# design 1

Design 1, sequential cells coloured by netlist name:
Bar = 20 µm. Other sequential cells in the stronger grey, the rest of the logic in the fainter grey.
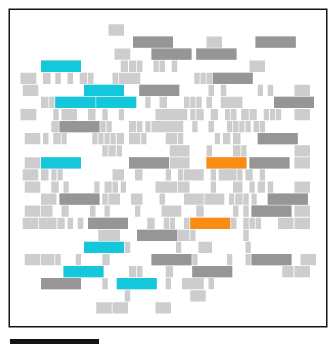

[src/rtl/seq_adder_pkg.sv]
// Shared definitions for the sequential adder: FSM state encoding and an
// index-width helper used to size the chunk counter.
package seq_adder_pkg;

  typedef logic [1:0] state_t;

  localparam state_t S_IDLE = 2'd0;
  localparam state_t S_RUN  = 2'd1;
  localparam state_t S_DONE = 2'd2;

  // Number of bits needed to count 0..value-1; returns 0 for value <= 1.
  function automatic int clog2(input int value);
    int bits;
    int rem;
    bits = 0;
    rem  = value - 1;
    while (rem > 0) begin
      bits = bits + 1;
      rem  = rem >> 1;
    end
    return bits;
  endfunction

endpackage

[src/rtl/chunk_add.sv]
// Combinational CHUNK-bit ripple-carry adder slice built from fulladd cells.
// The top reuses a single instance of this slice on every RUN cycle.
module chunk_add #(
  parameter int CHUNK = 2
) (
  input  logic [CHUNK-1:0] a,
  input  logic [CHUNK-1:0] b,
  input  logic             cin,
  output logic [CHUNK-1:0] s,
  output logic             cout
);

  logic [CHUNK:0] c;

  assign c[0] = cin;

  for (genvar i = 0; i < CHUNK; i++) begin : g_bit
    fulladd u_fa (
      .a   (a[i]),
      .b   (b[i]),
      .cin (c[i]),
      .s   (s[i]),
      .cout(c[i+1])
    );
  end

  assign cout = c[CHUNK];

endmodule

[src/rtl/fulladd.sv]
// One-bit full adder cell; the building block of the chunk ripple.
module fulladd (
  input  logic a,
  input  logic b,
  input  logic cin,
  output logic s,
  output logic cout
);

  assign s    = a ^ b ^ cin;
  assign cout = (a & b) | (cin & (a ^ b));

endmodule

[src/rtl/seq_adder_n.sv]
// Multi-cycle WIDTH-bit adder: CHUNK bits per clock through a carry register.
// Define SEQ_ADDER_SUB_EN to add a 'sub' port that computes x + ~y + 1.
module seq_adder_n
  import seq_adder_pkg::*;
#(
  parameter int WIDTH = 8,
  parameter int CHUNK = 2
) (
  input  logic             clk,
  input  logic             rst_n,
`ifdef SEQ_ADDER_SUB_EN
  input  logic             sub,
`endif
  input  logic             start,
  input  logic             carryin,
  input  logic [WIDTH-1:0] x,
  input  logic [WIDTH-1:0] y,
  output logic             busy,
  output logic             done,
  output logic [WIDTH-1:0] sum,
  output logic             carryout
);

  localparam int NCH = (CHUNK > 0) ? (WIDTH / CHUNK) : 1;
  localparam int IW  = (NCH > 1) ? clog2(NCH) : 1;
  localparam logic [IW-1:0] LAST = IW'(NCH - 1);

  if (WIDTH < 1) begin : g_bad_width
    $error("seq_adder_n: WIDTH must be >= 1");
  end
  if ((CHUNK < 1) || ((WIDTH % CHUNK) != 0)) begin : g_bad_chunk
    $error("seq_adder_n: WIDTH must be a multiple of CHUNK");
  end

  state_t           state_q;
  state_t           state_d;
  logic [WIDTH-1:0] x_q;
  logic [WIDTH-1:0] y_q;
  logic             carry_q;
  logic [IW-1:0]    idx_q;
  logic [WIDTH-1:0] sum_q;
  logic             cout_q;
  logic [CHUNK-1:0] a_chunk;
  logic [CHUNK-1:0] b_chunk;
  logic [CHUNK-1:0] s_chunk;
  logic             c_next;
  logic             accept;
  logic             last;
  logic             sub_sel;

`ifdef SEQ_ADDER_SUB_EN
  assign sub_sel = sub;
`else
  assign sub_sel = 1'b0;
`endif

  // A new add is taken only from IDLE or DONE; start during RUN is dropped.
  assign accept = start && ((state_q == S_IDLE) || (state_q == S_DONE));
  assign last   = (idx_q == LAST);

  assign a_chunk = x_q[idx_q*CHUNK +: CHUNK];
  assign b_chunk = y_q[idx_q*CHUNK +: CHUNK];

  chunk_add #(
    .CHUNK(CHUNK)
  ) u_chunk (
    .a   (a_chunk),
    .b   (b_chunk),
    .cin (carry_q),
    .s   (s_chunk),
    .cout(c_next)
  );

  // NOTE: sequential state uses non-blocking (<=) so every register samples
  // pre-edge values, independent of the order the always blocks run in.
  always_ff @(posedge clk or negedge rst_n) begin
    if (!rst_n) begin
      state_q <= S_IDLE;
    end else begin
      state_q <= state_d;
    end
  end

  // NOTE: every always_comb output gets a default first, so no path can
  // leave it unassigned and infer a latch.
  always_comb begin
    state_d = state_q;
    case (state_q)
      S_IDLE:  if (start) state_d = S_RUN;
      S_RUN:   if (last) state_d = S_DONE;
      S_DONE:  state_d = start ? S_RUN : S_IDLE;
      default: state_d = S_IDLE;
    endcase
  end

  always_comb begin
    busy = 1'b0;
    done = 1'b0;
    case (state_q)
      S_RUN:   busy = 1'b1;
      S_DONE:  done = 1'b1;
      default: ;
    endcase
  end

  // NOTE: all datapath registers are plain flops (no memory arrays), so each
  // one takes the reset; a mid-run reset therefore clears any partial sum.
  always_ff @(posedge clk or negedge rst_n) begin
    if (!rst_n) begin
      x_q     <= '0;
      y_q     <= '0;
      carry_q <= 1'b0;
      idx_q   <= '0;
      sum_q   <= '0;
      cout_q  <= 1'b0;
    end else if (accept) begin
      // Subtract folds into the add: invert y and force the carry-in to 1.
      x_q     <= x;
      y_q     <= sub_sel ? ~y : y;
      carry_q <= sub_sel | carryin;
      idx_q   <= '0;
    end else if (state_q == S_RUN) begin
      sum_q[idx_q*CHUNK +: CHUNK] <= s_chunk;
      carry_q                     <= c_next;
      idx_q                       <= idx_q + IW'(1);
      if (last) begin
        cout_q <= c_next;
      end
    end
  end

  assign sum      = sum_q;
  assign carryout = cout_q;

endmodule

[config.mk]
export PLATFORM = sky130hd
export DESIGN_NAME = seq_adder_n
export DESIGN_NICKNAME = d
export VERILOG_FILES = /design/src/rtl/seq_adder_pkg.sv /design/src/rtl/chunk_add.sv /design/src/rtl/fulladd.sv /design/src/rtl/seq_adder_n.sv
export SDC_FILE = /design/constraint.sdc
export NUM_CORES = 1
export LEC_CHECK = 0
export ABC_AREA = 1
export CAP_MARGIN = 40
export CORE_MARGIN = 2
export CORE_UTILIZATION = 34
export DETAILED_ROUTE_END_ITERATION = 12
export PLACE_DENSITY = 0.57
export SLEW_MARGIN = 0
export SYNTH_ARGS = -nofsm -noshare
export SYNTH_HDL_FRONTEND = slang
export SYNTH_SLANG_ARGS = --single-unit
[constraint.sdc]
create_clock -name clk -period 2.58 [get_ports clk]
set_input_delay 0.258 -clock clk [delete_from_list [all_inputs] [get_ports clk]]
set_output_delay 0.258 -clock clk [all_outputs]
set_load 0.02 [all_outputs]
# design 2

[src/rtl/nn_pkg.sv]
// nn_pkg: shared defaults and output-stage FSM states for the vector scaler datapath
package nn_pkg;
    localparam int NN_WIDTH = 8;
    localparam int NN_SIZE = 6;
    localparam int NN_ACC = 3;
    typedef enum logic [1:0] {IDLE = 2'd0, CAPT = 2'd1, HOLD = 2'd2} act_state_t;
endpackage

[src/rtl/act_lane.sv]
// act_lane: one lane of ReLU, round-half-up right shift and saturation (combinational)
// VSM_ACT_RELU_EN defined applies ReLU; undefined keeps the lane signed end to end.
module act_lane #(
    parameter int WIDTH = 8,
    parameter int SHIFT = 0
) (
    input  logic [WIDTH-1:0] x,
    output logic [WIDTH-1:0] z
);
    localparam logic signed [WIDTH:0] RND = (WIDTH+1)'((1 << SHIFT) >> 1);
    localparam logic signed [WIDTH:0] MAX = (WIDTH+1)'((1 << (WIDTH-1)) - 1);
`ifdef VSM_ACT_RELU_EN
    localparam logic signed [WIDTH:0] MIN = '0;
`else
    localparam logic signed [WIDTH:0] MIN = -MAX - (WIDTH+1)'(1);
`endif
    logic signed [WIDTH:0] y, s;
    // One guard bit keeps the rounding add from wrapping before the shift.
    always_comb begin
`ifdef VSM_ACT_RELU_EN
        y = x[WIDTH-1] ? '0 : {1'b0, x};
`else
        y = {x[WIDTH-1], x};
`endif
        s = (y + RND) >>> SHIFT;
        z = s > MAX ? MAX[WIDTH-1:0] : s < MIN ? MIN[WIDTH-1:0] : s[WIDTH-1:0];
    end
endmodule

[src/rtl/vsm_act_out.sv]
// vsm_act_out: counts accumulation enables, captures the settled vector, activates it per lane
// and offers it downstream over valid/ready with a sticky overrun flag (VSM_ACT_RELU_EN selects ReLU).
module vsm_act_out
    import nn_pkg::*;
#(
    parameter int SIZE = NN_SIZE,
    parameter int WIDTH = NN_WIDTH,
    parameter int ACCUMULATIONS = NN_ACC,
    parameter int SHIFT = 0
) (
    input  logic                  clk,
    input  logic                  reset,
    input  logic                  enable,
    input  logic [WIDTH*SIZE-1:0] in_vec,
    output logic [WIDTH*SIZE-1:0] out_data,
    output logic                  out_valid,
    input  logic                  out_ready,
    output logic                  stall,
    output logic                  overrun
);
    localparam int CW = ACCUMULATIONS > 1 ? $clog2(ACCUMULATIONS) : 1;
    localparam logic [CW-1:0] LAST = CW'(ACCUMULATIONS - 1);
    act_state_t state, nxt;
    logic [CW-1:0] cnt;
    logic [WIDTH*SIZE-1:0] lanes;
    logic vld, last, cap, load, drop, vld_n;
    for (genvar i = 0; i < SIZE; i++) begin : g_lane
        act_lane #(.WIDTH(WIDTH), .SHIFT(SHIFT)) u_lane (
            .x(in_vec[WIDTH*i +: WIDTH]),
            .z(lanes[WIDTH*i +: WIDTH])
        );
    end
    always_ff @(posedge clk) begin
        if (reset) begin
            state <= IDLE;
            cnt <= '0;
            vld <= 1'b0;
            out_data <= '0;
            overrun <= 1'b0;
        end else begin
            state <= nxt;
            cnt <= last ? '0 : cnt + CW'(enable);
            vld <= vld_n;
            if (load) out_data <= lanes;
            if (drop) overrun <= 1'b1;
        end
    end
    // A capture only loads if the slot is empty or is being emptied this cycle.
    always_comb begin
        last = enable && cnt == LAST;
        cap = state == CAPT;
        load = cap && (!vld || out_ready);
        drop = cap && vld && !out_ready;
        vld_n = load || (vld && !out_ready);
        nxt = last ? CAPT : vld_n ? HOLD : IDLE;
    end
    always_comb begin
        out_valid = vld;
        stall = vld && !out_ready;
    end
endmodule

[config.mk]
export PLATFORM = sky130hd
export DESIGN_NAME = vsm_act_out
export DESIGN_NICKNAME = d
export VERILOG_FILES = /design/src/rtl/nn_pkg.sv /design/src/rtl/act_lane.sv /design/src/rtl/vsm_act_out.sv
export SDC_FILE = /design/constraint.sdc
export NUM_CORES = 1
export LEC_CHECK = 0
export CAP_MARGIN = 40
export CORE_UTILIZATION = 40
export DETAILED_ROUTE_END_ITERATION = 6
export GPL_TIMING_DRIVEN = 0
export PLACE_DENSITY = 0.79
export SYNTH_ARGS = -nofsm -noshare
export SYNTH_HDL_FRONTEND = slang
export SYNTH_SLANG_ARGS = --single-unit
[constraint.sdc]
create_clock -name clk -period 2.46 [get_ports clk]
set_input_delay 0.369 -clock clk [delete_from_list [all_inputs] [get_ports clk]]
set_output_delay 0.369 -clock clk [all_outputs]
set_load 0.01 [all_outputs]
# design 3

## src/rtl/pwm_sequencer.sv

```systemverilog
// PWM duty sequencer: hold / ramp-up / ramp-down / breathe, with duty updates aligned to PWM period ends.
// Optional macro PEAK_DWELL_EN adds a BR_DWELL state that holds the breathe peak for DWELL update ticks.
module pwm_sequencer #(
  parameter int PERIOD   = 256,
  parameter int PRESCALE = 4,
  parameter int DWELL    = 8
) (
  input  logic       clk,
  input  logic       rst,
  input  logic       start,
  input  logic       stop,
  input  logic [1:0] mode,
  input  logic [7:0] step,
  input  logic [7:0] level,
  output logic [7:0] duty,
  output logic       busy,
  output logic       done,
  output logic       sync
);

  localparam int PW = (PERIOD > 1) ? $clog2(PERIOD) : 1;
  localparam int QW = (PRESCALE > 1) ? $clog2(PRESCALE) : 1;
  localparam logic [PW-1:0] PCNT_MAX = PW'(PERIOD - 1);
  localparam logic [QW-1:0] PRE_MAX  = QW'(PRESCALE - 1);

  // Elaboration-time guard on the configuration.
  if (PRESCALE < 1 || DWELL < 0) begin : g_bad_cfg
    $error("pwm_sequencer: PRESCALE must be >= 1 and DWELL >= 0");
  end

  typedef enum logic [1:0] {
    MODE_HOLD    = 2'b00,
    MODE_UP      = 2'b01,
    MODE_DOWN    = 2'b10,
    MODE_BREATHE = 2'b11
  } mode_t;

  typedef enum logic [2:0] {
    IDLE,
    RAMP_UP,
    RAMP_DN,
    BR_UP,
    BR_DN
`ifdef PEAK_DWELL_EN
    , BR_DWELL
`endif
  } state_t;

  state_t         state, state_nxt;
  logic [PW-1:0]  pcnt;
  logic [QW-1:0]  pre;
  logic [7:0]     step_r, level_r;
  logic [7:0]     duty_nxt;
  logic           done_nxt;
  logic           launch;
  logic           tick;
  logic [8:0]     sum9, dif9;
  logic           up_reach, dn_reach, br_bottom;

`ifdef PEAK_DWELL_EN
  localparam int DWW = (DWELL > 1) ? $clog2(DWELL) : 1;
  localparam logic [DWW-1:0] DWELL_MAX = DWW'((DWELL > 0) ? DWELL - 1 : 0);
  localparam bit DWELL_ON = (DWELL > 0);
  logic [DWW-1:0] dwell_cnt, dwell_nxt;
`endif

  assign sync = (pcnt == PCNT_MAX);
  assign busy = (state != IDLE);
  assign tick = sync && (pre == PRE_MAX);

  // 9-bit arithmetic so overflow/underflow of the 8-bit duty is visible in bit 8.
  assign sum9      = {1'b0, duty} + {1'b0, step_r};
  assign dif9      = {1'b0, duty} - {1'b0, step_r};
  assign up_reach  = (sum9 >= {1'b0, level_r});
  assign dn_reach  = dif9[8] || (dif9[7:0] <= level_r);
  assign br_bottom = (duty <= step_r);

  // NOTE: every register here (including the latched step/level) is cleared on reset,
  // and state is updated with non-blocking assignments so all flops see pre-edge values.
  always_ff @(posedge clk) begin
    if (rst) begin
      state   <= IDLE;
      pcnt    <= '0;
      pre     <= '0;
      duty    <= 8'h00;
      done    <= 1'b0;
      step_r  <= 8'h00;
      level_r <= 8'h00;
`ifdef PEAK_DWELL_EN
      dwell_cnt <= '0;
`endif
    end else begin
      pcnt  <= sync ? '0 : pcnt + PW'(1);
      state <= state_nxt;
      duty  <= duty_nxt;
      done  <= done_nxt;
`ifdef PEAK_DWELL_EN
      dwell_cnt <= dwell_nxt;
`endif
      if (launch) begin
        step_r  <= (step == 8'h00) ? 8'h01 : step;
        level_r <= level;
        pre     <= '0;
      end else if (busy && sync) begin
        pre <= (pre == PRE_MAX) ? '0 : pre + QW'(1);
      end
    end
  end

  // NOTE: every output of this block gets a default before the case, so no latches are inferred.
  always_comb begin
    state_nxt = state;
    duty_nxt  = duty;
    done_nxt  = 1'b0;
    launch    = 1'b0;
`ifdef PEAK_DWELL_EN
    dwell_nxt = dwell_cnt;
`endif

    if (state != IDLE && stop) begin
      // Abort wins over a coincident tick; duty freezes where it is.
      state_nxt = IDLE;
    end else begin
      unique case (state)
        IDLE: begin
          if (start && !stop) begin
            unique case (mode_t'(mode))
              MODE_HOLD: begin
                duty_nxt = level;
                done_nxt = 1'b1;
              end
              MODE_UP: begin
                launch    = 1'b1;
                state_nxt = RAMP_UP;
              end
              MODE_DOWN: begin
                launch    = 1'b1;
                state_nxt = RAMP_DN;
              end
              MODE_BREATHE: begin
                launch    = 1'b1;
                duty_nxt  = 8'h00;
                state_nxt = BR_UP;
              end
              default: ;
            endcase
          end
        end

        RAMP_UP: begin
          if (tick) begin
            if (up_reach) begin
              duty_nxt  = level_r;
              done_nxt  = 1'b1;
              state_nxt = IDLE;
            end else begin
              duty_nxt = sum9[7:0];
            end
          end
        end

        RAMP_DN: begin
          if (tick) begin
            if (dn_reach) begin
              duty_nxt  = level_r;
              done_nxt  = 1'b1;
              state_nxt = IDLE;
            end else begin
              duty_nxt = dif9[7:0];
            end
          end
        end

        BR_UP: begin
          if (tick) begin
            if (up_reach) begin
              duty_nxt = level_r;
`ifdef PEAK_DWELL_EN
              dwell_nxt = '0;
              state_nxt = DWELL_ON ? BR_DWELL : BR_DN;
`else
              state_nxt = BR_DN;
`endif
            end else begin
              duty_nxt = sum9[7:0];
            end
          end
        end

        BR_DN: begin
          if (tick) begin
            if (br_bottom) begin
              duty_nxt  = 8'h00;
              state_nxt = BR_UP;
            end else begin
              duty_nxt = dif9[7:0];
            end
          end
        end

`ifdef PEAK_DWELL_EN
        BR_DWELL: begin
          if (tick) begin
            if (dwell_cnt == DWELL_MAX) begin
              state_nxt = BR_DN;
            end else begin
              dwell_nxt = dwell_cnt + DWW'(1);
            end
          end
        end
`endif

        default: state_nxt = IDLE;
      endcase
    end
  end

endmodule
```

## config.mk

```make
export PLATFORM = sky130hd
export DESIGN_NAME = pwm_sequencer
export DESIGN_NICKNAME = d
export VERILOG_FILES = /design/src/rtl/pwm_sequencer.sv
export SDC_FILE = /design/constraint.sdc
export NUM_CORES = 1
export LEC_CHECK = 0
export CAP_MARGIN = 15
export CORE_ASPECT_RATIO = 1.25
export CORE_MARGIN = 2
export CORE_UTILIZATION = 57
export CTS_CLUSTER_DIAMETER = 50
export DETAILED_ROUTE_END_ITERATION = 8
export MAX_ROUTING_LAYER = met4
export PLACE_DENSITY = 0.82
export SLEW_MARGIN = 5
export SYNTH_ARGS = -nofsm -noshare
export SYNTH_HDL_FRONTEND = slang
export SYNTH_SLANG_ARGS = --single-unit
```

## constraint.sdc

```tcl
create_clock -name clk -period 4.7 [get_ports clk]
set_input_delay 0.94 -clock clk [delete_from_list [all_inputs] [get_ports clk]]
set_output_delay 0.94 -clock clk [all_outputs]
set_load 0.005 [all_outputs]
```


==> screenshots <==
Selected gate families.
Plate I
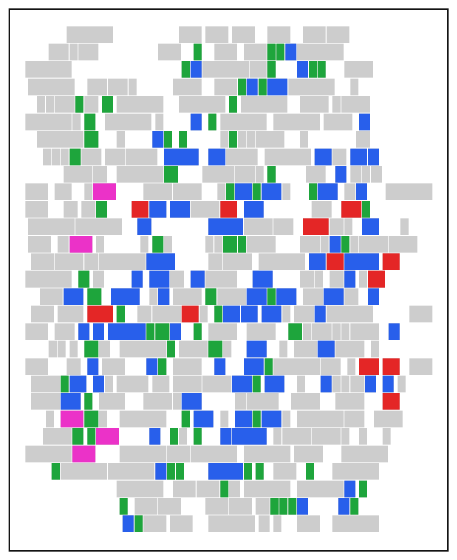
Plate II
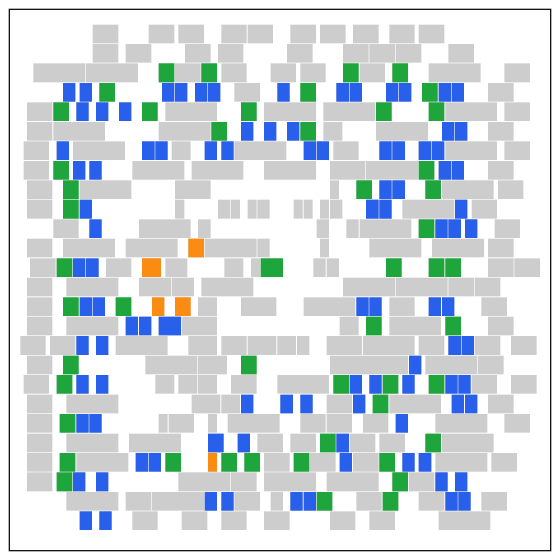
Plate III
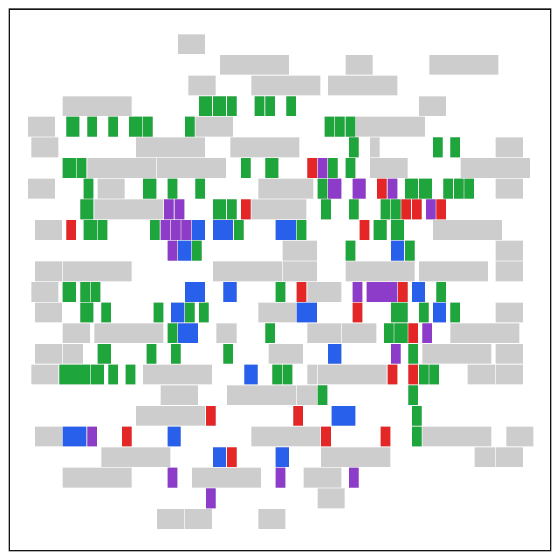
The one with the fewest cells is Plate III.
design 1: Plate III
design 2: Plate II
design 3: Plate I

Design 1, routing congestion map:
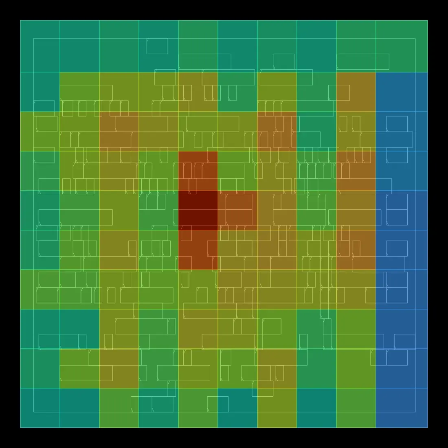
wire length per cell: 11.52 µm
GR Util met2: 0.2397
met1 usage: 0.1756
fin util: 0.4514

## Picture notes: 'sequential cells coloured by netlist name' of design 1
- orange: state_q (flops 2)
- cyan: y_q (flops 8)

==> Changelog: implementation, design 1 <==
## Implementation

- Status: completed
- Worst Max-Slew Pin Slew: 0.3839 ns
- Yosys top cell by instances: nand2_1
- Share of flip-flops with an asynchronous set or reset: 1.000
- # Max-Cap Violations: 0
- Yosys aoi share: 0.07510
- FF-to-FF End: sum[1]$_DFFE_PN0P_
- Yosys cell count: 188
- Largest cell class: registers
- Tcrit/Tclk final: 0.8897
- Synth warnings: 0
- Share of cells above drive strength 1: 0.06278
- Placement Setup Slack: 0.2865 ns
- Total Power: 2421 µW
- Worst Clk Skew: 0.004578 ns
- Clock sinks: 30
- Yosys stat area: 1533 µm²
design 1: placed cells by master (no fill, tap or decap), drive strengths merged:
cell / count
nand2: 65
dfrtp: 30
clkdlybuf4s50: 30
nand3: 19
inv: 19
nor2: 18
o21ai: 9
clkbuf: 7
ha: 6
o211ai: 5
a21oi: 5
buf: 4
nor3: 2
fa: 2
clkinv: 1
nand4: 1
design 1: flip-flops by register name, indices dropped and copies added, names as in the netlist:
register	count
carryout	1
y_q	8
x_q	8
sum	8
carry_q	1
idx_q	2
state_q	2
design 1: metrics by stage:
| step | hold WS, ns | cell area [µm²] |
|---|---|---|
| floorplan | -0.03759 | 1533 |
| global placement | 0.4606 | 1889 |
| detailed placement | 0.4607 | 1889 |
| CTS | 0.3853 | 1966 |
| global route | 0.4218 | 1966 |
| finish | 0.3686 | 1966 |
design 1: critical path, cell delays in order, from the launching register on:
cell,delay (ns)
dfrtp_1,0.42
clkinv_1,0.29
o211ai_1,0.19
nand2_1,0.09
fa_1,0.41
fa_1,0.54
nand2_1,0.06
nor3_1,0.12
nand2_1,0.06
nand2_1,0.05
design 1: cells by family after synthesis:
kind of cell / count (synthesis)
simple gates: 105
flops: 30
buf+inv: 26
fa+ha+maj: 8
compound gates: 19
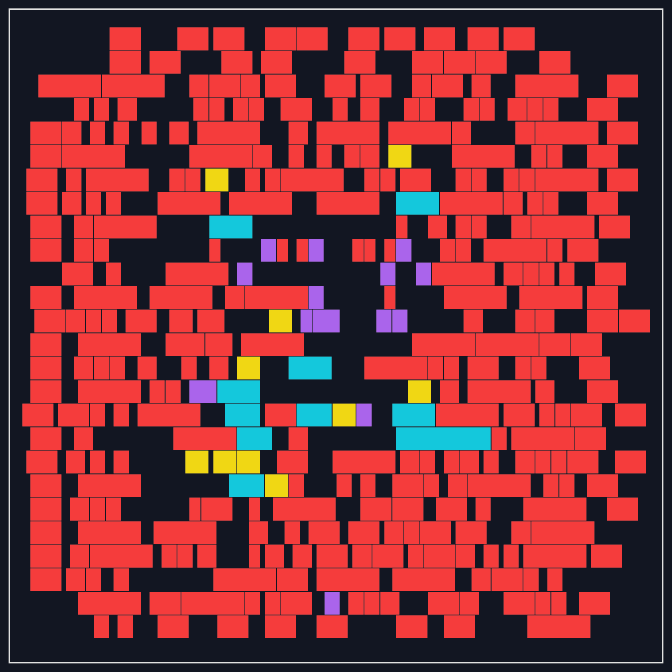
Design 2: drive-strength map
- yellow: drive 3 to 4 (cells 10; share 2.8%)
- purple: drive 2 (cells 14; share 4.0%)
- red: drive 1 or less (cells 319; share 90%)
- cyan: drive 6 and up (cells 10; share 2.8%)
bufs w/o clock: 133
post-route worst setup slack: 0.2424 ns
Area growth syn-to-layout: 56.07%
final instance area: 3364 µm²

Design 2, routed metal, one colour a layer:
Only two layers are drawn.
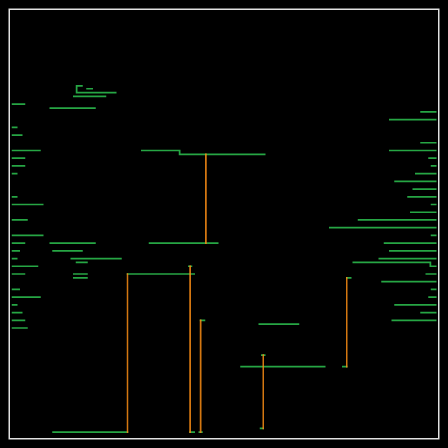
- orange: met4 (wire length 121 µm)
- green: met3 (wire length 339 µm)

==> Changelog: implementation, design 2 <==
## Implementation

- Register-to-register setup slack: 1.26 ns
- Sequential cell count: 54
- DP Area: 3254 µm²
- Final-layout non-clock buffer area share: 0.3589
- Sequential cell area: 1081 µm²
- Max_slew headroom: 0.6921
- Yosys top cell by instances: dfxtp_1
- Yosys aoi share: 0.2298
- Hold Crit Class: primary input to register
- Post-cts sizing count: 0
- Seq/Total Area, Yosys: 0.5015
- Syn Std Cell Area: 2156 µm²
- Max Slew Vio Count: 0
- Worst Reg2Reg Path Length in Cells: 3
- Drt first pass iters: 4
- Syn avg cell area: 8.835 µm²
- Cell Count, Final, Fillers Out: 423
- Fp_density: 0.4194
- Synth mux share: 0
- Status: completed
design 2: placed cells by master (no fill, tap or decap):
master,instances
a21oi_1,48
clkbuf_1,10
o21ai_1,48
clkinvlp_4,1
a21oi_2,1
nor2_1,1
xnor2_1,1
buf_6,4
nor3_1,1
and3b_1,1
buf_2,10
ha_1,1
nand4_1,48
dfxtp_1,54
bufinv_16,1
nor3b_1,1
inv_2,1
a31oi_1,1
buf_4,9
nor2b_1,2
clkbuf_8,5
clkinv_2,1
clkdlybuf4s50_1,101
nand2b_2,1
nand2b_1,1
design 2: power groups by stage:
stage / sequential [µW] / combinational [µW] / clock (µW)
floorplan: 922 / 56.1 / 0
global placement: 917 / 179 / 0
detailed placement: 918 / 180 / 0
CTS: 897 / 182 / 594
global route: 899 / 196 / 624
finish: 897 / 181 / 586
design 2: per-layer routing:
layer  up-vias  share of wire  GRT usage  wire [µm]
li1       1119              -          -          -
met2        87           0.48     0.3671       2911
met3        12          0.056    0.04101        339
met4         0          0.020    0.08436        121
met1      1038           0.45     0.2848       2709
met5         -              0          0          0
design 2: worst max-delay path by stage:
stage / end / cells past startpoint
floorplan: stall / 4
global placement: stall / 6
CTS: stall / 6
detailed placement: stall / 6
finish: stall / 6
global route: stall / 6
Design 3, routing congestion map:
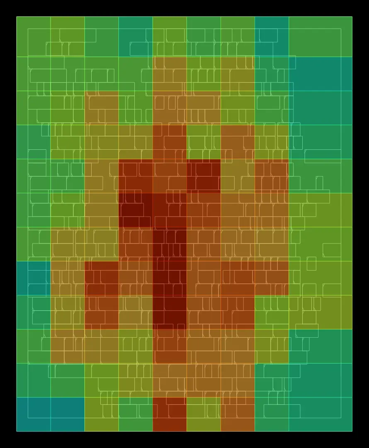
fin util: 0.6677
met3 GRT Util: 0.03914
busiest grt layer: met2

==> Changelog: implementation, design 3 <==
## Implementation

- Cell row count: 29
- Slowest Stage Delay on Critical Path: 0.37 ns
- Fill cell count: 415
- Met1 usage: 0.3415
- GR Util met2: 0.4898
- Dominant logic cell types in the final layout: nand2_1 (52), dfxtp_1 (38), ha_1 (37)
- Switching part of the total: 0.3562
- Sequential Power: 353 µW
- Bufs w/o clock: 33
- Hold Crit Class: register to register
- Die y size: 84.06 µm
- Post-route worst setup slack: 0.8984 ns
- Synth warnings: 0
- Sequential cell area: 760.7 µm²
- Crit path top cell by count: ha_1
- Tap Cells: 62
- Power Clock: 236 µW
- Buf/Inv on CP: 1
- Status: completed
- Commonest flop: dfxtp_1
- Power Combinational: 348 µW
- Switching pwr: 334.1 µW
- Post-cts sizing count: 0
- Worst setup path startpoint: step_r[1]$_SDFFE_PP0P_
## design 3: cells in the mapped netlist (all sizes together), types with 2 or more instances
library cell | instances | share of area
nand3 | 8 | 0.014
a31oi | 2 | 0.0064
fa | 2 | 0.014
dfxtp | 38 | 0.26
buf | 8 | 0.020
ha | 37 | 0.16
nor3 | 8 | 0.014
a21o | 3 | 0.0077
and3 | 4 | 0.0086
inv | 31 | 0.040
o41ai | 2 | 0.0086
o21ai | 8 | 0.016
nand4 | 7 | 0.015
o221ai | 2 | 0.0060
xnor2 | 8 | 0.024
and2 | 2 | 0.0043
clkbuf | 6 | 0.0077
o31ai | 2 | 0.0051
or2 | 2 | 0.0043
o41a | 2 | 0.0077
nand2 | 53 | 0.069
o21bai | 4 | 0.010
a311oi | 6 | 0.018
a221oi | 10 | 0.039
a21oi | 28 | 0.048
o21a | 5 | 0.013
nor2 | 33 | 0.047
xor2 | 8 | 0.024
mux2i | 5 | 0.017
nor2b | 4 | 0.0086
or3 | 2 | 0.0043
a211oi | 4 | 0.012
## design 3: flip-flops by register name, summed over array words and instances (netlist names)
signal   count
duty         8
done         1
pre          2
step_r       8
level_r      8
state        3
pcnt         8

# design 4

Design 4, metal 4:
Bar = 20 µm.
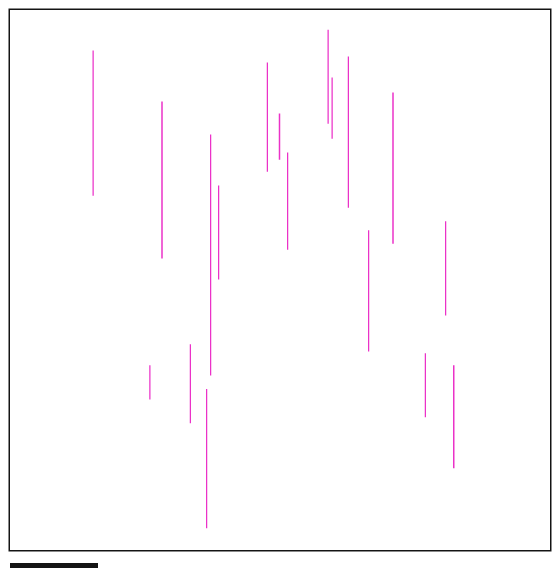

## src/rtl/pipe_stage.sv

```systemverilog
`default_nettype none
// ============================================================================
// Module   : pipe_stage
// Brief    : Parametrised pipeline stage register with valid/ready handshake,
//            synchronous flush (bubble insertion) and an optional skid entry
//            that keeps in_ready registered.
// Revision : 1.0 - initial release
// ============================================================================
module pipe_stage #(
    parameter int unsigned      WIDTH     = 64,
    parameter logic [WIDTH-1:0] RESET_VAL = '0,
    parameter bit               SKID      = 1'b1
) (
    input  logic             CLK,
    input  logic             nRST,
    input  logic             flush,
    input  logic             in_valid,
    output logic             in_ready,
    input  logic [WIDTH-1:0] in_data,
    output logic             out_valid,
    input  logic             out_ready,
    output logic [WIDTH-1:0] out_data,
    output logic [1:0]       count
);

    typedef enum logic [1:0] {
        ST_EMPTY = 2'd0,
        ST_ONE   = 2'd1,
        ST_FULL  = 2'd2
    } state_t;

    state_t           r_state;
    state_t           w_state_nxt;
    logic [WIDTH-1:0] r_main;
    logic [WIDTH-1:0] r_skid;
    logic [WIDTH-1:0] w_main_nxt;
    logic [WIDTH-1:0] w_skid_nxt;
    logic             w_accept;
    logic             w_drain;

    // Outputs come straight from registers; M is RESET_VAL whenever empty.
    assign out_valid = (r_state != ST_EMPTY);
    assign out_data  = r_main;
    assign w_accept  = in_valid & in_ready;
    assign w_drain   = out_valid & out_ready;

    // Occupancy derived from the state.
    always_comb begin
        count = 2'd0;
        case (r_state)
            ST_ONE:  count = 2'd1;
            ST_FULL: count = 2'd2;
            default: count = 2'd0;
        endcase
    end

    // Next-state and next-payload logic; flush overrides everything.
    always_comb begin
        w_state_nxt = r_state;
        w_main_nxt  = r_main;
        w_skid_nxt  = r_skid;
        if (flush) begin
            w_state_nxt = ST_EMPTY;
            w_main_nxt  = RESET_VAL;
            w_skid_nxt  = RESET_VAL;
        end else begin
            case (r_state)
                ST_EMPTY: begin
                    if (w_accept) begin
                        w_main_nxt  = in_data;
                        w_state_nxt = ST_ONE;
                    end
                end
                ST_ONE: begin
                    if (w_accept && w_drain) begin
                        w_main_nxt = in_data;
                    end else if (w_accept) begin
                        // Only reachable with a skid entry: downstream stalled
                        // while the registered in_ready was still high.
                        if (SKID) begin
                            w_skid_nxt  = in_data;
                            w_state_nxt = ST_FULL;
                        end
                    end else if (w_drain) begin
                        w_main_nxt  = RESET_VAL;
                        w_state_nxt = ST_EMPTY;
                    end
                end
                ST_FULL: begin
                    if (w_drain) begin
                        w_main_nxt  = r_skid;
                        w_skid_nxt  = RESET_VAL;
                        w_state_nxt = ST_ONE;
                    end
                end
                default: begin
                    w_state_nxt = ST_EMPTY;
                    w_main_nxt  = RESET_VAL;
                    w_skid_nxt  = RESET_VAL;
                end
            endcase
        end
    end

    // State and payload registers.
    always_ff @(posedge CLK or negedge nRST) begin
        if (!nRST) begin
            r_state <= ST_EMPTY;
            r_main  <= RESET_VAL;
            r_skid  <= RESET_VAL;
        end else begin
            r_state <= w_state_nxt;
            r_main  <= w_main_nxt;
            r_skid  <= w_skid_nxt;
        end
    end

    generate
        if (SKID) begin : g_skid_ready
            logic r_in_ready;
            // Registered ready: low exactly while the stage will be full.
            always_ff @(posedge CLK or negedge nRST) begin
                if (!nRST) begin
                    r_in_ready <= 1'b1;
                end else begin
                    r_in_ready <= (w_state_nxt != ST_FULL);
                end
            end
            assign in_ready = r_in_ready;
        end else begin : g_comb_ready
            // Single entry: accept when empty or when the held entry leaves.
            assign in_ready = !out_valid | out_ready;
        end
    endgenerate

endmodule
`default_nettype wire

```

## config.mk

```make
export PLATFORM = sky130hd
export DESIGN_NAME = pipe_stage
export DESIGN_NICKNAME = d
export VERILOG_FILES = /design/src/rtl/pipe_stage.sv
export SDC_FILE = /design/constraint.sdc
export NUM_CORES = 1
export LEC_CHECK = 0
export CORE_MARGIN = 2
export CORE_UTILIZATION = 47
export DETAILED_ROUTE_END_ITERATION = 6
export HOLD_SLACK_MARGIN = 0.03
export PLACE_DENSITY = 0.77
export SYNTH_ARGS = -nofsm -noshare
export SYNTH_HDL_FRONTEND = slang
export SYNTH_SLANG_ARGS = --single-unit
```

## constraint.sdc

```tcl
create_clock -name CLK -period 1.4 [get_ports CLK]
set_input_delay 0.21 -clock CLK [delete_from_list [all_inputs] [get_ports CLK]]
set_output_delay 0.21 -clock CLK [all_outputs]
set_load 0.02 [all_outputs]
```

# design 5

## src/rtl/bp_pkg.sv

```systemverilog
// Shared types and helpers for the branch target predictor: entry layout,
// counter encodings and PC index/tag extraction.
package bp_pkg;

    // Entry fields are sized for the widest supported configuration; the
    // predictor narrows them with casts to its own XLEN/TAG_BITS/CTR_BITS.
    localparam int unsigned BP_MAX_XLEN = 64;
    localparam int unsigned BP_MAX_TAG  = 32;
    localparam int unsigned BP_MAX_CTR  = 8;

    typedef struct packed {
        logic                   valid;
        logic                   is_jump;
        logic [BP_MAX_TAG-1:0]  tag;
        logic [BP_MAX_XLEN-1:0] target;
        logic [BP_MAX_CTR-1:0]  ctr;
    } bp_entry_t;

    function automatic logic [BP_MAX_CTR-1:0] bp_ctr_weak(input int unsigned ctr_bits);
        return BP_MAX_CTR'(1) << (ctr_bits - 1);
    endfunction

    function automatic logic [BP_MAX_CTR-1:0] bp_ctr_strong(input int unsigned ctr_bits);
        return (BP_MAX_CTR'(1) << ctr_bits) - BP_MAX_CTR'(1);
    endfunction

    function automatic logic [BP_MAX_XLEN-1:0] bp_index(input logic [BP_MAX_XLEN-1:0] pc,
                                                        input int unsigned idx_bits);
        return (pc >> 2) & ((BP_MAX_XLEN'(1) << idx_bits) - BP_MAX_XLEN'(1));
    endfunction

    function automatic logic [BP_MAX_XLEN-1:0] bp_tag(input logic [BP_MAX_XLEN-1:0] pc,
                                                      input int unsigned idx_bits,
                                                      input int unsigned tag_bits);
        return (pc >> (idx_bits + 2)) & ((BP_MAX_XLEN'(1) << tag_bits) - BP_MAX_XLEN'(1));
    endfunction

endpackage

```

## src/rtl/bp_sat_counter.sv

```systemverilog
// Next-value logic for a CTR_BITS-wide saturating direction counter.
module bp_sat_counter #(
    parameter int unsigned CTR_BITS = 2
) (
    input  logic [CTR_BITS-1:0] ctr_in,
    input  logic                inc,
    input  logic                dec,
    input  logic                set_max,
    output logic [CTR_BITS-1:0] ctr_out
);

    always_comb begin
        ctr_out = ctr_in;
        if (set_max) begin
            ctr_out = '1;
        end else if (inc && (ctr_in != '1)) begin
            ctr_out = ctr_in + CTR_BITS'(1);
        end else if (dec && (ctr_in != '0)) begin
            ctr_out = ctr_in - CTR_BITS'(1);
        end
    end

endmodule

```

## src/rtl/branch_target_predictor.sv

```systemverilog
// Flop-based BTB with per-entry saturating direction counters: same-cycle
// fetch prediction, ID-stage training, mispredict detection and perf counters.
module branch_target_predictor
    import bp_pkg::*;
#(
    parameter int unsigned XLEN     = 64,
    parameter int unsigned ENTRIES  = 16,
    parameter int unsigned TAG_BITS = 10,
    parameter int unsigned CTR_BITS = 2,
    parameter int unsigned PERF_W   = 32
) (
    input  logic              clk,
    input  logic              resetn,
    input  logic [XLEN-1:0]   lkp_pc,
    output logic              lkp_hit,
    output logic              lkp_taken,
    output logic [XLEN-1:0]   lkp_target,
    input  logic              upd_valid,
    input  logic [XLEN-1:0]   upd_pc,
    input  logic              upd_taken,
    input  logic [XLEN-1:0]   upd_target,
    input  logic              upd_is_jump,
    input  logic              upd_pred_taken,
    input  logic [XLEN-1:0]   upd_pred_target,
    output logic              mispredict,
    output logic [XLEN-1:0]   redirect_pc,
    input  logic              invalidate,
    output logic [PERF_W-1:0] perf_branches,
    output logic [PERF_W-1:0] perf_mispredicts
);

    localparam int unsigned IDX = $clog2(ENTRIES);

    bp_entry_t mem_q [ENTRIES];
    bp_entry_t mem_d [ENTRIES];

    logic [PERF_W-1:0]   perf_branches_q, perf_branches_d;
    logic [PERF_W-1:0]   perf_mispredicts_q, perf_mispredicts_d;

    logic [IDX-1:0]      lkp_idx, upd_idx;
    logic [TAG_BITS-1:0] lkp_tag, upd_tag;
    bp_entry_t           lkp_e, upd_e, new_e;
    logic [CTR_BITS-1:0] lkp_ctr, upd_ctr, upd_ctr_next;
    logic                upd_hit;

    assign lkp_idx = IDX'(bp_index(BP_MAX_XLEN'(lkp_pc), IDX));
    assign lkp_tag = TAG_BITS'(bp_tag(BP_MAX_XLEN'(lkp_pc), IDX, TAG_BITS));
    assign upd_idx = IDX'(bp_index(BP_MAX_XLEN'(upd_pc), IDX));
    assign upd_tag = TAG_BITS'(bp_tag(BP_MAX_XLEN'(upd_pc), IDX, TAG_BITS));

    // Lookup reads the registered array only, so a same-cycle update is not bypassed.
    always_comb begin
        lkp_e      = mem_q[lkp_idx];
        lkp_ctr    = CTR_BITS'(lkp_e.ctr);
        lkp_hit    = lkp_e.valid && (TAG_BITS'(lkp_e.tag) == lkp_tag);
        lkp_taken  = lkp_hit && (lkp_ctr[CTR_BITS-1] || lkp_e.is_jump);
        lkp_target = lkp_hit ? XLEN'(lkp_e.target) : '0;
    end

    always_comb begin
        mispredict  = upd_valid && ((upd_taken != upd_pred_taken) ||
                                    (upd_taken && (upd_target != upd_pred_target)));
        redirect_pc = upd_taken ? upd_target : (upd_pc + XLEN'(4));
    end

    always_comb begin
        upd_e   = mem_q[upd_idx];
        upd_ctr = CTR_BITS'(upd_e.ctr);
        upd_hit = upd_e.valid && (TAG_BITS'(upd_e.tag) == upd_tag);
    end

    bp_sat_counter #(
        .CTR_BITS (CTR_BITS)
    ) u_upd_ctr (
        .ctr_in  (upd_ctr),
        .inc     (upd_taken),
        .dec     (!upd_taken),
        .set_max (upd_is_jump),
        .ctr_out (upd_ctr_next)
    );

    always_comb begin
        mem_d = mem_q;
        new_e = upd_e;
        if (upd_valid && !invalidate) begin
            if (upd_hit) begin
                new_e.ctr = BP_MAX_CTR'(upd_ctr_next);
                if (upd_is_jump) begin
                    new_e.is_jump = 1'b1;
                end
                if (upd_taken) begin
                    new_e.target = BP_MAX_XLEN'(upd_target);
                end
                mem_d[upd_idx] = new_e;
            end else if (upd_taken) begin
                new_e.valid   = 1'b1;
                new_e.is_jump = upd_is_jump;
                new_e.tag     = BP_MAX_TAG'(upd_tag);
                new_e.target  = BP_MAX_XLEN'(upd_target);
                new_e.ctr     = upd_is_jump ? bp_ctr_strong(CTR_BITS) : bp_ctr_weak(CTR_BITS);
                mem_d[upd_idx] = new_e;
            end
        end
        if (invalidate) begin
            for (int unsigned i = 0; i < ENTRIES; i++) begin
                mem_d[i].valid = 1'b0;
            end
        end
    end

    // Perf counters still see updates that an invalidate suppresses.
    always_comb begin
        perf_branches_d    = perf_branches_q;
        perf_mispredicts_d = perf_mispredicts_q;
        if (upd_valid && (perf_branches_q != '1)) begin
            perf_branches_d = perf_branches_q + PERF_W'(1);
        end
        if (mispredict && (perf_mispredicts_q != '1)) begin
            perf_mispredicts_d = perf_mispredicts_q + PERF_W'(1);
        end
    end

    always_ff @(posedge clk) begin
        if (!resetn) begin
            for (int unsigned i = 0; i < ENTRIES; i++) begin
                mem_q[i].valid <= 1'b0;
            end
            perf_branches_q    <= '0;
            perf_mispredicts_q <= '0;
        end else begin
            mem_q              <= mem_d;
            perf_branches_q    <= perf_branches_d;
            perf_mispredicts_q <= perf_mispredicts_d;
        end
    end

    assign perf_branches    = perf_branches_q;
    assign perf_mispredicts = perf_mispredicts_q;

endmodule

```

## config.mk

```make
export PLATFORM = sky130hd
export DESIGN_NAME = branch_target_predictor
export DESIGN_NICKNAME = d
export VERILOG_FILES = /design/src/rtl/bp_pkg.sv /design/src/rtl/bp_sat_counter.sv /design/src/rtl/branch_target_predictor.sv
export SDC_FILE = /design/constraint.sdc
export NUM_CORES = 2
export LEC_CHECK = 0
export CAP_MARGIN = 20
export CORE_UTILIZATION = 50
export CTS_CLUSTER_DIAMETER = 60
export DETAILED_ROUTE_END_ITERATION = 12
export PLACE_DENSITY_LB_ADDON = 0.2
export SLEW_MARGIN = 10
export SYNTH_ARGS = -nofsm -noshare
export SYNTH_HDL_FRONTEND = slang
export SYNTH_SLANG_ARGS = --single-unit
```

## constraint.sdc

```tcl
create_clock -name clk -period 19.8 [get_ports clk]
set_clock_uncertainty 0.15 [all_clocks]
set_input_delay 3.96 -clock clk [delete_from_list [all_inputs] [get_ports clk]]
set_output_delay 3.96 -clock clk [all_outputs]
set_load 0.1 [all_outputs]
```


==> gallery <==
Routing congestion map.
image #1
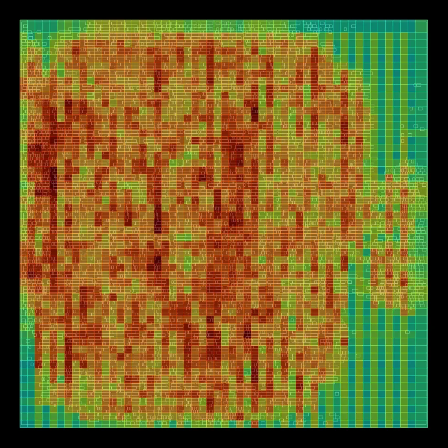
image #2
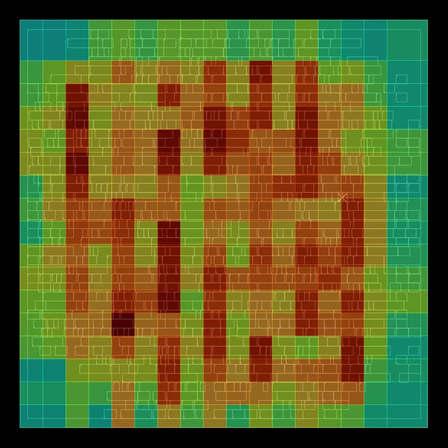
For design 4, see image #2.
For design 5, see image #1.
Of these, highest track usage: image #1
Of these, most wire per cell: image #1

Design 4, selected gate families:
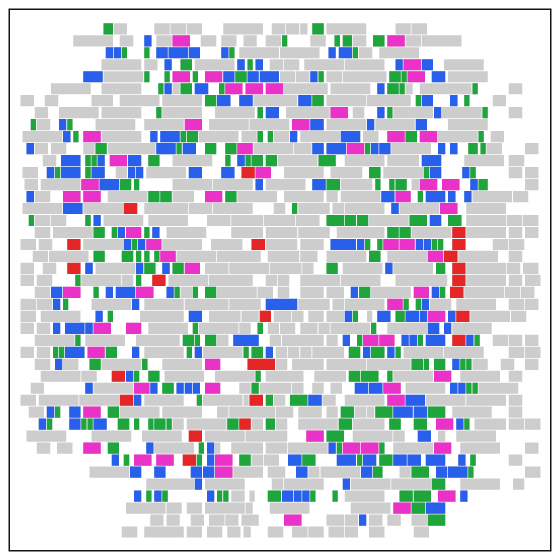
- magenta: multiplexers (cells 64; most used mux2_2; where widely spread)
- red: AND-OR and OR-AND gates (cells 22; most used a22o_1)
- blue: inverting AOI/OAI gates (cells 177; most used o21ai_1; where widely spread)
- green: NAND gates (cells 200; most used nand2_1; where widely spread)
Comb area share: 0.3280
Cell Count, Final, Fillers Out: 1050
dominant logic cell type in the layout: dfrtp_1

Design 4, sequential cells coloured by netlist name:
Bar = 20 µm. Other sequential cells in the stronger grey, the rest of the logic in the fainter grey.
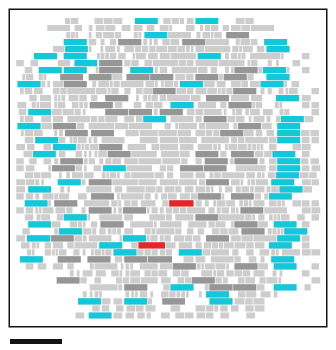
- cyan: out_data (flops 64; where widely spread)
- red: r_state (flops 2)
- not coloured: 65

About 'metal 4' of design 4:
- wire length on this layer: 445 µm
- main direction: vertical
- nets with wire on the layer: 13
- longest straight run: 54.4 µm
Total Routed Length: 22220 µm
routed vias: 6360

==> Changelog: implementation, design 4 <==
## Implementation

- Status: complete, but fails checks
- Violated checks: DRC, setup timing
- Post-route worst setup slack: -0.3543 ns
- Wl on met1: 8752 µm
- Yosys stat area: 6610 µm²
- Register-to-register setup slack: -0.35 ns
- # setup viols final: 132
- Dominant logic cell types in the final layout: dfrtp_1 (128), nand2_1 (113), o21ai_1 (98)
- Io pins: 137
- Family with the most delay on the worst path: AND-OR/OR-AND gates
- Number of ordinary inverters in the final layout: 2
- Top achievable clock speed: 570.0 MHz
- Maximum fanout along the worst path: 38
- Die y size: 122.6 µm
- Final net count: 926
- Final hold violations: 0
- Final hold slack: 0.2057 ns
- Cell row count: 43
- Met2 Wirelength: 10980 µm
- Tap Cells: 180
- Setup TNS: -34.14 ns
- Max_slew headroom: 0.7417
- Busiest grt layer: met2
- DRC: 3
- Tool warning count: 29
- DRT iter0 DRCs: 624
- Syn avg cell area: 9.881 µm²
- Clock network area share: 0.05862
design 4: power by group:
| part | internal [µW] | switching (µW) |
|---|---|---|
| registers | 4020 | 149 |
| clock network | 2920 | 1650 |
| logic | 1220 | 1310 |
design 4: kinds of logic after synthesis:
| family | Yosys count | synth area share |
|---|---|---|
| buffers and inverters | 67 | 0.05130 |
| AND-OR/OR-AND | 199 | 0.1819 |
| flip-flops | 131 | 0.4961 |
| AND/OR/NAND/NOR | 208 | 0.1651 |
| multiplexers | 64 | 0.1056 |
design 4: registers in the layout, indices dropped and copies added (netlist names):
name and cells:
r_skid 64, in_ready 1, r_state 2, out_data 64
design 4: cells in the mapped netlist, types with 2 or more instances:
library cell,number,area (µm²)
o21ai_1,116,580.6
dfrtp_1,130,3253
mux2i_1,18,180.2
mux2_2,39,439.2
buf_4,10,75.07
a21o_1,2,15.01
a22o_1,18,157.7
a22oi_1,46,345.3
a21oi_1,13,65.06
buf_2,16,80.08
buf_1,2,7.510
mux2_1,7,78.83
nand4b_1,12,105.1
nand3b_1,54,405.4
inv_1,2,7.510
buf_6,4,45.04
clkbuf_1,33,123.9
nand2_1,131,491.7
nand3_1,2,10.01
Design 5, metal 4:
Bar = 100 µm.
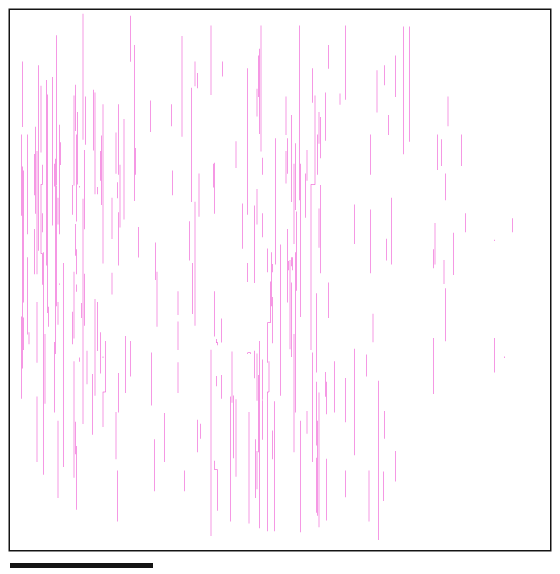
- wire length on this layer: 10300 µm
- nets with wire on the layer: 129
Total Routed Length: 232700 µm
routed vias: 46.48k

==> Changelog: implementation, design 5 <==
## Implementation

- Flops out of synthesis: 1312
- Yosys aoi share: 0.01364
- First-pass GRT wire length: 329000 µm
- Status: completed
- Busiest grt layer: met2
- Placed cells: 6734
- Critical path depth in cells: 11
- Max FFs per register: 1248
- Worst Max-Slew Pin Slew: 1.191 ns
- Commonest flop: edfxtp_1
- DP Area: 75540 µm²
- Initial antenna violation count: 10
- Crit path DRT: 15.69 ns
- Hold Crit Class: register to register
- Max_slew headroom: 0.2058
- Met2 Wirelength: 111300 µm
- Power Combinational: 579 µW
- Largest Register: mem_q
- Die area: 142200 µm²
- Fp_density: 0.5041
- Maximum vdd ir drop: 68.94 µV
- Comb pwr share: 0.094
- Mapped Cells: 4792
-- design 5: path summary, 6_finish.rpt --
path	start	endpoint
worst max-delay path	lkp_pc[2]	lkp_target[27]
worst min-delay path	perf_mispredicts[23]$_SDFFE_PN0P_	perf_mispredicts[23]$_SDFFE_PN0P_
worst max register to register	mem_q[289]$_DFFE_PP_	mem_q[60]$_DFFE_PP_
worst min register to register	perf_mispredicts[23]$_SDFFE_PN0P_	perf_mispredicts[23]$_SDFFE_PN0P_
-- design 5: cell families (layout without fill, tap and decap cells) --
group / Yosys count / count (layout)
buf+inv: 490 / 813
other cells: 0 / 3
compound gates: 160 / 160
xor+xnor: 179 / 179
mux: 849 / 849
flops: 1312 / 1312
fa+ha+maj: 9 / 9
simple gates: 1793 / 1793
-- design 5: final cells by class --
cell class / count / area, µm² / area share
Inverter: 26 / 97.59 / 0.001219
Clock buffer: 182 / 3881 / 0.04849
Tap cell: 1876 / 2347 / 0.02933
Antenna cell: 3 / 7.507 / 0.00009380
Multi-Input combinational cell: 2990 / 29440 / 0.3679
Clock inverter: 74 / 603.1 / 0.007535
Sequential cell: 1312 / 38600 / 0.4822
Timing Repair Buffer: 531 / 5060 / 0.06322

# design 6

Design 6, routing congestion map:
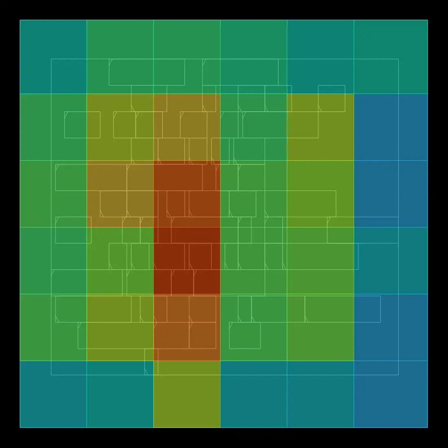

### config.mk
export PLATFORM = sky130hd
export DESIGN_NAME = sat_counter
export DESIGN_NICKNAME = d
export VERILOG_FILES = /design/src/rtl/counter_seq_checker_sat_counter.sv
export SDC_FILE = /design/constraint.sdc
export NUM_CORES = 1
export LEC_CHECK = 0
export CAP_MARGIN = 30
export CELL_PAD_IN_SITES_DETAIL_PLACEMENT = 0
export CELL_PAD_IN_SITES_GLOBAL_PLACEMENT = 1
export CORE_MARGIN = 3
export CORE_UTILIZATION = 33
export CTS_CLUSTER_DIAMETER = 50
export DETAILED_ROUTE_END_ITERATION = 10
export PLACE_DENSITY = 0.79
export SYNTH_ARGS = -nofsm -noshare
export SYNTH_HDL_FRONTEND = slang
export SYNTH_SLANG_ARGS = --single-unit
### constraint.sdc
create_clock -name clk -period 1.7 [get_ports clk]
set_input_delay 0.17 -clock clk [delete_from_list [all_inputs] [get_ports clk]]
set_output_delay 0.17 -clock clk [all_outputs]
set_load 0.1 [all_outputs]
### src/rtl/counter_seq_checker_sat_counter.sv
// Saturating up-counter with synchronous reset and increment enable.
// Once it reaches all-ones it holds there and never wraps back to zero.
module sat_counter #(
  parameter int unsigned W = 8
) (
  input  logic         clk,
  input  logic         rst,
  input  logic         inc,
  output logic [W-1:0] cnt
);

  localparam logic [W-1:0] MAX_C = {W{1'b1}};
  localparam logic [W-1:0] ONE_C = {{(W-1){1'b0}}, 1'b1};

  logic [W-1:0] cnt_q;
  logic [W-1:0] cnt_d;

  // Next count: step by one on request unless already at the ceiling.
  always_comb begin
    cnt_d = cnt_q;
    if (inc && (cnt_q != MAX_C)) begin
      cnt_d = cnt_q + ONE_C;
    end else begin
      cnt_d = cnt_q;
    end
  end

  // Count register with synchronous reset.
  always_ff @(posedge clk) begin
    if (rst) begin
      cnt_q <= {W{1'b0}};
    end else begin
      cnt_q <= cnt_d;
    end
  end

  assign cnt = cnt_q;

endmodule

# design 7

### src/rtl/booth_dot_pkg.sv
// booth_dot_pkg: shared types and helpers for the Booth dot-product engine.
//   booth_digit_e  : radix-4 Booth digit {0, +1, +2, -1, -2}
//   booth_encode() : maps a 3-bit multiplier window {a[2k+1], a[2k], a[2k-1]} to a digit
//   pp_count()     : partial products per lane (DATA_W/2)
//   prod_w()       : full product width (2*DATA_W)
package booth_dot_pkg;

   typedef enum logic [2:0] {
      BoothZero,
      BoothP1,
      BoothP2,
      BoothM1,
      BoothM2
   } booth_digit_e;

   function automatic int unsigned pp_count(input int unsigned data_w);
      return data_w / 2;
   endfunction

   function automatic int unsigned prod_w(input int unsigned data_w);
      return 2 * data_w;
   endfunction

   function automatic booth_digit_e booth_encode(input logic [2:0] win);
      booth_digit_e dig;
      unique case (win)
         3'b000, 3'b111: dig = BoothZero;
         3'b001, 3'b010: dig = BoothP1;
         3'b011:         dig = BoothP2;
         3'b100:         dig = BoothM2;
         default:        dig = BoothM1;  // 3'b101, 3'b110
      endcase
      return dig;
   endfunction

endpackage

### src/rtl/booth_pp_gen.sv
// booth_pp_gen: one lane of radix-4 Booth partial-product generation (combinational).
// Ports:
//   a  : DATA_W signed multiplier (recoded)
//   b  : DATA_W signed multiplicand
//   pp : PP_COUNT partial products, PROD_W bits each, already shifted by 2*index;
//        partial product k is pp[k*PROD_W +: PROD_W]
module booth_pp_gen
   import booth_dot_pkg::*;
#(
   parameter int unsigned DATA_W = 8
) (
   input  logic [DATA_W-1:0]                                 a,
   input  logic [DATA_W-1:0]                                 b,
   output logic [pp_count(DATA_W)*prod_w(DATA_W)-1:0]        pp
);

   localparam int unsigned PP_COUNT = pp_count(DATA_W);
   localparam int unsigned PROD_W   = prod_w(DATA_W);

   logic signed [PROD_W-1:0] b_ext;
   logic signed [PROD_W-1:0] mag;
   logic        [DATA_W:0]   a_ext;
   booth_digit_e             dig;

   always_comb begin
      // Widen before negating so -(-2^(DATA_W-1)) and its double are exact.
      b_ext = PROD_W'($signed(b));
      a_ext = {a, 1'b0};
      pp    = '0;
      mag   = '0;
      dig   = BoothZero;
      for (int unsigned k = 0; k < PP_COUNT; k++) begin
         dig = booth_encode(a_ext[2*k +: 3]);
         unique case (dig)
            BoothP1: mag = b_ext;
            BoothP2: mag = b_ext <<< 1;
            BoothM1: mag = -b_ext;
            BoothM2: mag = -(b_ext <<< 1);
            default: mag = '0;
         endcase
         pp[k*PROD_W +: PROD_W] = mag << (2*k);
      end
   end

endmodule

### src/rtl/booth_dot_engine.sv
// booth_dot_engine: pipelined signed dot-product engine with radix-4 Booth lanes.
// Pipeline: S1 Booth partial products -> S2 per-lane + cross-lane sum -> S3 accumulate.
// Ports:
//   clk, reset              : clock (rising edge), synchronous active-high reset
//   in_valid/in_ready       : input beat handshake
//   in_first/in_last        : vector delimiters (ignored when in_valid=0)
//   in_a, in_b              : LANES packed signed operands, lane i at [i*DATA_W +: DATA_W]
//   out_valid/out_ready     : result handshake
//   out_data                : ACC_W signed dot product of the vector
//   out_overflow            : accumulator overflowed during the vector
// Build option: define BOOTH_DOT_SAT_EN to saturate the accumulator and report a sticky
// overflow flag; otherwise the accumulator wraps and out_overflow is tied to 0.
module booth_dot_engine
   import booth_dot_pkg::*;
#(
   parameter int unsigned DATA_W = 8,
   parameter int unsigned LANES  = 4,
   parameter int unsigned ACC_W  = 24
) (
   input  logic                      clk,
   input  logic                      reset,
   input  logic                      in_valid,
   output logic                      in_ready,
   input  logic                      in_first,
   input  logic                      in_last,
   input  logic [LANES*DATA_W-1:0]   in_a,
   input  logic [LANES*DATA_W-1:0]   in_b,
   output logic                      out_valid,
   input  logic                      out_ready,
   output logic [ACC_W-1:0]          out_data,
   output logic                      out_overflow
);

   localparam int unsigned PP_COUNT = pp_count(DATA_W);
   localparam int unsigned PROD_W   = prod_w(DATA_W);
   localparam int unsigned PP_W     = PP_COUNT * PROD_W;

   logic stall;

   logic [PP_W-1:0] pp_comb  [LANES];
   logic [PP_W-1:0] s1_pp_q  [LANES];
   logic            s1_valid_q, s1_first_q, s1_last_q;

   logic signed [PROD_W-1:0] prod;
   logic signed [ACC_W-1:0]  lane_sum;
   logic signed [ACC_W-1:0]  s2_sum_q;
   logic                     s2_valid_q, s2_first_q, s2_last_q;

   logic signed [ACC_W-1:0]  acc_q, base, acc_sum, acc_next;
   logic        [ACC_W-1:0]  out_data_q;
   logic                     out_valid_q;

   // The whole pipeline freezes while a result waits for the consumer.
   assign stall     = out_valid_q & ~out_ready;
   assign in_ready  = ~stall;
   assign out_valid = out_valid_q;
   assign out_data  = out_data_q;

   for (genvar l = 0; l < LANES; l++) begin : g_lane
      booth_pp_gen #(
         .DATA_W (DATA_W)
      ) u_pp_gen (
         .a  (in_a[l*DATA_W +: DATA_W]),
         .b  (in_b[l*DATA_W +: DATA_W]),
         .pp (pp_comb[l])
      );
   end

   always_comb begin
      lane_sum = '0;
      prod     = '0;
      for (int unsigned l = 0; l < LANES; l++) begin
         prod = '0;
         for (int unsigned k = 0; k < PP_COUNT; k++) begin
            prod = prod + s1_pp_q[l][k*PROD_W +: PROD_W];
         end
         lane_sum = lane_sum + ACC_W'(prod);
      end
   end

`ifdef BOOTH_DOT_SAT_EN
   localparam logic signed [ACC_W-1:0] ACC_MAX = {1'b0, {(ACC_W-1){1'b1}}};
   localparam logic signed [ACC_W-1:0] ACC_MIN = {1'b1, {(ACC_W-1){1'b0}}};

   logic add_ovf, sticky_q, sticky_next, out_overflow_q;
`endif

   always_comb begin
      base    = s2_first_q ? '0 : acc_q;
      acc_sum = base + s2_sum_q;
`ifdef BOOTH_DOT_SAT_EN
      // Signed overflow: operands agree in sign, result does not.
      add_ovf = (base[ACC_W-1] == s2_sum_q[ACC_W-1]) && (acc_sum[ACC_W-1] != base[ACC_W-1]);
      if (add_ovf) begin
         acc_next = base[ACC_W-1] ? ACC_MIN : ACC_MAX;
      end else begin
         acc_next = acc_sum;
      end
      sticky_next = (s2_first_q ? 1'b0 : sticky_q) | add_ovf;
`else
      acc_next = acc_sum;
`endif
   end

   always_ff @(posedge clk) begin
      if (reset) begin
         for (int unsigned l = 0; l < LANES; l++) begin
            s1_pp_q[l] <= '0;
         end
         s1_valid_q  <= 1'b0;
         s1_first_q  <= 1'b0;
         s1_last_q   <= 1'b0;
         s2_sum_q    <= '0;
         s2_valid_q  <= 1'b0;
         s2_first_q  <= 1'b0;
         s2_last_q   <= 1'b0;
         acc_q       <= '0;
         out_data_q  <= '0;
         out_valid_q <= 1'b0;
      end else if (!stall) begin
         for (int unsigned l = 0; l < LANES; l++) begin
            s1_pp_q[l] <= pp_comb[l];
         end
         s1_valid_q  <= in_valid;
         s1_first_q  <= in_valid & in_first;
         s1_last_q   <= in_valid & in_last;
         s2_sum_q    <= lane_sum;
         s2_valid_q  <= s1_valid_q;
         s2_first_q  <= s1_first_q;
         s2_last_q   <= s1_last_q;
         // Not stalled implies any held result is being taken on this edge.
         out_valid_q <= s2_valid_q & s2_last_q;
         if (s2_valid_q) begin
            if (s2_last_q) begin
               out_data_q <= acc_next;
               acc_q      <= '0;
            end else begin
               acc_q      <= acc_next;
            end
         end
      end
   end

`ifdef BOOTH_DOT_SAT_EN
   always_ff @(posedge clk) begin
      if (reset) begin
         sticky_q       <= 1'b0;
         out_overflow_q <= 1'b0;
      end else if (!stall && s2_valid_q) begin
         if (s2_last_q) begin
            out_overflow_q <= sticky_next;
            sticky_q       <= 1'b0;
         end else begin
            sticky_q       <= sticky_next;
         end
      end
   end

   assign out_overflow = out_overflow_q;
`else
   assign out_overflow = 1'b0;
`endif

endmodule

### config.mk
export PLATFORM = sky130hd
export DESIGN_NAME = booth_dot_engine
export DESIGN_NICKNAME = d
export VERILOG_FILES = /design/src/rtl/booth_dot_pkg.sv /design/src/rtl/booth_pp_gen.sv /design/src/rtl/booth_dot_engine.sv
export SDC_FILE = /design/constraint.sdc
export NUM_CORES = 1
export LEC_CHECK = 0
export CAP_MARGIN = 20
export CORE_MARGIN = 5
export CORE_UTILIZATION = 35
export CTS_CLUSTER_SIZE = 28
export DETAILED_ROUTE_END_ITERATION = 6
export DONT_BUFFER_PORTS = 1
export GPL_TIMING_DRIVEN = 0
export MAX_ROUTING_LAYER = met4
export PLACE_DENSITY = 0.5
export SETUP_SLACK_MARGIN = 0.4
export SLEW_MARGIN = 20
export SYNTH_ARGS = -nofsm -noshare
export SYNTH_HDL_FRONTEND = slang
export SYNTH_SLANG_ARGS = --single-unit
### constraint.sdc
create_clock -name clk -period 8.09 [get_ports clk]
set_input_delay 1.618 -clock clk [delete_from_list [all_inputs] [get_ports clk]]
set_output_delay 1.618 -clock clk [all_outputs]
set_load 0.1 [all_outputs]
# design 8

### config.mk
export PLATFORM = sky130hd
export DESIGN_NAME = eq_band_mixer_flat
export DESIGN_NICKNAME = d
export VERILOG_FILES = /design/src/rtl/eq_band_mixer_pkg.sv /design/src/rtl/eq_band_mixer_if.sv /design/src/rtl/eq_band_mixer_round_sat.sv /design/src/rtl/eq_band_mixer.sv /design/src/flat_wrapper.sv
export SDC_FILE = /design/constraint.sdc
export NUM_CORES = 2
export LEC_CHECK = 0
export CAP_MARGIN = 15
export CORE_ASPECT_RATIO = 1.75
export CORE_UTILIZATION = 51
export CTS_CLUSTER_DIAMETER = 60
export DETAILED_ROUTE_END_ITERATION = 7
export GPL_ROUTABILITY_DRIVEN = 0
export PLACE_DENSITY = 0.71
export SLEW_MARGIN = 5
export SYNTH_ARGS = -nofsm -noshare
export SYNTH_HDL_FRONTEND = slang
export SYNTH_HIERARCHICAL = 1
export SYNTH_SLANG_ARGS = --single-unit
### constraint.sdc
create_clock -name clk -period 9.2 [get_ports clk]
set_input_delay 1.84 -clock clk [delete_from_list [all_inputs] [get_ports clk]]
set_output_delay 1.84 -clock clk [all_outputs]
set_load 0.02 [all_outputs]
### src/rtl/eq_band_mixer_pkg.sv
// Shared constants and FSM state type for the equalizer band mixer.
// Used by eq_band_mixer, its interface and the eq_round_sat stage.
package eq_pkg;

    localparam int N_BANDS    = 8;
    localparam int BAND_IDX_W = 3;
    localparam int IN_W       = 32;
    localparam int FRAC_IN    = 14;
    localparam int GAIN_W     = 12;
    localparam int OUT_W      = 16;
    localparam int ACC_W      = 48;
    localparam int PROD_W     = IN_W + GAIN_W + 1;
    localparam int SHIFT      = FRAC_IN + 8;

    localparam logic [GAIN_W-1:0] UNITY_GAIN = 12'h100;

    typedef enum logic [1:0] {
        IDLE,
        ACC,
        OUT
    } state_t;

endpackage

### src/rtl/eq_band_mixer_if.sv
// Sample, gain-write and result signals between the band filters and the mixer.
interface eq_band_mixer_if;
    import eq_pkg::*;

    logic                      ena;
    logic                      in_valid;
    logic [N_BANDS*IN_W-1:0]   band_in;
    logic                      in_ready;
    logic                      gain_we;
    logic [BAND_IDX_W-1:0]     gain_addr;
    logic [GAIN_W-1:0]         gain_wdata;
    logic signed [OUT_W-1:0]   y_out;
    logic                      out_valid;
    logic                      sat_flag;
    logic                      overrun;

    modport master (
        output ena, in_valid, band_in, gain_we, gain_addr, gain_wdata,
        input  in_ready, y_out, out_valid, sat_flag, overrun
    );

    modport slave (
        input  ena, in_valid, band_in, gain_we, gain_addr, gain_wdata,
        output in_ready, y_out, out_valid, sat_flag, overrun
    );

endinterface

### src/rtl/eq_band_mixer_round_sat.sv
// Combinational round-half-up, arithmetic shift and saturation from an
// accumulator down to an output sample, with a clip indicator.
module eq_round_sat
    import eq_pkg::*;
#(
    parameter int A_W = ACC_W,
    parameter int O_W = OUT_W,
    parameter int SH  = SHIFT
) (
    input  logic signed [A_W-1:0] acc,
    output logic signed [O_W-1:0] y,
    output logic                  clip
);

    localparam logic signed [A_W-1:0] HALF  = A_W'(1) <<< (SH - 1);
    localparam logic signed [A_W-1:0] Y_MAX = (A_W'(1) <<< (O_W - 1)) - A_W'(1);
    localparam logic signed [A_W-1:0] Y_MIN = -(A_W'(1) <<< (O_W - 1));

    logic signed [A_W-1:0] biased;
    logic signed [A_W-1:0] shifted;

    always_comb begin
        biased  = acc + HALF;
        shifted = biased >>> SH;
        y       = shifted[O_W-1:0];
        clip    = 1'b0;
        if (shifted > Y_MAX) begin
            y    = Y_MAX[O_W-1:0];
            clip = 1'b1;
        end else if (shifted < Y_MIN) begin
            y    = Y_MIN[O_W-1:0];
            clip = 1'b1;
        end
    end

endmodule

### src/rtl/eq_band_mixer.sv
// Weights 8 band-filter outputs by per-band Q4.8 gains with one shared MAC,
// then rounds/saturates to a 16-bit sample. Optional EQ_MIX_SAT_CNT_EN adds sat_count.
module eq_band_mixer
    import eq_pkg::*;
(
    input  logic            clk,
    input  logic            rst_n,
    eq_band_mixer_if.slave  bus
`ifdef EQ_MIX_SAT_CNT_EN
    ,
    output logic [15:0]     sat_count
`endif
);

    state_t state, state_next;

    logic [BAND_IDX_W-1:0]    band_idx;
    logic signed [IN_W-1:0]   band_hold   [N_BANDS];
    logic [GAIN_W-1:0]        gain_shadow [N_BANDS];
    logic [GAIN_W-1:0]        gain_active [N_BANDS];
    logic signed [ACC_W-1:0]  acc;
    logic signed [PROD_W-1:0] prod;
    logic signed [OUT_W-1:0]  y_rs;
    logic signed [OUT_W-1:0]  y_reg;
    logic                     clip_rs;
    logic                     out_valid_reg;
    logic                     sat_reg;
    logic                     overrun_reg;
    logic                     in_ready_c;
    logic                     start;
    logic                     busy_hit;
    logic                     acc_en;
    logic                     out_en;

    always_ff @(posedge clk or negedge rst_n) begin
        if (!rst_n) state <= IDLE;
        else        state <= state_next;
    end

    always_comb begin
        state_next = state;
        case (state)
            IDLE: if (bus.ena && bus.in_valid) state_next = ACC;
            ACC:  if (band_idx == BAND_IDX_W'(N_BANDS - 1)) state_next = OUT;
            OUT:  state_next = IDLE;
            default: state_next = IDLE;
        endcase
    end

    always_comb begin
        in_ready_c = 1'b0;
        start      = 1'b0;
        busy_hit   = bus.ena & bus.in_valid;
        acc_en     = 1'b0;
        out_en     = 1'b0;
        case (state)
            IDLE: begin
                in_ready_c = 1'b1;
                start      = bus.ena & bus.in_valid;
                busy_hit   = 1'b0;
            end
            ACC:     acc_en = 1'b1;
            OUT:     out_en = 1'b1;
            default: ;
        endcase
    end

    // The 1'b0 prefix keeps the unsigned Q4.8 gain positive in the signed multiply.
    assign prod = PROD_W'(band_hold[band_idx]) *
                  PROD_W'($signed({1'b0, gain_active[band_idx]}));

    always_ff @(posedge clk or negedge rst_n) begin
        if (!rst_n) begin
            for (int i = 0; i < N_BANDS; i++) gain_shadow[i] <= UNITY_GAIN;
        end else if (bus.gain_we) begin
            gain_shadow[bus.gain_addr] <= bus.gain_wdata;
        end
    end

    // Active gains are latched only at capture so a sample's weights stay fixed.
    always_ff @(posedge clk or negedge rst_n) begin
        if (!rst_n) begin
            for (int i = 0; i < N_BANDS; i++) begin
                band_hold[i]   <= '0;
                gain_active[i] <= UNITY_GAIN;
            end
            acc      <= '0;
            band_idx <= '0;
        end else if (start) begin
            for (int i = 0; i < N_BANDS; i++) begin
                band_hold[i]   <= bus.band_in[i*IN_W +: IN_W];
                gain_active[i] <= gain_shadow[i];
            end
            acc      <= '0;
            band_idx <= '0;
        end else if (acc_en) begin
            acc      <= acc + ACC_W'(prod);
            band_idx <= band_idx + 1'b1;
        end
    end

    eq_round_sat u_round_sat (
        .acc  (acc),
        .y    (y_rs),
        .clip (clip_rs)
    );

    always_ff @(posedge clk or negedge rst_n) begin
        if (!rst_n) begin
            y_reg         <= '0;
            out_valid_reg <= 1'b0;
            sat_reg       <= 1'b0;
            overrun_reg   <= 1'b0;
        end else begin
            out_valid_reg <= out_en;
            sat_reg       <= out_en & clip_rs;
            if (out_en)   y_reg       <= y_rs;
            if (busy_hit) overrun_reg <= 1'b1;
        end
    end

`ifdef EQ_MIX_SAT_CNT_EN
    always_ff @(posedge clk or negedge rst_n) begin
        if (!rst_n) sat_count <= '0;
        else if (out_en && clip_rs && sat_count != 16'hFFFF) sat_count <= sat_count + 16'd1;
    end
`endif

    assign bus.in_ready  = in_ready_c;
    assign bus.y_out     = y_reg;
    assign bus.out_valid = out_valid_reg;
    assign bus.sat_flag  = sat_reg;
    assign bus.overrun   = overrun_reg;

endmodule

### src/flat_wrapper.sv
// flat-port wrapper written by rule: the top's interface ports become plain ports
module eq_band_mixer_flat import eq_pkg::*;
  (clk, rst_n, bus_ena, bus_in_valid, bus_band_in, bus_gain_we, bus_gain_addr, bus_gain_wdata, bus_in_ready, bus_y_out, bus_out_valid, bus_sat_flag, bus_overrun);
  eq_band_mixer_if bus_i ();
  input  logic clk;
  input  logic rst_n;
  input wire logic [$bits(bus_i.ena)-1:0] bus_ena;
  input wire logic [$bits(bus_i.in_valid)-1:0] bus_in_valid;
  input wire logic [$bits(bus_i.band_in)-1:0] bus_band_in;
  input wire logic [$bits(bus_i.gain_we)-1:0] bus_gain_we;
  input wire logic [$bits(bus_i.gain_addr)-1:0] bus_gain_addr;
  input wire logic [$bits(bus_i.gain_wdata)-1:0] bus_gain_wdata;
  output wire logic [$bits(bus_i.in_ready)-1:0] bus_in_ready;
  output wire logic [$bits(bus_i.y_out)-1:0] bus_y_out;
  output wire logic [$bits(bus_i.out_valid)-1:0] bus_out_valid;
  output wire logic [$bits(bus_i.sat_flag)-1:0] bus_sat_flag;
  output wire logic [$bits(bus_i.overrun)-1:0] bus_overrun;
  assign bus_i.ena = bus_ena;
  assign bus_i.in_valid = bus_in_valid;
  assign bus_i.band_in = bus_band_in;
  assign bus_i.gain_we = bus_gain_we;
  assign bus_i.gain_addr = bus_gain_addr;
  assign bus_i.gain_wdata = bus_gain_wdata;
  assign bus_in_ready = bus_i.in_ready;
  assign bus_y_out = bus_i.y_out;
  assign bus_out_valid = bus_i.out_valid;
  assign bus_sat_flag = bus_i.sat_flag;
  assign bus_overrun = bus_i.overrun;
  eq_band_mixer u_core (.clk(clk), .rst_n(rst_n), .bus(bus_i));
endmodule
# design 9

===== src/rtl/parking_pkg.sv =====
// rtl/parking_pkg.sv - shared button indices, FSM encoding and grant priority
package parking_pkg;

  localparam int NUM_BTN  = 6;

  localparam int IDX_ADD1 = 0;
  localparam int IDX_ADD2 = 1;
  localparam int IDX_ADD3 = 2;
  localparam int IDX_ADD4 = 3;
  localparam int IDX_RST1 = 4;
  localparam int IDX_RST2 = 5;

  typedef enum logic [1:0] {
    S_IDLE  = 2'd0,
    S_ISSUE = 2'd1,
    S_GAP   = 2'd2
  } state_t;

  // Highest priority first: presets beat adds, larger adds beat smaller ones.
  localparam logic [2:0] PRIO_ORDER [NUM_BTN] = '{
    3'(IDX_RST2), 3'(IDX_RST1), 3'(IDX_ADD4),
    3'(IDX_ADD3), 3'(IDX_ADD2), 3'(IDX_ADD1)
  };

  // Walk from lowest to highest priority so the last hit is the winner.
  function automatic logic [2:0] pick_winner(input logic [NUM_BTN-1:0] req);
    logic [2:0] idx;
    idx = PRIO_ORDER[NUM_BTN-1];
    for (int i = NUM_BTN - 1; i >= 0; i--) begin
      if (req[PRIO_ORDER[i]]) idx = PRIO_ORDER[i];
    end
    return idx;
  endfunction

endpackage


===== src/rtl/parking_cmd_scheduler_if.sv =====
// rtl/parking_cmd_scheduler_if.sv - button inputs and timer command outputs of the scheduler
interface parking_cmd_scheduler_if #(
  parameter int CNT_W = 8
);

  logic [5:0]       btn_raw;
  logic             add1_p;
  logic             add2_p;
  logic             add3_p;
  logic             add4_p;
  logic             rst1_p;
  logic             rst2_p;
  logic [5:0]       pending;
  logic             busy;
  logic [CNT_W-1:0] issued_cnt;

  modport master (
    output btn_raw,
    input  add1_p, add2_p, add3_p, add4_p, rst1_p, rst2_p,
    input  pending, busy, issued_cnt
  );

  modport slave (
    input  btn_raw,
    output add1_p, add2_p, add3_p, add4_p, rst1_p, rst2_p,
    output pending, busy, issued_cnt
  );

endinterface


===== src/rtl/button_conditioner.sv =====
// rtl/button_conditioner.sv - 2-FF sync, debounce and rising-edge pulse for one button
module button_conditioner #(
  parameter int DEBOUNCE_CYCLES = 3
) (
  input  logic clk,
  input  logic rst_n,
  input  logic btn_async,
  output logic rise
);

  localparam int CW = (DEBOUNCE_CYCLES > 1) ? $clog2(DEBOUNCE_CYCLES) : 1;

  logic          sync1;
  logic          sync2;
  logic          level;
  logic [CW-1:0] cnt;

  // Synchronise, then flip the level only after DEBOUNCE_CYCLES differing samples in a row.
  always_ff @(posedge clk) begin
    if (!rst_n) begin
      sync1 <= 1'b0;
      sync2 <= 1'b0;
      level <= 1'b0;
      cnt   <= '0;
      rise  <= 1'b0;
    end else begin
      sync1 <= btn_async;
      sync2 <= sync1;
      rise  <= 1'b0;
      if (sync2 == level) begin
        cnt <= '0;
      end else if (cnt == CW'(DEBOUNCE_CYCLES - 1)) begin
        level <= sync2;
        rise  <= sync2;
        cnt   <= '0;
      end else begin
        cnt <= cnt + 1'b1;
      end
    end
  end

endmodule


===== src/rtl/parking_cmd_scheduler.sv =====
// rtl/parking_cmd_scheduler.sv - latches conditioned presses and issues them as spaced single-cycle pulses
module parking_cmd_scheduler
  import parking_pkg::*;
#(
  parameter int DEBOUNCE_CYCLES = 3,
  parameter int GAP_CYCLES      = 2,
  parameter int CNT_W           = 8
) (
  input  logic                    clk,
  input  logic                    rst_n,
  parking_cmd_scheduler_if.slave  bus
);

  localparam int GW = (GAP_CYCLES > 1) ? $clog2(GAP_CYCLES + 1) : 1;

  logic [NUM_BTN-1:0] rise;
  logic [NUM_BTN-1:0] pending;
  logic [NUM_BTN-1:0] pend_clr;
  logic [NUM_BTN-1:0] pulse;
  logic [2:0]         winner;
  logic [GW-1:0]      gap_cnt;
  logic [CNT_W-1:0]   cnt;
  logic               busy;
  state_t             state;

  for (genvar g = 0; g < NUM_BTN; g++) begin : g_cond
    button_conditioner #(
      .DEBOUNCE_CYCLES(DEBOUNCE_CYCLES)
    ) u_cond (
      .clk      (clk),
      .rst_n    (rst_n),
      .btn_async(bus.btn_raw[g]),
      .rise     (rise[g])
    );
  end

  // Pick the grant and the pending bits it retires; a preset also drops queued adds.
  always_comb begin
    winner   = pick_winner(pending);
    pend_clr = '0;
    if (state == S_IDLE && pending != '0) begin
      pend_clr[winner] = 1'b1;
      if (winner == 3'(IDX_RST1) || winner == 3'(IDX_RST2)) begin
        pend_clr[IDX_ADD4:IDX_ADD1] = '1;
      end
    end
  end

  // Grant FSM with registered pulse/busy/count; new rising edges always win over clears.
  always_ff @(posedge clk) begin
    if (!rst_n) begin
      state   <= S_IDLE;
      pending <= '0;
      pulse   <= '0;
      gap_cnt <= '0;
      cnt     <= '0;
      busy    <= 1'b0;
    end else begin
      pending <= (pending & ~pend_clr) | rise;
      case (state)
        S_IDLE: begin
          if (pending != '0) begin
            pulse <= NUM_BTN'(1) << winner;
            cnt   <= cnt + 1'b1;
            busy  <= 1'b1;
            state <= S_ISSUE;
          end
        end
        S_ISSUE: begin
          pulse <= '0;
          if (GAP_CYCLES == 0) begin
            busy  <= 1'b0;
            state <= S_IDLE;
          end else begin
            gap_cnt <= GW'(GAP_CYCLES);
            state   <= S_GAP;
          end
        end
        S_GAP: begin
          if (gap_cnt <= GW'(1)) begin
            busy  <= 1'b0;
            state <= S_IDLE;
          end else begin
            gap_cnt <= gap_cnt - 1'b1;
          end
        end
        default: begin
          pulse <= '0;
          busy  <= 1'b0;
          state <= S_IDLE;
        end
      endcase
    end
  end

  assign bus.add1_p     = pulse[IDX_ADD1];
  assign bus.add2_p     = pulse[IDX_ADD2];
  assign bus.add3_p     = pulse[IDX_ADD3];
  assign bus.add4_p     = pulse[IDX_ADD4];
  assign bus.rst1_p     = pulse[IDX_RST1];
  assign bus.rst2_p     = pulse[IDX_RST2];
  assign bus.pending    = pending;
  assign bus.busy       = busy;
  assign bus.issued_cnt = cnt;

endmodule


===== src/flat_wrapper.sv =====
// flat-port wrapper written by rule: the top's interface ports become plain ports
module parking_cmd_scheduler_flat import parking_pkg::*;
#(
  parameter int DEBOUNCE_CYCLES = 3,
  parameter int GAP_CYCLES      = 2,
  parameter int CNT_W           = 8
)
  (clk, rst_n, bus_btn_raw, bus_add1_p, bus_add2_p, bus_add3_p, bus_add4_p, bus_rst1_p, bus_rst2_p, bus_pending, bus_busy, bus_issued_cnt);
  parking_cmd_scheduler_if #(.CNT_W(CNT_W)) bus_i ();
  input  logic clk;
  input  logic rst_n;
  input wire logic [$bits(bus_i.btn_raw)-1:0] bus_btn_raw;
  output wire logic [$bits(bus_i.add1_p)-1:0] bus_add1_p;
  output wire logic [$bits(bus_i.add2_p)-1:0] bus_add2_p;
  output wire logic [$bits(bus_i.add3_p)-1:0] bus_add3_p;
  output wire logic [$bits(bus_i.add4_p)-1:0] bus_add4_p;
  output wire logic [$bits(bus_i.rst1_p)-1:0] bus_rst1_p;
  output wire logic [$bits(bus_i.rst2_p)-1:0] bus_rst2_p;
  output wire logic [$bits(bus_i.pending)-1:0] bus_pending;
  output wire logic [$bits(bus_i.busy)-1:0] bus_busy;
  output wire logic [$bits(bus_i.issued_cnt)-1:0] bus_issued_cnt;
  assign bus_i.btn_raw = bus_btn_raw;
  assign bus_add1_p = bus_i.add1_p;
  assign bus_add2_p = bus_i.add2_p;
  assign bus_add3_p = bus_i.add3_p;
  assign bus_add4_p = bus_i.add4_p;
  assign bus_rst1_p = bus_i.rst1_p;
  assign bus_rst2_p = bus_i.rst2_p;
  assign bus_pending = bus_i.pending;
  assign bus_busy = bus_i.busy;
  assign bus_issued_cnt = bus_i.issued_cnt;
  parking_cmd_scheduler #(.DEBOUNCE_CYCLES(DEBOUNCE_CYCLES), .GAP_CYCLES(GAP_CYCLES), .CNT_W(CNT_W)) u_core (.clk(clk), .rst_n(rst_n), .bus(bus_i));
endmodule

===== config.mk =====
export PLATFORM = sky130hd
export DESIGN_NAME = parking_cmd_scheduler_flat
export DESIGN_NICKNAME = d
export VERILOG_FILES = /design/src/rtl/parking_pkg.sv /design/src/rtl/parking_cmd_scheduler_if.sv /design/src/rtl/button_conditioner.sv /design/src/rtl/parking_cmd_scheduler.sv /design/src/flat_wrapper.sv
export SDC_FILE = /design/constraint.sdc
export NUM_CORES = 1
export LEC_CHECK = 0
export ABC_AREA = 1
export CAP_MARGIN = 30
export CORE_ASPECT_RATIO = 0.75
export CORE_UTILIZATION = 40
export DETAILED_ROUTE_END_ITERATION = 7
export PLACE_DENSITY = 0.6
export SLEW_MARGIN = 20
export SYNTH_ARGS = -nofsm -noshare
export SYNTH_HDL_FRONTEND = slang
export SYNTH_SLANG_ARGS = --single-unit

===== constraint.sdc =====
create_clock -name clk -period 2.9 [get_ports clk]
set_input_delay 0.725 -clock clk [delete_from_list [all_inputs] [get_ports clk]]
set_output_delay 0.725 -clock clk [all_outputs]
set_load 0.05 [all_outputs]


==> layout pictures side by side <==
Selected gate families.
panel A
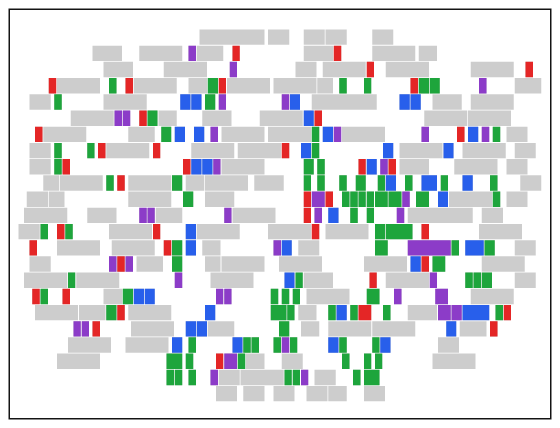
panel B
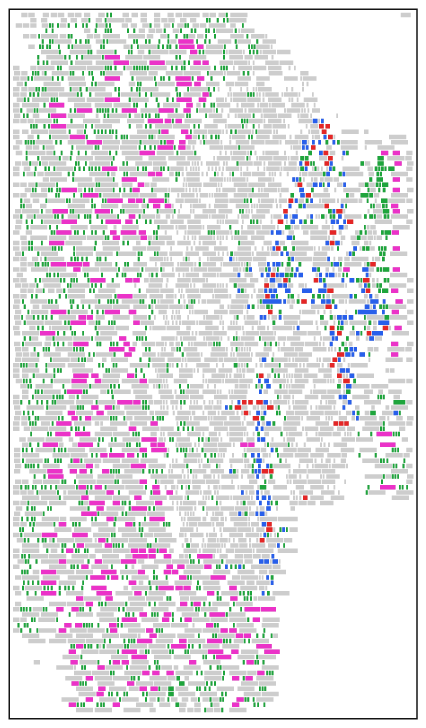
panel C
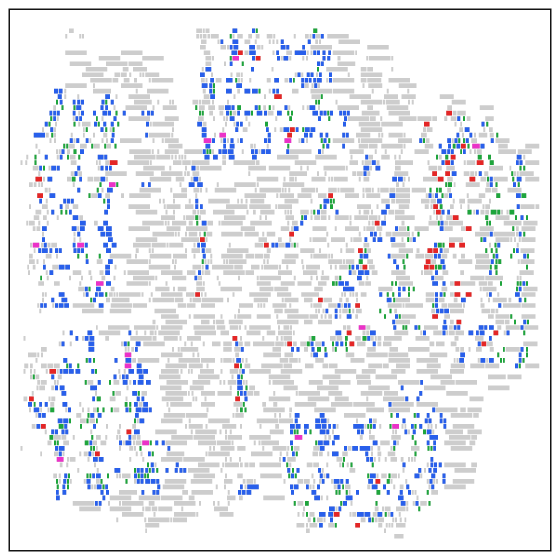
panel D
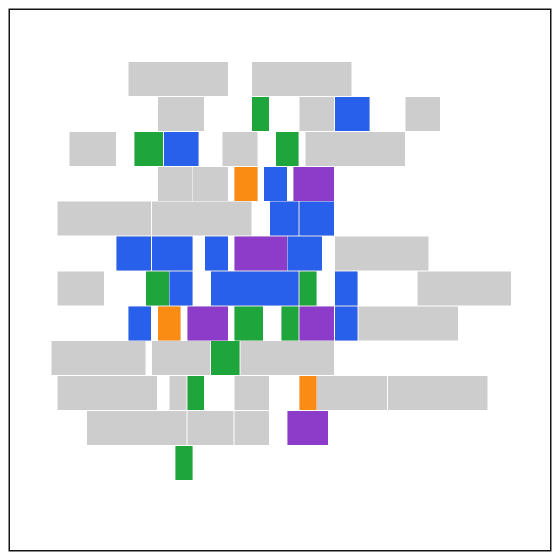
design 7: panel C
design 8: panel B
design 9: panel A
design 6: panel D

Key to panel A:
- green: NAND gates (cells 88; most used nand2_1)
- red: inverters (cells 40; most used inv_1)
- blue: inverting AOI/OAI gates (cells 39; most used a21oi_1)
- purple: NOR gates (cells 38; most used nor2_1)

Design 7, routed metal, one colour a layer:
Only two layers are drawn.
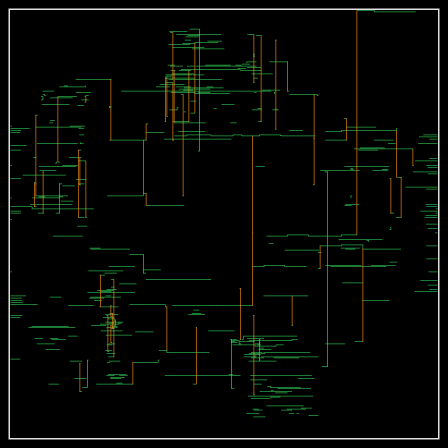
- orange: met4 (wire length 1840 µm)
- green: met3 (wire length 3890 µm)

==> Changelog: implementation, design 7 <==
## Implementation

- Root Driver: clkbuf_16
- Cell Count, Final, Fillers Out: 3627
- Vias in the first global route: 19.36k
- Mapped Cells: 2696
- Commonest flop: edfxtp_1
- Number of ordinary inverters in the final layout: 302
- Fin util: 0.3891
- Status: completed
- Syn Std Cell Area: 23180 µm²
- H-Tree Level Count: 2
- Die area: 71460 µm²
- Hold Crit Class: register to register
- Met1 usage: 0.2762
- Worst-path cell chain: inv_1, fa_1, inv_1, fa_1, ha_1, a21oi_1, nor2b_1, o211ai_1, nand2_1, a41oi_1, nor2b_1, xnor2_1, fa_1, inv_1, fa_1, inv_1, ha_1, nand2_1, or2_2, o21ai_0, o311ai_0, a221oi_1, nor3_1
- DRC: 0
- Clock buffer depth: 3
- CTS tree: yes
## design 7: tightest hold or removal path: cells and delay by family, from the launching register on
| kind | cells | cell delay [ns] |
|---|---|---|
| simple gates | 1 | 0.04 |
| compound gates | 1 | 0.06 |
| flops | 1 | 0.32 |
## design 7: flip-flops by register name (all words and copies together), names as in the netlist
register,cells
s2_first_q,1
s2_valid_q,1
acc_q,24
s1_valid_q,1
s1_last_q,1
s1_pp_q,208
s2_last_q,1
s1_first_q,1
s2_sum_q,19
out_data,24
out_valid,1
## design 7: cells by family after synthesis
group / count (synthesis) / synth area share
flops: 282 / 0.3334
mux: 16 / 0.007126
compound gates: 761 / 0.2033
fa+ha+maj: 233 / 0.1638
buf+inv: 471 / 0.08017
other cells: 1 / 0.0001618
simple gates: 775 / 0.1527
xor+xnor: 157 / 0.05933
Design 9, drive-strength map:
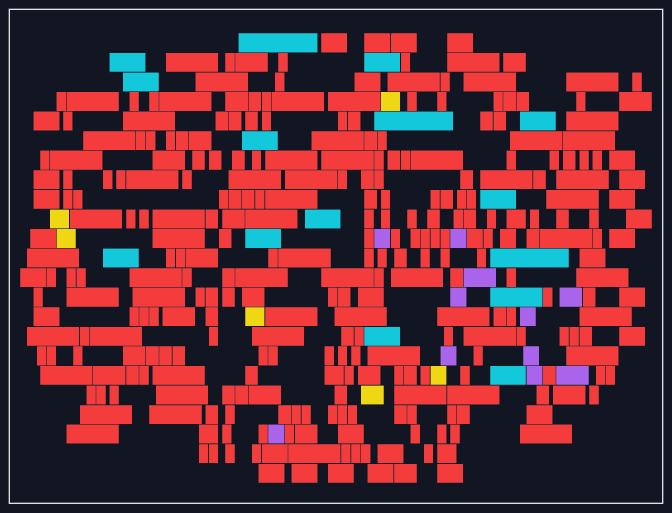
- purple: drive 2 (cells 11; share 3.3%)
- red: drive 1 or less (cells 299; share 90%)
- cyan: drive 6 and up (cells 15; share 4.5%)
- yellow: drive 3 to 4 (cells 6; share 1.8%)

==> Changelog: implementation, design 9 <==
## Implementation

- Startpoint type of the worst setup path: register
- Status: completed
- Gpl congestion: 0.7647
- Yosys top cell by instances: dfxtp_1
- Final hold slack: 0.4105 ns
- Worst Reg2Reg Path Length in Cells: 6
- Top-area cell share: 0.5180
- Top achievable clock speed: 426.6 MHz
- Drt first pass iters: 4
- Critical path depth in cells: 1
- Seq/Total Area, Yosys: 0.5180
- Die area: 6207 µm²
- Sequential cell area: 1221 µm²
- Fp_density: 0.4289
- Root Driver: clkbuf_8
- Post-CTS Hold Fix Bufs: 0
- Hold depth: 1
- H-Tree Level Count: 3
design 9: routing by layer:
| metal | global-route usage | vias to the layer above |
|---|---|---|
| li1 | - | 982 |
| met1 | 0.1920 | 774 |
| met2 | 0.2225 | 29 |
| met3 | 0.06000 | 5 |
| met4 | 0.07863 | 0 |
| met5 | 0 | - |
design 9: path summary, 6_finish.rpt:
| check | start | end | slack [ns] |
|---|---|---|---|
| setup / recovery | u_core.bus.issued_cnt[3]$_SDFFE_PN0P_ | bus_issued_cnt[3] | 0.56 |
| hold / removal | u_core.g_cond[1].u_cond.cnt[0]$_SDFF_PP0_ | u_core.g_cond[1].u_cond.cnt[0]$_SDFF_PP0_ | 0.41 |
| setup reg to reg | u_core.bus.pending[5]$_SDFF_PN0_ | u_core.bus.pending[1]$_SDFF_PN0_ | 1.68 |
| hold reg to reg | u_core.g_cond[1].u_cond.cnt[0]$_SDFF_PP0_ | u_core.g_cond[1].u_cond.cnt[0]$_SDFF_PP0_ | 0.41 |
design 9: logic make-up after synthesis:
| kind of cell | count (synthesis) |
|---|---|
| AOI/OAI and AO/OA | 40 |
| xor gates and xnor gates | 9 |
| adders and majority gates | 8 |
| buffers and inverters | 46 |
| DFF | 61 |
| and+or+nand+nor | 126 |
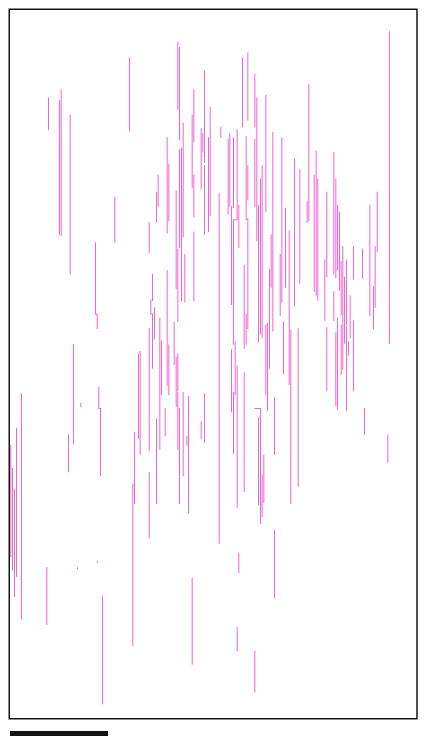
Design 8: metal 4
Bar = 50 µm.
- longest straight run: 180 µm
- share of all routed wire: 6.2%
- nets with wire on the layer: 124
- main direction: vertical
- wire length on this layer: 6510 µm
routed vias: 28.95k
Total Routed Length: 105500 µm

==> Changelog: implementation, design 8 <==
## Implementation

- Status: complete, but fails checks
- Violated checks: slew limit
- Worst setup path startpoint: u_core/band_idx[0]$_DFFE_PN0P_
- Startpoint type of the worst setup path: register
- Slowest Stage Delay on Critical Path: 0.76 ns
- Sequential share of cell area: 0.2969
- Number of ordinary inverters in the final layout: 496
- Fill cell count: 6149
- Top-area cell share: 0.3322
- CTS buffer count: 51
- Total gr overflow: 0
- Clock latency on the worst-skew pair: 0.63 ns
- FF-to-FF End: u_core/acc[45]$_DFFE_PN0P_
- Max Slew Vio Count: 36
- Placeable core region: 73830 µm²
- Yosys stat area: 37960 µm²
- Yosys top cell by instances: nand2_1
- Cell variety after synth: 75
- Die width: 208.2 µm
- Hold depth: 2
- CP Class: register to register
- Fp_density: 0.5142
- Setup TNS: 0 ns
- Top achievable clock speed: 114.8 MHz
- Post-CTS Hold Fix Bufs: 0
==> design 8: kinds of logic (layout without fill, tap and decap cells) <==
kind of cell / after synthesis / after routing / synth area share
compound gates: 248 / 248 / 0.04469
xor+xnor: 50 / 50 / 0.01154
fa+ha+maj: 499 / 499 / 0.2410
buf+inv: 694 / 957 / 0.06944
flops: 520 / 520 / 0.3433
mux: 274 / 274 / 0.1062
other cells: 0 / 6 / 0
simple gates: 1737 / 1737 / 0.1839
==> design 8: metrics by stage <==
stage | instances | instance area [µm²] | hold slack (ns)
floorplan | 4022 | 37960 | 0.4322
global placement | 5126 | 42060 | 0.4368
detailed placement | 5127 | 42080 | 0.4447
CTS | 5223 | 43920 | 0.4599
global route | 5229 | 43930 | 0.4770
finish | 5229 | 43930 | 0.4579
Design 6, drive-strength map:
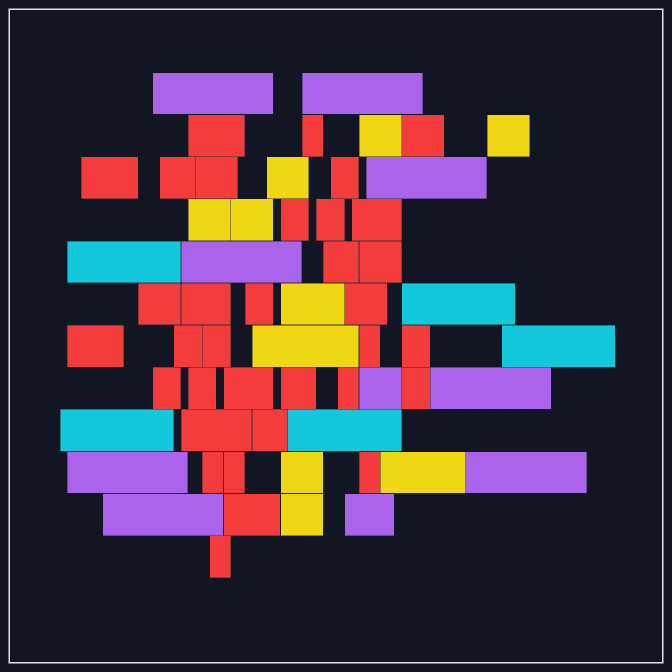
- yellow: drive 3 to 4 (cells 10; share 17%)
- red: drive 1 or less (cells 34; share 58%)
- cyan: drive 6 and up (cells 5; share 8.5%)
- purple: drive 2 (cells 10; share 17%)

Design 6, pin map:
Bar = 10 µm. Pins as bars across the die edge, other pins in grey.
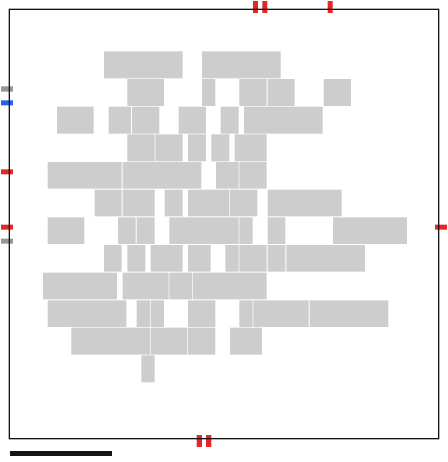
- blue: rst (pins 1; direction input; edge west)
- red: cnt (pins 8; direction output; edge 3 north, 2 south, 2 west, 1 east)
- all pins by edge: 5 west, 3 north, 2 south, 1 east

Notes on 'routing congestion map' of design 6 above:
GR Util met2: 0.1698
busiest grt layer: met2

==> Changelog: implementation, design 6 <==
## Implementation

- Max FFs per register: 8
- Yosys cell count: 46
- Dominant logic cell type in the layout: dfxtp_2
- Register-to-register setup slack: 0.26 ns
- Adder Area Share: 0.02907
- # Max-Cap Violations: 0
- Synth warnings: 0
- Setup TNS: 0 ns
- Maximum fanout along the worst path: 6
- Final hold violations: 0
- Clock sinks: 8
- Buf/Inv on CP: 0
- Met3 wire length: 40 µm
- Post-route worst setup slack: 0.2616 ns
- DRC: 0
- Family with the most delay on the worst path: flip-flops
- Status: completed
- Top non-seq family: AND-OR/OR-AND gates
- Fill cell count: 114
==> design 6: final timing paths <==
kind,from,to
max,cnt[0]$_SDFFE_PP0P_,cnt[0]$_SDFFE_PP0P_
min,cnt[5]$_SDFFE_PP0P_,cnt[5]$_SDFFE_PP0P_
max reg2reg,cnt[0]$_SDFFE_PP0P_,cnt[0]$_SDFFE_PP0P_
min reg2reg,cnt[5]$_SDFFE_PP0P_,cnt[5]$_SDFFE_PP0P_
==> design 6: final cells by class <==
type                            instances  area share
Tap cell                               14     0.02828
Timing Repair Buffer                   11      0.2424
Inverter                                1    0.006061
Sequential cell                         8      0.2747
Clock buffer                            3     0.03636
Multi-Input combinational cell         36      0.4121
==> design 6: synthesized netlist by cell type <==
library cell,instances
dfxtp_1,8
a21oi_1,5
nand2_1,5
a211oi_1,2
and4_1,2
nand3_1,2
nand4_1,2
nor3_1,2
o21bai_1,2
a21boi_0,1
a21boi_4,1
a311oi_1,1
a31oi_1,1
and2b_2,1
and3_4,1
buf_6,1
ha_1,1
inv_1,1
mux2_4,1
mux2i_1,1
nand2b_1,1
nor2_1,1
o21ai_1,1
o311a_1,1
or3_2,1

# design 10

Design 10, sequential cells coloured by netlist name:
Bar = 50 µm. Other sequential cells in the stronger grey, the rest of the logic in the fainter grey.
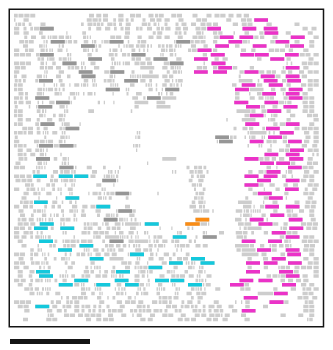

**config.mk**
```make
export PLATFORM = sky130hd
export DESIGN_NAME = rib_rr_xbar
export DESIGN_NICKNAME = d
export VERILOG_FILES = /design/src/rtl/rib_pkg.sv /design/src/rtl/rib_rr_arb.sv /design/src/rtl/rib_rr_xbar.sv
export SDC_FILE = /design/constraint.sdc
export NUM_CORES = 1
export LEC_CHECK = 0
export CAP_MARGIN = 15
export CORE_AREA = 2 2 194 196
export CTS_CLUSTER_SIZE = 10
export DETAILED_ROUTE_END_ITERATION = 16
export DIE_AREA = 0 0 196 198
export GPL_TIMING_DRIVEN = 0
export SETUP_SLACK_MARGIN = 0.4
export SLEW_MARGIN = 20
export SYNTH_ARGS = -nofsm -noshare
export SYNTH_HDL_FRONTEND = slang
export SYNTH_SLANG_ARGS = --single-unit
```
**constraint.sdc**
```tcl
create_clock -name clk -period 9.71 [get_ports clk]
set_input_delay 1.4565 -clock clk [delete_from_list [all_inputs] [get_ports clk]]
set_output_delay 1.4565 -clock clk [all_outputs]
set_load 0.05 [all_outputs]
```
**src/rtl/rib_pkg.sv**
```systemverilog
// Shared types and constants for the RIB round-robin crossbar.
// Holds the FSM encoding, the decode-error fill word and default geometry.
package rib_pkg;

  typedef enum logic [1:0] {
    ST_IDLE   = 2'd0,
    ST_ACCESS = 2'd1,
    ST_DONE   = 2'd2
  } rib_state_e;

  localparam int RIB_MST_NUM = 3;
  localparam int RIB_SLV_NUM = 2;
  localparam int RIB_SEL_W   = 4;

  localparam logic [31:0] RIB_DEC_ERR_DATA = 32'hDEAD_BEEF;

endpackage

```
**src/rtl/rib_rr_arb.sv**
```systemverilog
// Round-robin arbiter: one-hot grant to the first requester
// found after last_grant, wrapping modulo MST_NUM.
module rib_rr_arb
  import rib_pkg::*;
#(
  parameter int MST_NUM = RIB_MST_NUM,
  parameter int LGW     = $clog2(MST_NUM)
) (
  input  logic [MST_NUM-1:0] req,
  input  logic [LGW-1:0]     last_grant,
  output logic [MST_NUM-1:0] grant
);

  // Scan farthest-first so the nearest requester overwrites.
  always_comb begin
    int idx;
    idx   = 0;
    grant = '0;
    for (int k = MST_NUM; k >= 1; k--) begin
      idx = (int'(last_grant) + k) % MST_NUM;
      if (req[idx]) begin
        grant      = '0;
        grant[idx] = 1'b1;
      end
    end
  end

endmodule

```
**src/rtl/rib_rr_xbar.sv**
```systemverilog
// RIB crossbar: round-robin masters onto address-decoded slaves,
// one transaction per two cycles (ACCESS then DONE).
module rib_rr_xbar
  import rib_pkg::*;
#(
  parameter int MST_NUM = RIB_MST_NUM,
  parameter int SLV_NUM = RIB_SLV_NUM,
  parameter int AW      = 32,
  parameter int DW      = 32,
  parameter int SEL_W   = RIB_SEL_W
) (
  input  logic                  clk,
  input  logic                  rst_b,
  input  logic [MST_NUM-1:0]    rib_req_mst,
  input  logic [MST_NUM-1:0]    rib_wr_en_mst,
  input  logic [MST_NUM*AW-1:0] rib_addr_mst,
  input  logic [MST_NUM*DW-1:0] rib_wdata_mst,
  output logic [MST_NUM*DW-1:0] rib_rdata_mst,
  output logic [MST_NUM-1:0]    rib_ack_mst,
  output logic [MST_NUM-1:0]    rib_hold_mst,
  output logic [SLV_NUM-1:0]    rib_req_slv,
  output logic [SLV_NUM-1:0]    rib_wr_en_slv,
  output logic [SLV_NUM*AW-1:0] rib_addr_slv,
  output logic [SLV_NUM*DW-1:0] rib_wdata_slv,
  input  logic [SLV_NUM*DW-1:0] rib_rdata_slv,
  output logic                  rib_err
);

  localparam int LGW = $clog2(MST_NUM);
  localparam logic [DW-1:0] ERR_DATA =
    DW'(RIB_DEC_ERR_DATA);

  rib_state_e         st_q, st_d;
  logic [LGW-1:0]     last_q, win_q, win_d;
  logic [MST_NUM-1:0] gnt;
  logic [AW-1:0]      addr_q;
  logic [DW-1:0]      wdata_q, slv_rd;
  logic [SEL_W-1:0]   sel;
  logic               wr_q, grant, dec_err;

  assign sel     = addr_q[AW-1 -: SEL_W];
  assign dec_err = int'(sel) >= SLV_NUM;
  assign grant   = (|rib_req_mst) &&
                   (st_q != ST_ACCESS);

  assign rib_hold_mst = rib_req_mst & ~rib_ack_mst;

  rib_rr_arb #(
    .MST_NUM (MST_NUM),
    .LGW     (LGW)
  ) u_arb (
    .req        (rib_req_mst),
    .last_grant (last_q),
    .grant      (gnt)
  );

  always_comb begin
    win_d = '0;
    for (int i = 0; i < MST_NUM; i++)
      if (gnt[i]) win_d = LGW'(i);
  end

  always_ff @(posedge clk or posedge rst_b) begin
    if (rst_b) st_q <= ST_IDLE;
    else       st_q <= st_d;
  end

  always_comb begin
    st_d = st_q;
    unique case (st_q)
      ST_IDLE, ST_DONE:
        st_d = grant ? ST_ACCESS : ST_IDLE;
      ST_ACCESS:
        st_d = ST_DONE;
      default:
        st_d = ST_IDLE;
    endcase
  end

  // Winner request is latched so a later drop cannot abort it.
  always_ff @(posedge clk or posedge rst_b) begin
    if (rst_b) begin
      last_q  <= LGW'(MST_NUM - 1);
      win_q   <= '0;
      addr_q  <= '0;
      wdata_q <= '0;
      wr_q    <= 1'b0;
    end else if (grant) begin
      last_q  <= win_d;
      win_q   <= win_d;
      addr_q  <= rib_addr_mst[int'(win_d)*AW +: AW];
      wdata_q <= rib_wdata_mst[int'(win_d)*DW +: DW];
      wr_q    <= rib_wr_en_mst[win_d];
    end
  end

  always_comb begin
    slv_rd = '0;
    for (int s = 0; s < SLV_NUM; s++)
      if (int'(sel) == s)
        slv_rd = rib_rdata_slv[s*DW +: DW];
  end

  always_ff @(posedge clk or posedge rst_b) begin
    if (rst_b)
      rib_rdata_mst <= '0;
    else if (st_q == ST_DONE)
      rib_rdata_mst[int'(win_q)*DW +: DW] <=
        dec_err ? ERR_DATA : slv_rd;
  end

  always_comb begin
    rib_ack_mst   = '0;
    rib_err       = 1'b0;
    rib_req_slv   = '0;
    rib_wr_en_slv = '0;
    rib_addr_slv  = '0;
    rib_wdata_slv = '0;
    unique case (1'b1)
      st_q == ST_DONE: begin
        rib_ack_mst[win_q] = 1'b1;
        rib_err            = dec_err;
      end
      st_q == ST_ACCESS && !dec_err: begin
        for (int s = 0; s < SLV_NUM; s++)
          if (int'(sel) == s) begin
            rib_req_slv[s]              = 1'b1;
            rib_wr_en_slv[s]            = wr_q;
            rib_addr_slv[s*AW +: AW]    = addr_q;
            rib_wdata_slv[s*DW +: DW]   = wdata_q;
          end
      end
      default: ;
    endcase
  end

endmodule

```
# design 11

`config.mk`:
```
export PLATFORM = sky130hd
export DESIGN_NAME = aurora_flow_nfc
export DESIGN_NICKNAME = d
export VERILOG_FILES = /design/src/rtl/aurora_flow_nfc.sv
export SDC_FILE = /design/constraint.sdc
export NUM_CORES = 1
export LEC_CHECK = 0
export ABC_AREA = 0
export CAP_MARGIN = 5
export CORE_MARGIN = 3
export CORE_UTILIZATION = 37
export DETAILED_ROUTE_END_ITERATION = 16
export PLACE_DENSITY = 0.91
export RECOVER_POWER = 50
export SETUP_SLACK_MARGIN = 0.05
export SKIP_LAST_GASP = 1
export SLEW_MARGIN = 20
export SYNTH_ARGS = -nofsm -noshare
export SYNTH_HDL_FRONTEND = slang
export SYNTH_SLANG_ARGS = --single-unit
export TNS_END_PERCENT = 30
```
`constraint.sdc`:
```
create_clock -name user_clk -period 2.49 [get_ports user_clk]
set_input_delay 0.498 -clock user_clk [delete_from_list [all_inputs] [get_ports user_clk]]
set_output_delay 0.498 -clock user_clk [all_outputs]
set_load 0.02 [all_outputs]
```
`src/rtl/aurora_flow_nfc.sv`:
```
// Aurora native flow control: XOFF on RX FIFO prog_full, XON after a quiet hold.
// Optional statistics counters are built when AURORA_NFC_STATS_EN is defined.
module aurora_flow_nfc #(
  parameter int unsigned HOLD_CYCLES = 64,
  parameter int unsigned STAT_WIDTH  = 32
) (
  input  logic                  user_clk,
  input  logic                  rst_u,
  input  logic                  nfc_enable_u,
  input  logic                  fifo_rx_prog_full_u,
  input  logic                  fifo_rx_almost_full_u,
  input  logic                  m_axi_rx_tvalid_u,
  output logic                  s_axi_nfc_tvalid_u,
  input  logic                  s_axi_nfc_tready_u,
  output logic [15:0]           s_axi_nfc_tdata_u,
  output logic                  xoff_active_u,
  output logic [STAT_WIDTH-1:0] xoff_count_u,
  output logic [STAT_WIDTH-1:0] xoff_cycles_u,
  output logic [STAT_WIDTH-1:0] margin_viol_u
);

  localparam logic [2:0] INIT_XON  = 3'd0;
  localparam logic [2:0] IDLE      = 3'd1;
  localparam logic [2:0] SEND_XOFF = 3'd2;
  localparam logic [2:0] PAUSED    = 3'd3;
  localparam logic [2:0] SEND_XON  = 3'd4;

  localparam logic [15:0] XOFF_WORD = 16'h0100;
  localparam logic [15:0] XON_WORD  = 16'h0000;
  localparam logic [15:0] HOLD_LAST = 16'(HOLD_CYCLES - 1);

  logic [2:0]  state;
  logic [2:0]  state_nx;
  logic [15:0] hold_cnt;
  logic [15:0] hold_nx;
  logic        accept;
  logic        send_nx;

  // tready only counts while a request is actually on the bus
  assign accept  = s_axi_nfc_tvalid_u & s_axi_nfc_tready_u;
  assign send_nx = (state_nx == INIT_XON) |
                   (state_nx == SEND_XOFF) |
                   (state_nx == SEND_XON);

  always_comb begin
    state_nx = state;
    hold_nx  = hold_cnt;
    unique case (state)
      INIT_XON: begin
        if (accept) state_nx = IDLE;
      end
      IDLE: begin
        hold_nx = '0;
        if (nfc_enable_u && fifo_rx_prog_full_u)
          state_nx = SEND_XOFF;
      end
      SEND_XOFF: begin
        hold_nx = '0;
        if (accept) state_nx = PAUSED;
      end
      PAUSED: begin
        if (!nfc_enable_u) begin
          state_nx = SEND_XON;
          hold_nx  = '0;
        end else if (fifo_rx_prog_full_u) begin
          hold_nx = '0;
        end else if (hold_cnt == HOLD_LAST) begin
          state_nx = SEND_XON;
          hold_nx  = '0;
        end else begin
          hold_nx = hold_cnt + 16'd1;
        end
      end
      SEND_XON: begin
        if (accept) state_nx = IDLE;
      end
      default: begin
        state_nx = INIT_XON;
        hold_nx  = '0;
      end
    endcase
  end

  // tvalid/tdata are registered from the next state, so they never glitch
  always_ff @(posedge user_clk) begin
    if (rst_u) begin
      state              <= INIT_XON;
      hold_cnt           <= '0;
      s_axi_nfc_tvalid_u <= 1'b0;
      s_axi_nfc_tdata_u  <= XON_WORD;
      xoff_active_u      <= 1'b0;
    end else begin
      state              <= state_nx;
      hold_cnt           <= hold_nx;
      s_axi_nfc_tvalid_u <= send_nx;
      s_axi_nfc_tdata_u  <= (state_nx == SEND_XOFF) ? XOFF_WORD : XON_WORD;
      if (accept && state == SEND_XOFF)
        xoff_active_u <= 1'b1;
      else if (accept && state == SEND_XON)
        xoff_active_u <= 1'b0;
    end
  end

`ifdef AURORA_NFC_STATS_EN
  localparam logic [STAT_WIDTH-1:0] STAT_ONE = STAT_WIDTH'(1);

  always_ff @(posedge user_clk) begin
    if (rst_u) begin
      xoff_count_u  <= '0;
      xoff_cycles_u <= '0;
      margin_viol_u <= '0;
    end else begin
      if (accept && state == SEND_XOFF && xoff_count_u != '1)
        xoff_count_u <= xoff_count_u + STAT_ONE;
      if (xoff_active_u && xoff_cycles_u != '1)
        xoff_cycles_u <= xoff_cycles_u + STAT_ONE;
      if (m_axi_rx_tvalid_u && fifo_rx_almost_full_u &&
          margin_viol_u != '1)
        margin_viol_u <= margin_viol_u + STAT_ONE;
    end
  end
`else
  logic unused_stat_inputs;

  assign unused_stat_inputs = m_axi_rx_tvalid_u & fifo_rx_almost_full_u;
  assign xoff_count_u  = '0;
  assign xoff_cycles_u = '0;
  assign margin_viol_u = '0;
`endif

endmodule

```
Design 11, routed metal, one colour a layer:
Only two layers are drawn.
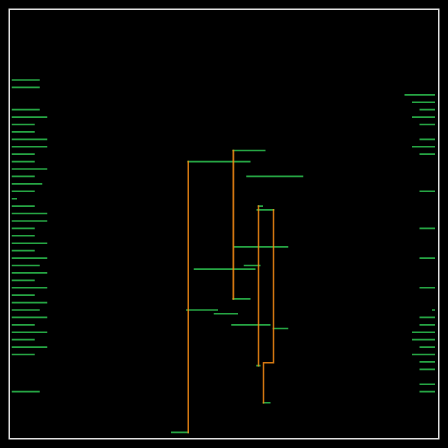
- orange: met4 (wire length 143 µm)
- green: met3 (wire length 328 µm)

==> Changelog: implementation, design 11 <==
## Implementation

- Fin util: 0.3577
- Tool warning count: 28
- Number of ordinary inverters in the final layout: 1
- Top non-seq family: buffers and inverters
- Total gr overflow: 0
- Final hold violations: 0
- Largest cell class: combinational gates
- Clock latency on the worst-skew pair: 0.27 ns
- Status: completed
- Syn avg cell area: 7.991 µm²
- Logic area: 1070 µm²
- Bufs w/o clock: 12
- DP Area: 1682 µm²
- Commonest flop: dfxtp_1
- First-pass GRT wire length: 4319 µm
- Met3 GRT Util: 0.006881
- Final min period: 2.322 ns
- Area growth syn-to-layout: -9.536%
- Ant diodes: 0
- Maximum vdd ir drop: 169.5 µV
- Cell Count, Final, Fillers Out: 320
- LEAKAGE: 0.0008258 µW
- Clock buffer depth: 2
- Final ANT Viol Nets: 0
- Syn Std Cell Area: 1942 µm²
- Cell row count: 25
- Clock sinks: 22
design 11: placed cells by master (no fill, tap or decap), types with 2 or more instances in the layout:
master	instances
a22o_1	3
nor2_1	12
nand4b_1	3
mux2i_1	2
a41oi_1	2
conb_1	111
a21o_1	2
nand3_1	9
a31oi_1	11
or4_1	2
nand3b_1	2
and3_1	3
clkbuf_8	4
dlygate4sd3_1	5
nand2_1	17
nor4b_4	2
nor3_1	2
nand2b_1	2
clkdlybuf4s50_1	2
and4_1	2
dfxtp_1	22
a21oi_1	7
o21ai_0	4
buf_4	4
o31ai_1	2
design 11: path summary, 6_finish.rpt:
check,to,depth (start not counted),from,slack (ns)
setup / recovery,hold_cnt[13]$_SDFFE_PP0P_,6,hold_cnt[0]$_SDFFE_PP0P_,0.17
hold / removal,hold_cnt[15]$_SDFFE_PP0P_,1,hold_cnt[15]$_SDFFE_PP0P_,0.47
setup reg to reg,hold_cnt[13]$_SDFFE_PP0P_,6,hold_cnt[0]$_SDFFE_PP0P_,0.17
hold reg to reg,hold_cnt[15]$_SDFFE_PP0P_,1,hold_cnt[15]$_SDFFE_PP0P_,0.47
design 11: where the power goes:
part	switching [µW]	internal (µW)
combinational	183	24.2
sequential	6.21	357
clock	121	141
total	310	522
Design 10, metal 4:
Bar = 50 µm.
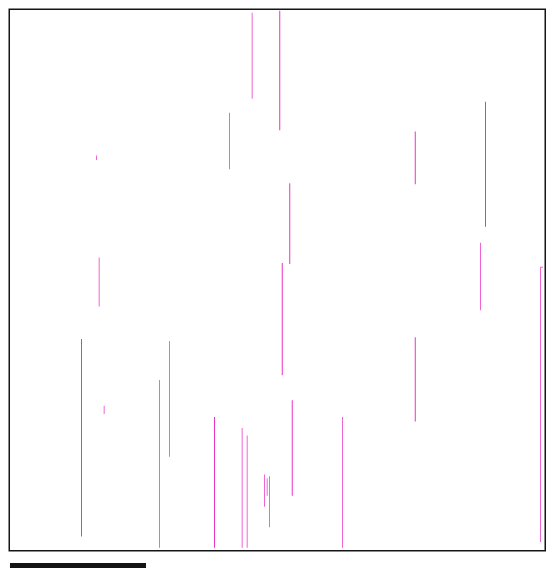
- longest straight run: 101 µm
- share of all routed wire: 1.8%

Design 10, selected gate families:
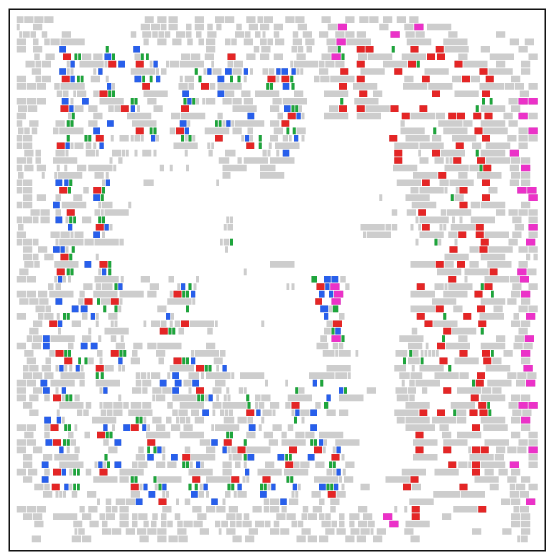
- blue: inverting AOI/OAI gates (cells 141; most used a21boi_0)
- magenta: multiplexers (cells 36; most used mux2i_1)
- green: NAND gates (cells 165; most used nand2_1; where widely spread)
- red: AND-OR and OR-AND gates (cells 164; most used a22o_1; where widely spread)

Notes on 'sequential cells coloured by netlist name' of design 10 above:
- orange: last_q (flops 2)
- magenta: rib_rdata_mst (flops 96; where a vertical strip on the right)
- cyan: wdata_q (flops 32)
- not coloured: 36
sequential cell area: 4155 µm²
Sequential Power: 1190 µW
fin util: 0.4381

==> Changelog: implementation, design 10 <==
## Implementation

- Dominant logic cell types in the final layout: clkdlybuf4s50_1 (491), dfrtp_1 (165), nand2_1 (162)
- Setup Buffers After CTS: 0
- # setup viols final: 0
- Critical path capture point: rib_wdata_slv[1]
- Total Power: 4724 µW
- Top cells by count: dfrtp_1 (165), nand2_1 (162), nor2_1 (141), and2_1 (126), a22o_1 (96)
- Yosys aoi share: 0.2319
- CTS buffer count: 17
- Cell variety after synth: 37
- Yosys cell count: 1151
- Cell Count, Final, Fillers Out: 2157
- Post-cts sizing count: 0
- Comb pwr share: 0.586
- Fp_density: 0.2703
- Status: completed
- Placed cells: 2123
- Met2 Wirelength: 23260 µm
- Initial antenna violation count: 4
==> design 10: flip-flops by register name, summed over array words and instances (netlist names) <==
| register | count |
|---|---|
| st_q | 2 |
| win_q | 1 |
| rib_rdata_mst | 96 |
| wdata_q | 32 |
| last_q | 2 |
| addr_q | 32 |
| wr_q | 1 |
==> design 10: cell type report <==
| type | count | area [µm²] |
|---|---|---|
| well taps | 474 | 593.1 |
| repair buffers | 492 | 4942 |
| fillers | 3619 | 20760 |
| multi-input cells | 875 | 5314 |
| clock inverters | 15 | 206.4 |
| diodes | 2 | 5.005 |
| plain buffers | 110 | 519.2 |
| flip-flops and latches | 166 | 4155 |
| clock buffers | 17 | 425.4 |
| inverters | 6 | 30.03 |
==> design 10: kinds of logic (layout without fill, tap and decap cells) <==
| group | after synthesis | count (layout) |
|---|---|---|
| mux | 36 | 36 |
| simple gates | 517 | 517 |
| fa+ha+maj | 10 | 10 |
| buf+inv | 116 | 640 |
| flops | 166 | 166 |
| other cells | 1 | 9 |
| compound gates | 305 | 305 |

## Gallery

Routing congestion map.
picture 1
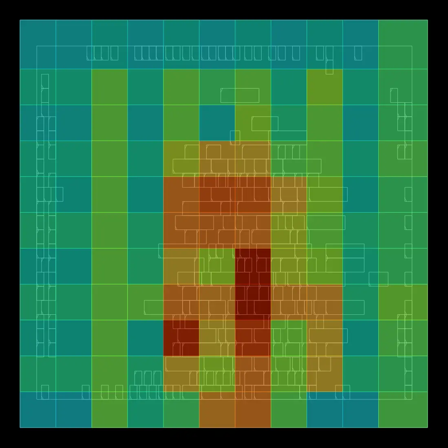
picture 2
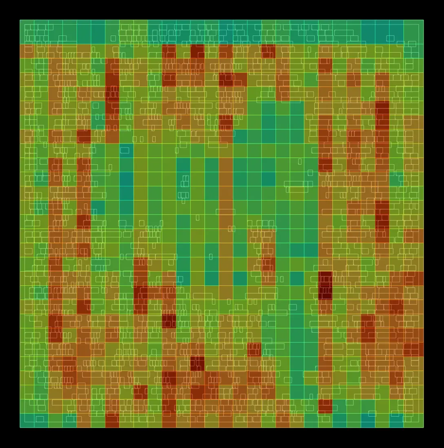
design 10: picture 2
design 11: picture 1
The one with the highest track usage is picture 2.
The one with the highest utilization is picture 2.



==> screenshots <==
Sequential cells coloured by netlist name.
shot_01.png
Bar = 20 µm. Other sequential cells in the stronger grey, the rest of the logic in the fainter grey.
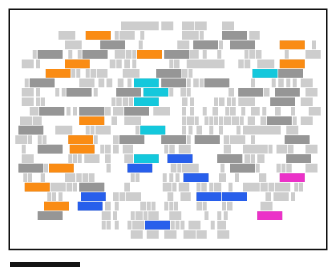
shot_02.png
Bar = 20 µm. Other sequential cells in the stronger grey, the rest of the logic in the fainter grey.
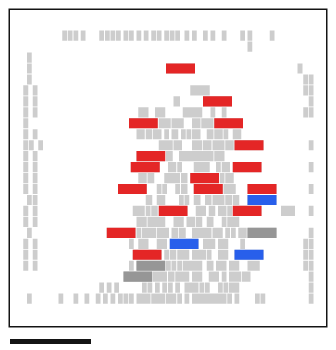
shot_03.png
Bar = 100 µm. Other sequential cells in the stronger grey, the rest of the logic in the fainter grey.
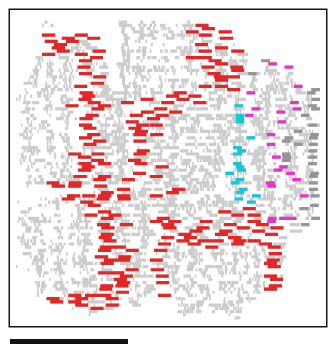
shot_04.png
Bar = 50 µm. Other sequential cells in the stronger grey, the rest of the logic in the fainter grey.
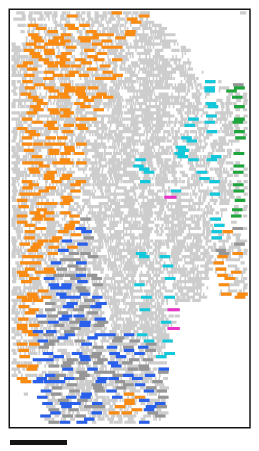
shot_05.png
Bar = 20 µm. Other sequential cells in the stronger grey, the rest of the logic in the fainter grey.
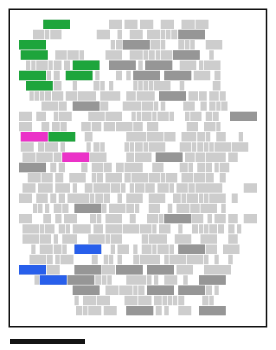
shot_06.png
Bar = 20 µm. Other sequential cells in the stronger grey, the rest of the logic in the fainter grey.
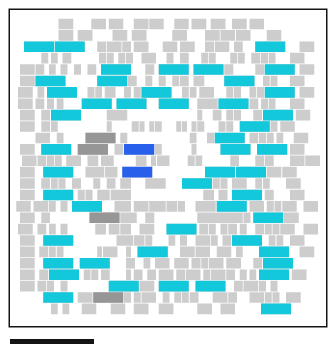
shot_06.png is design 2.
shot_04.png is design 8.
shot_02.png is design 11.
shot_03.png is design 7.
shot_01.png is design 9.
shot_05.png is design 3.
Of these, most sequential cells: shot_04.png


==> notes/layouts.md <==
Pictures saved along the way, in no particular order.

Routing congestion map.
(a)
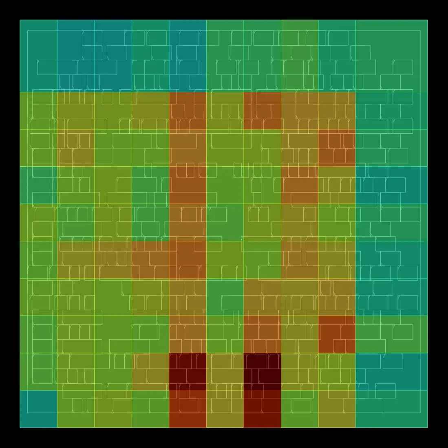
(b)
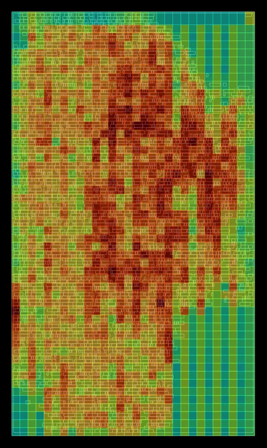
(c)
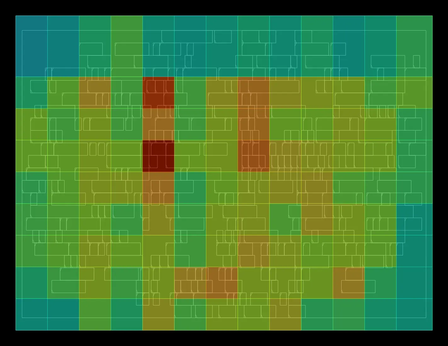
(d)
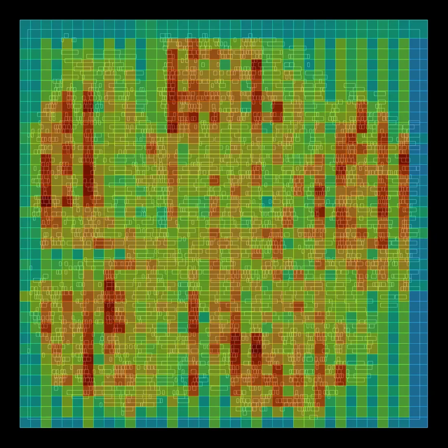
- design 8 = (b)
- design 2 = (a)
- design 9 = (c)
- design 7 = (d)
- lowest utilization: (d)
- highest track usage: (b)

Power is estimated from default activity; no workload was simulated.
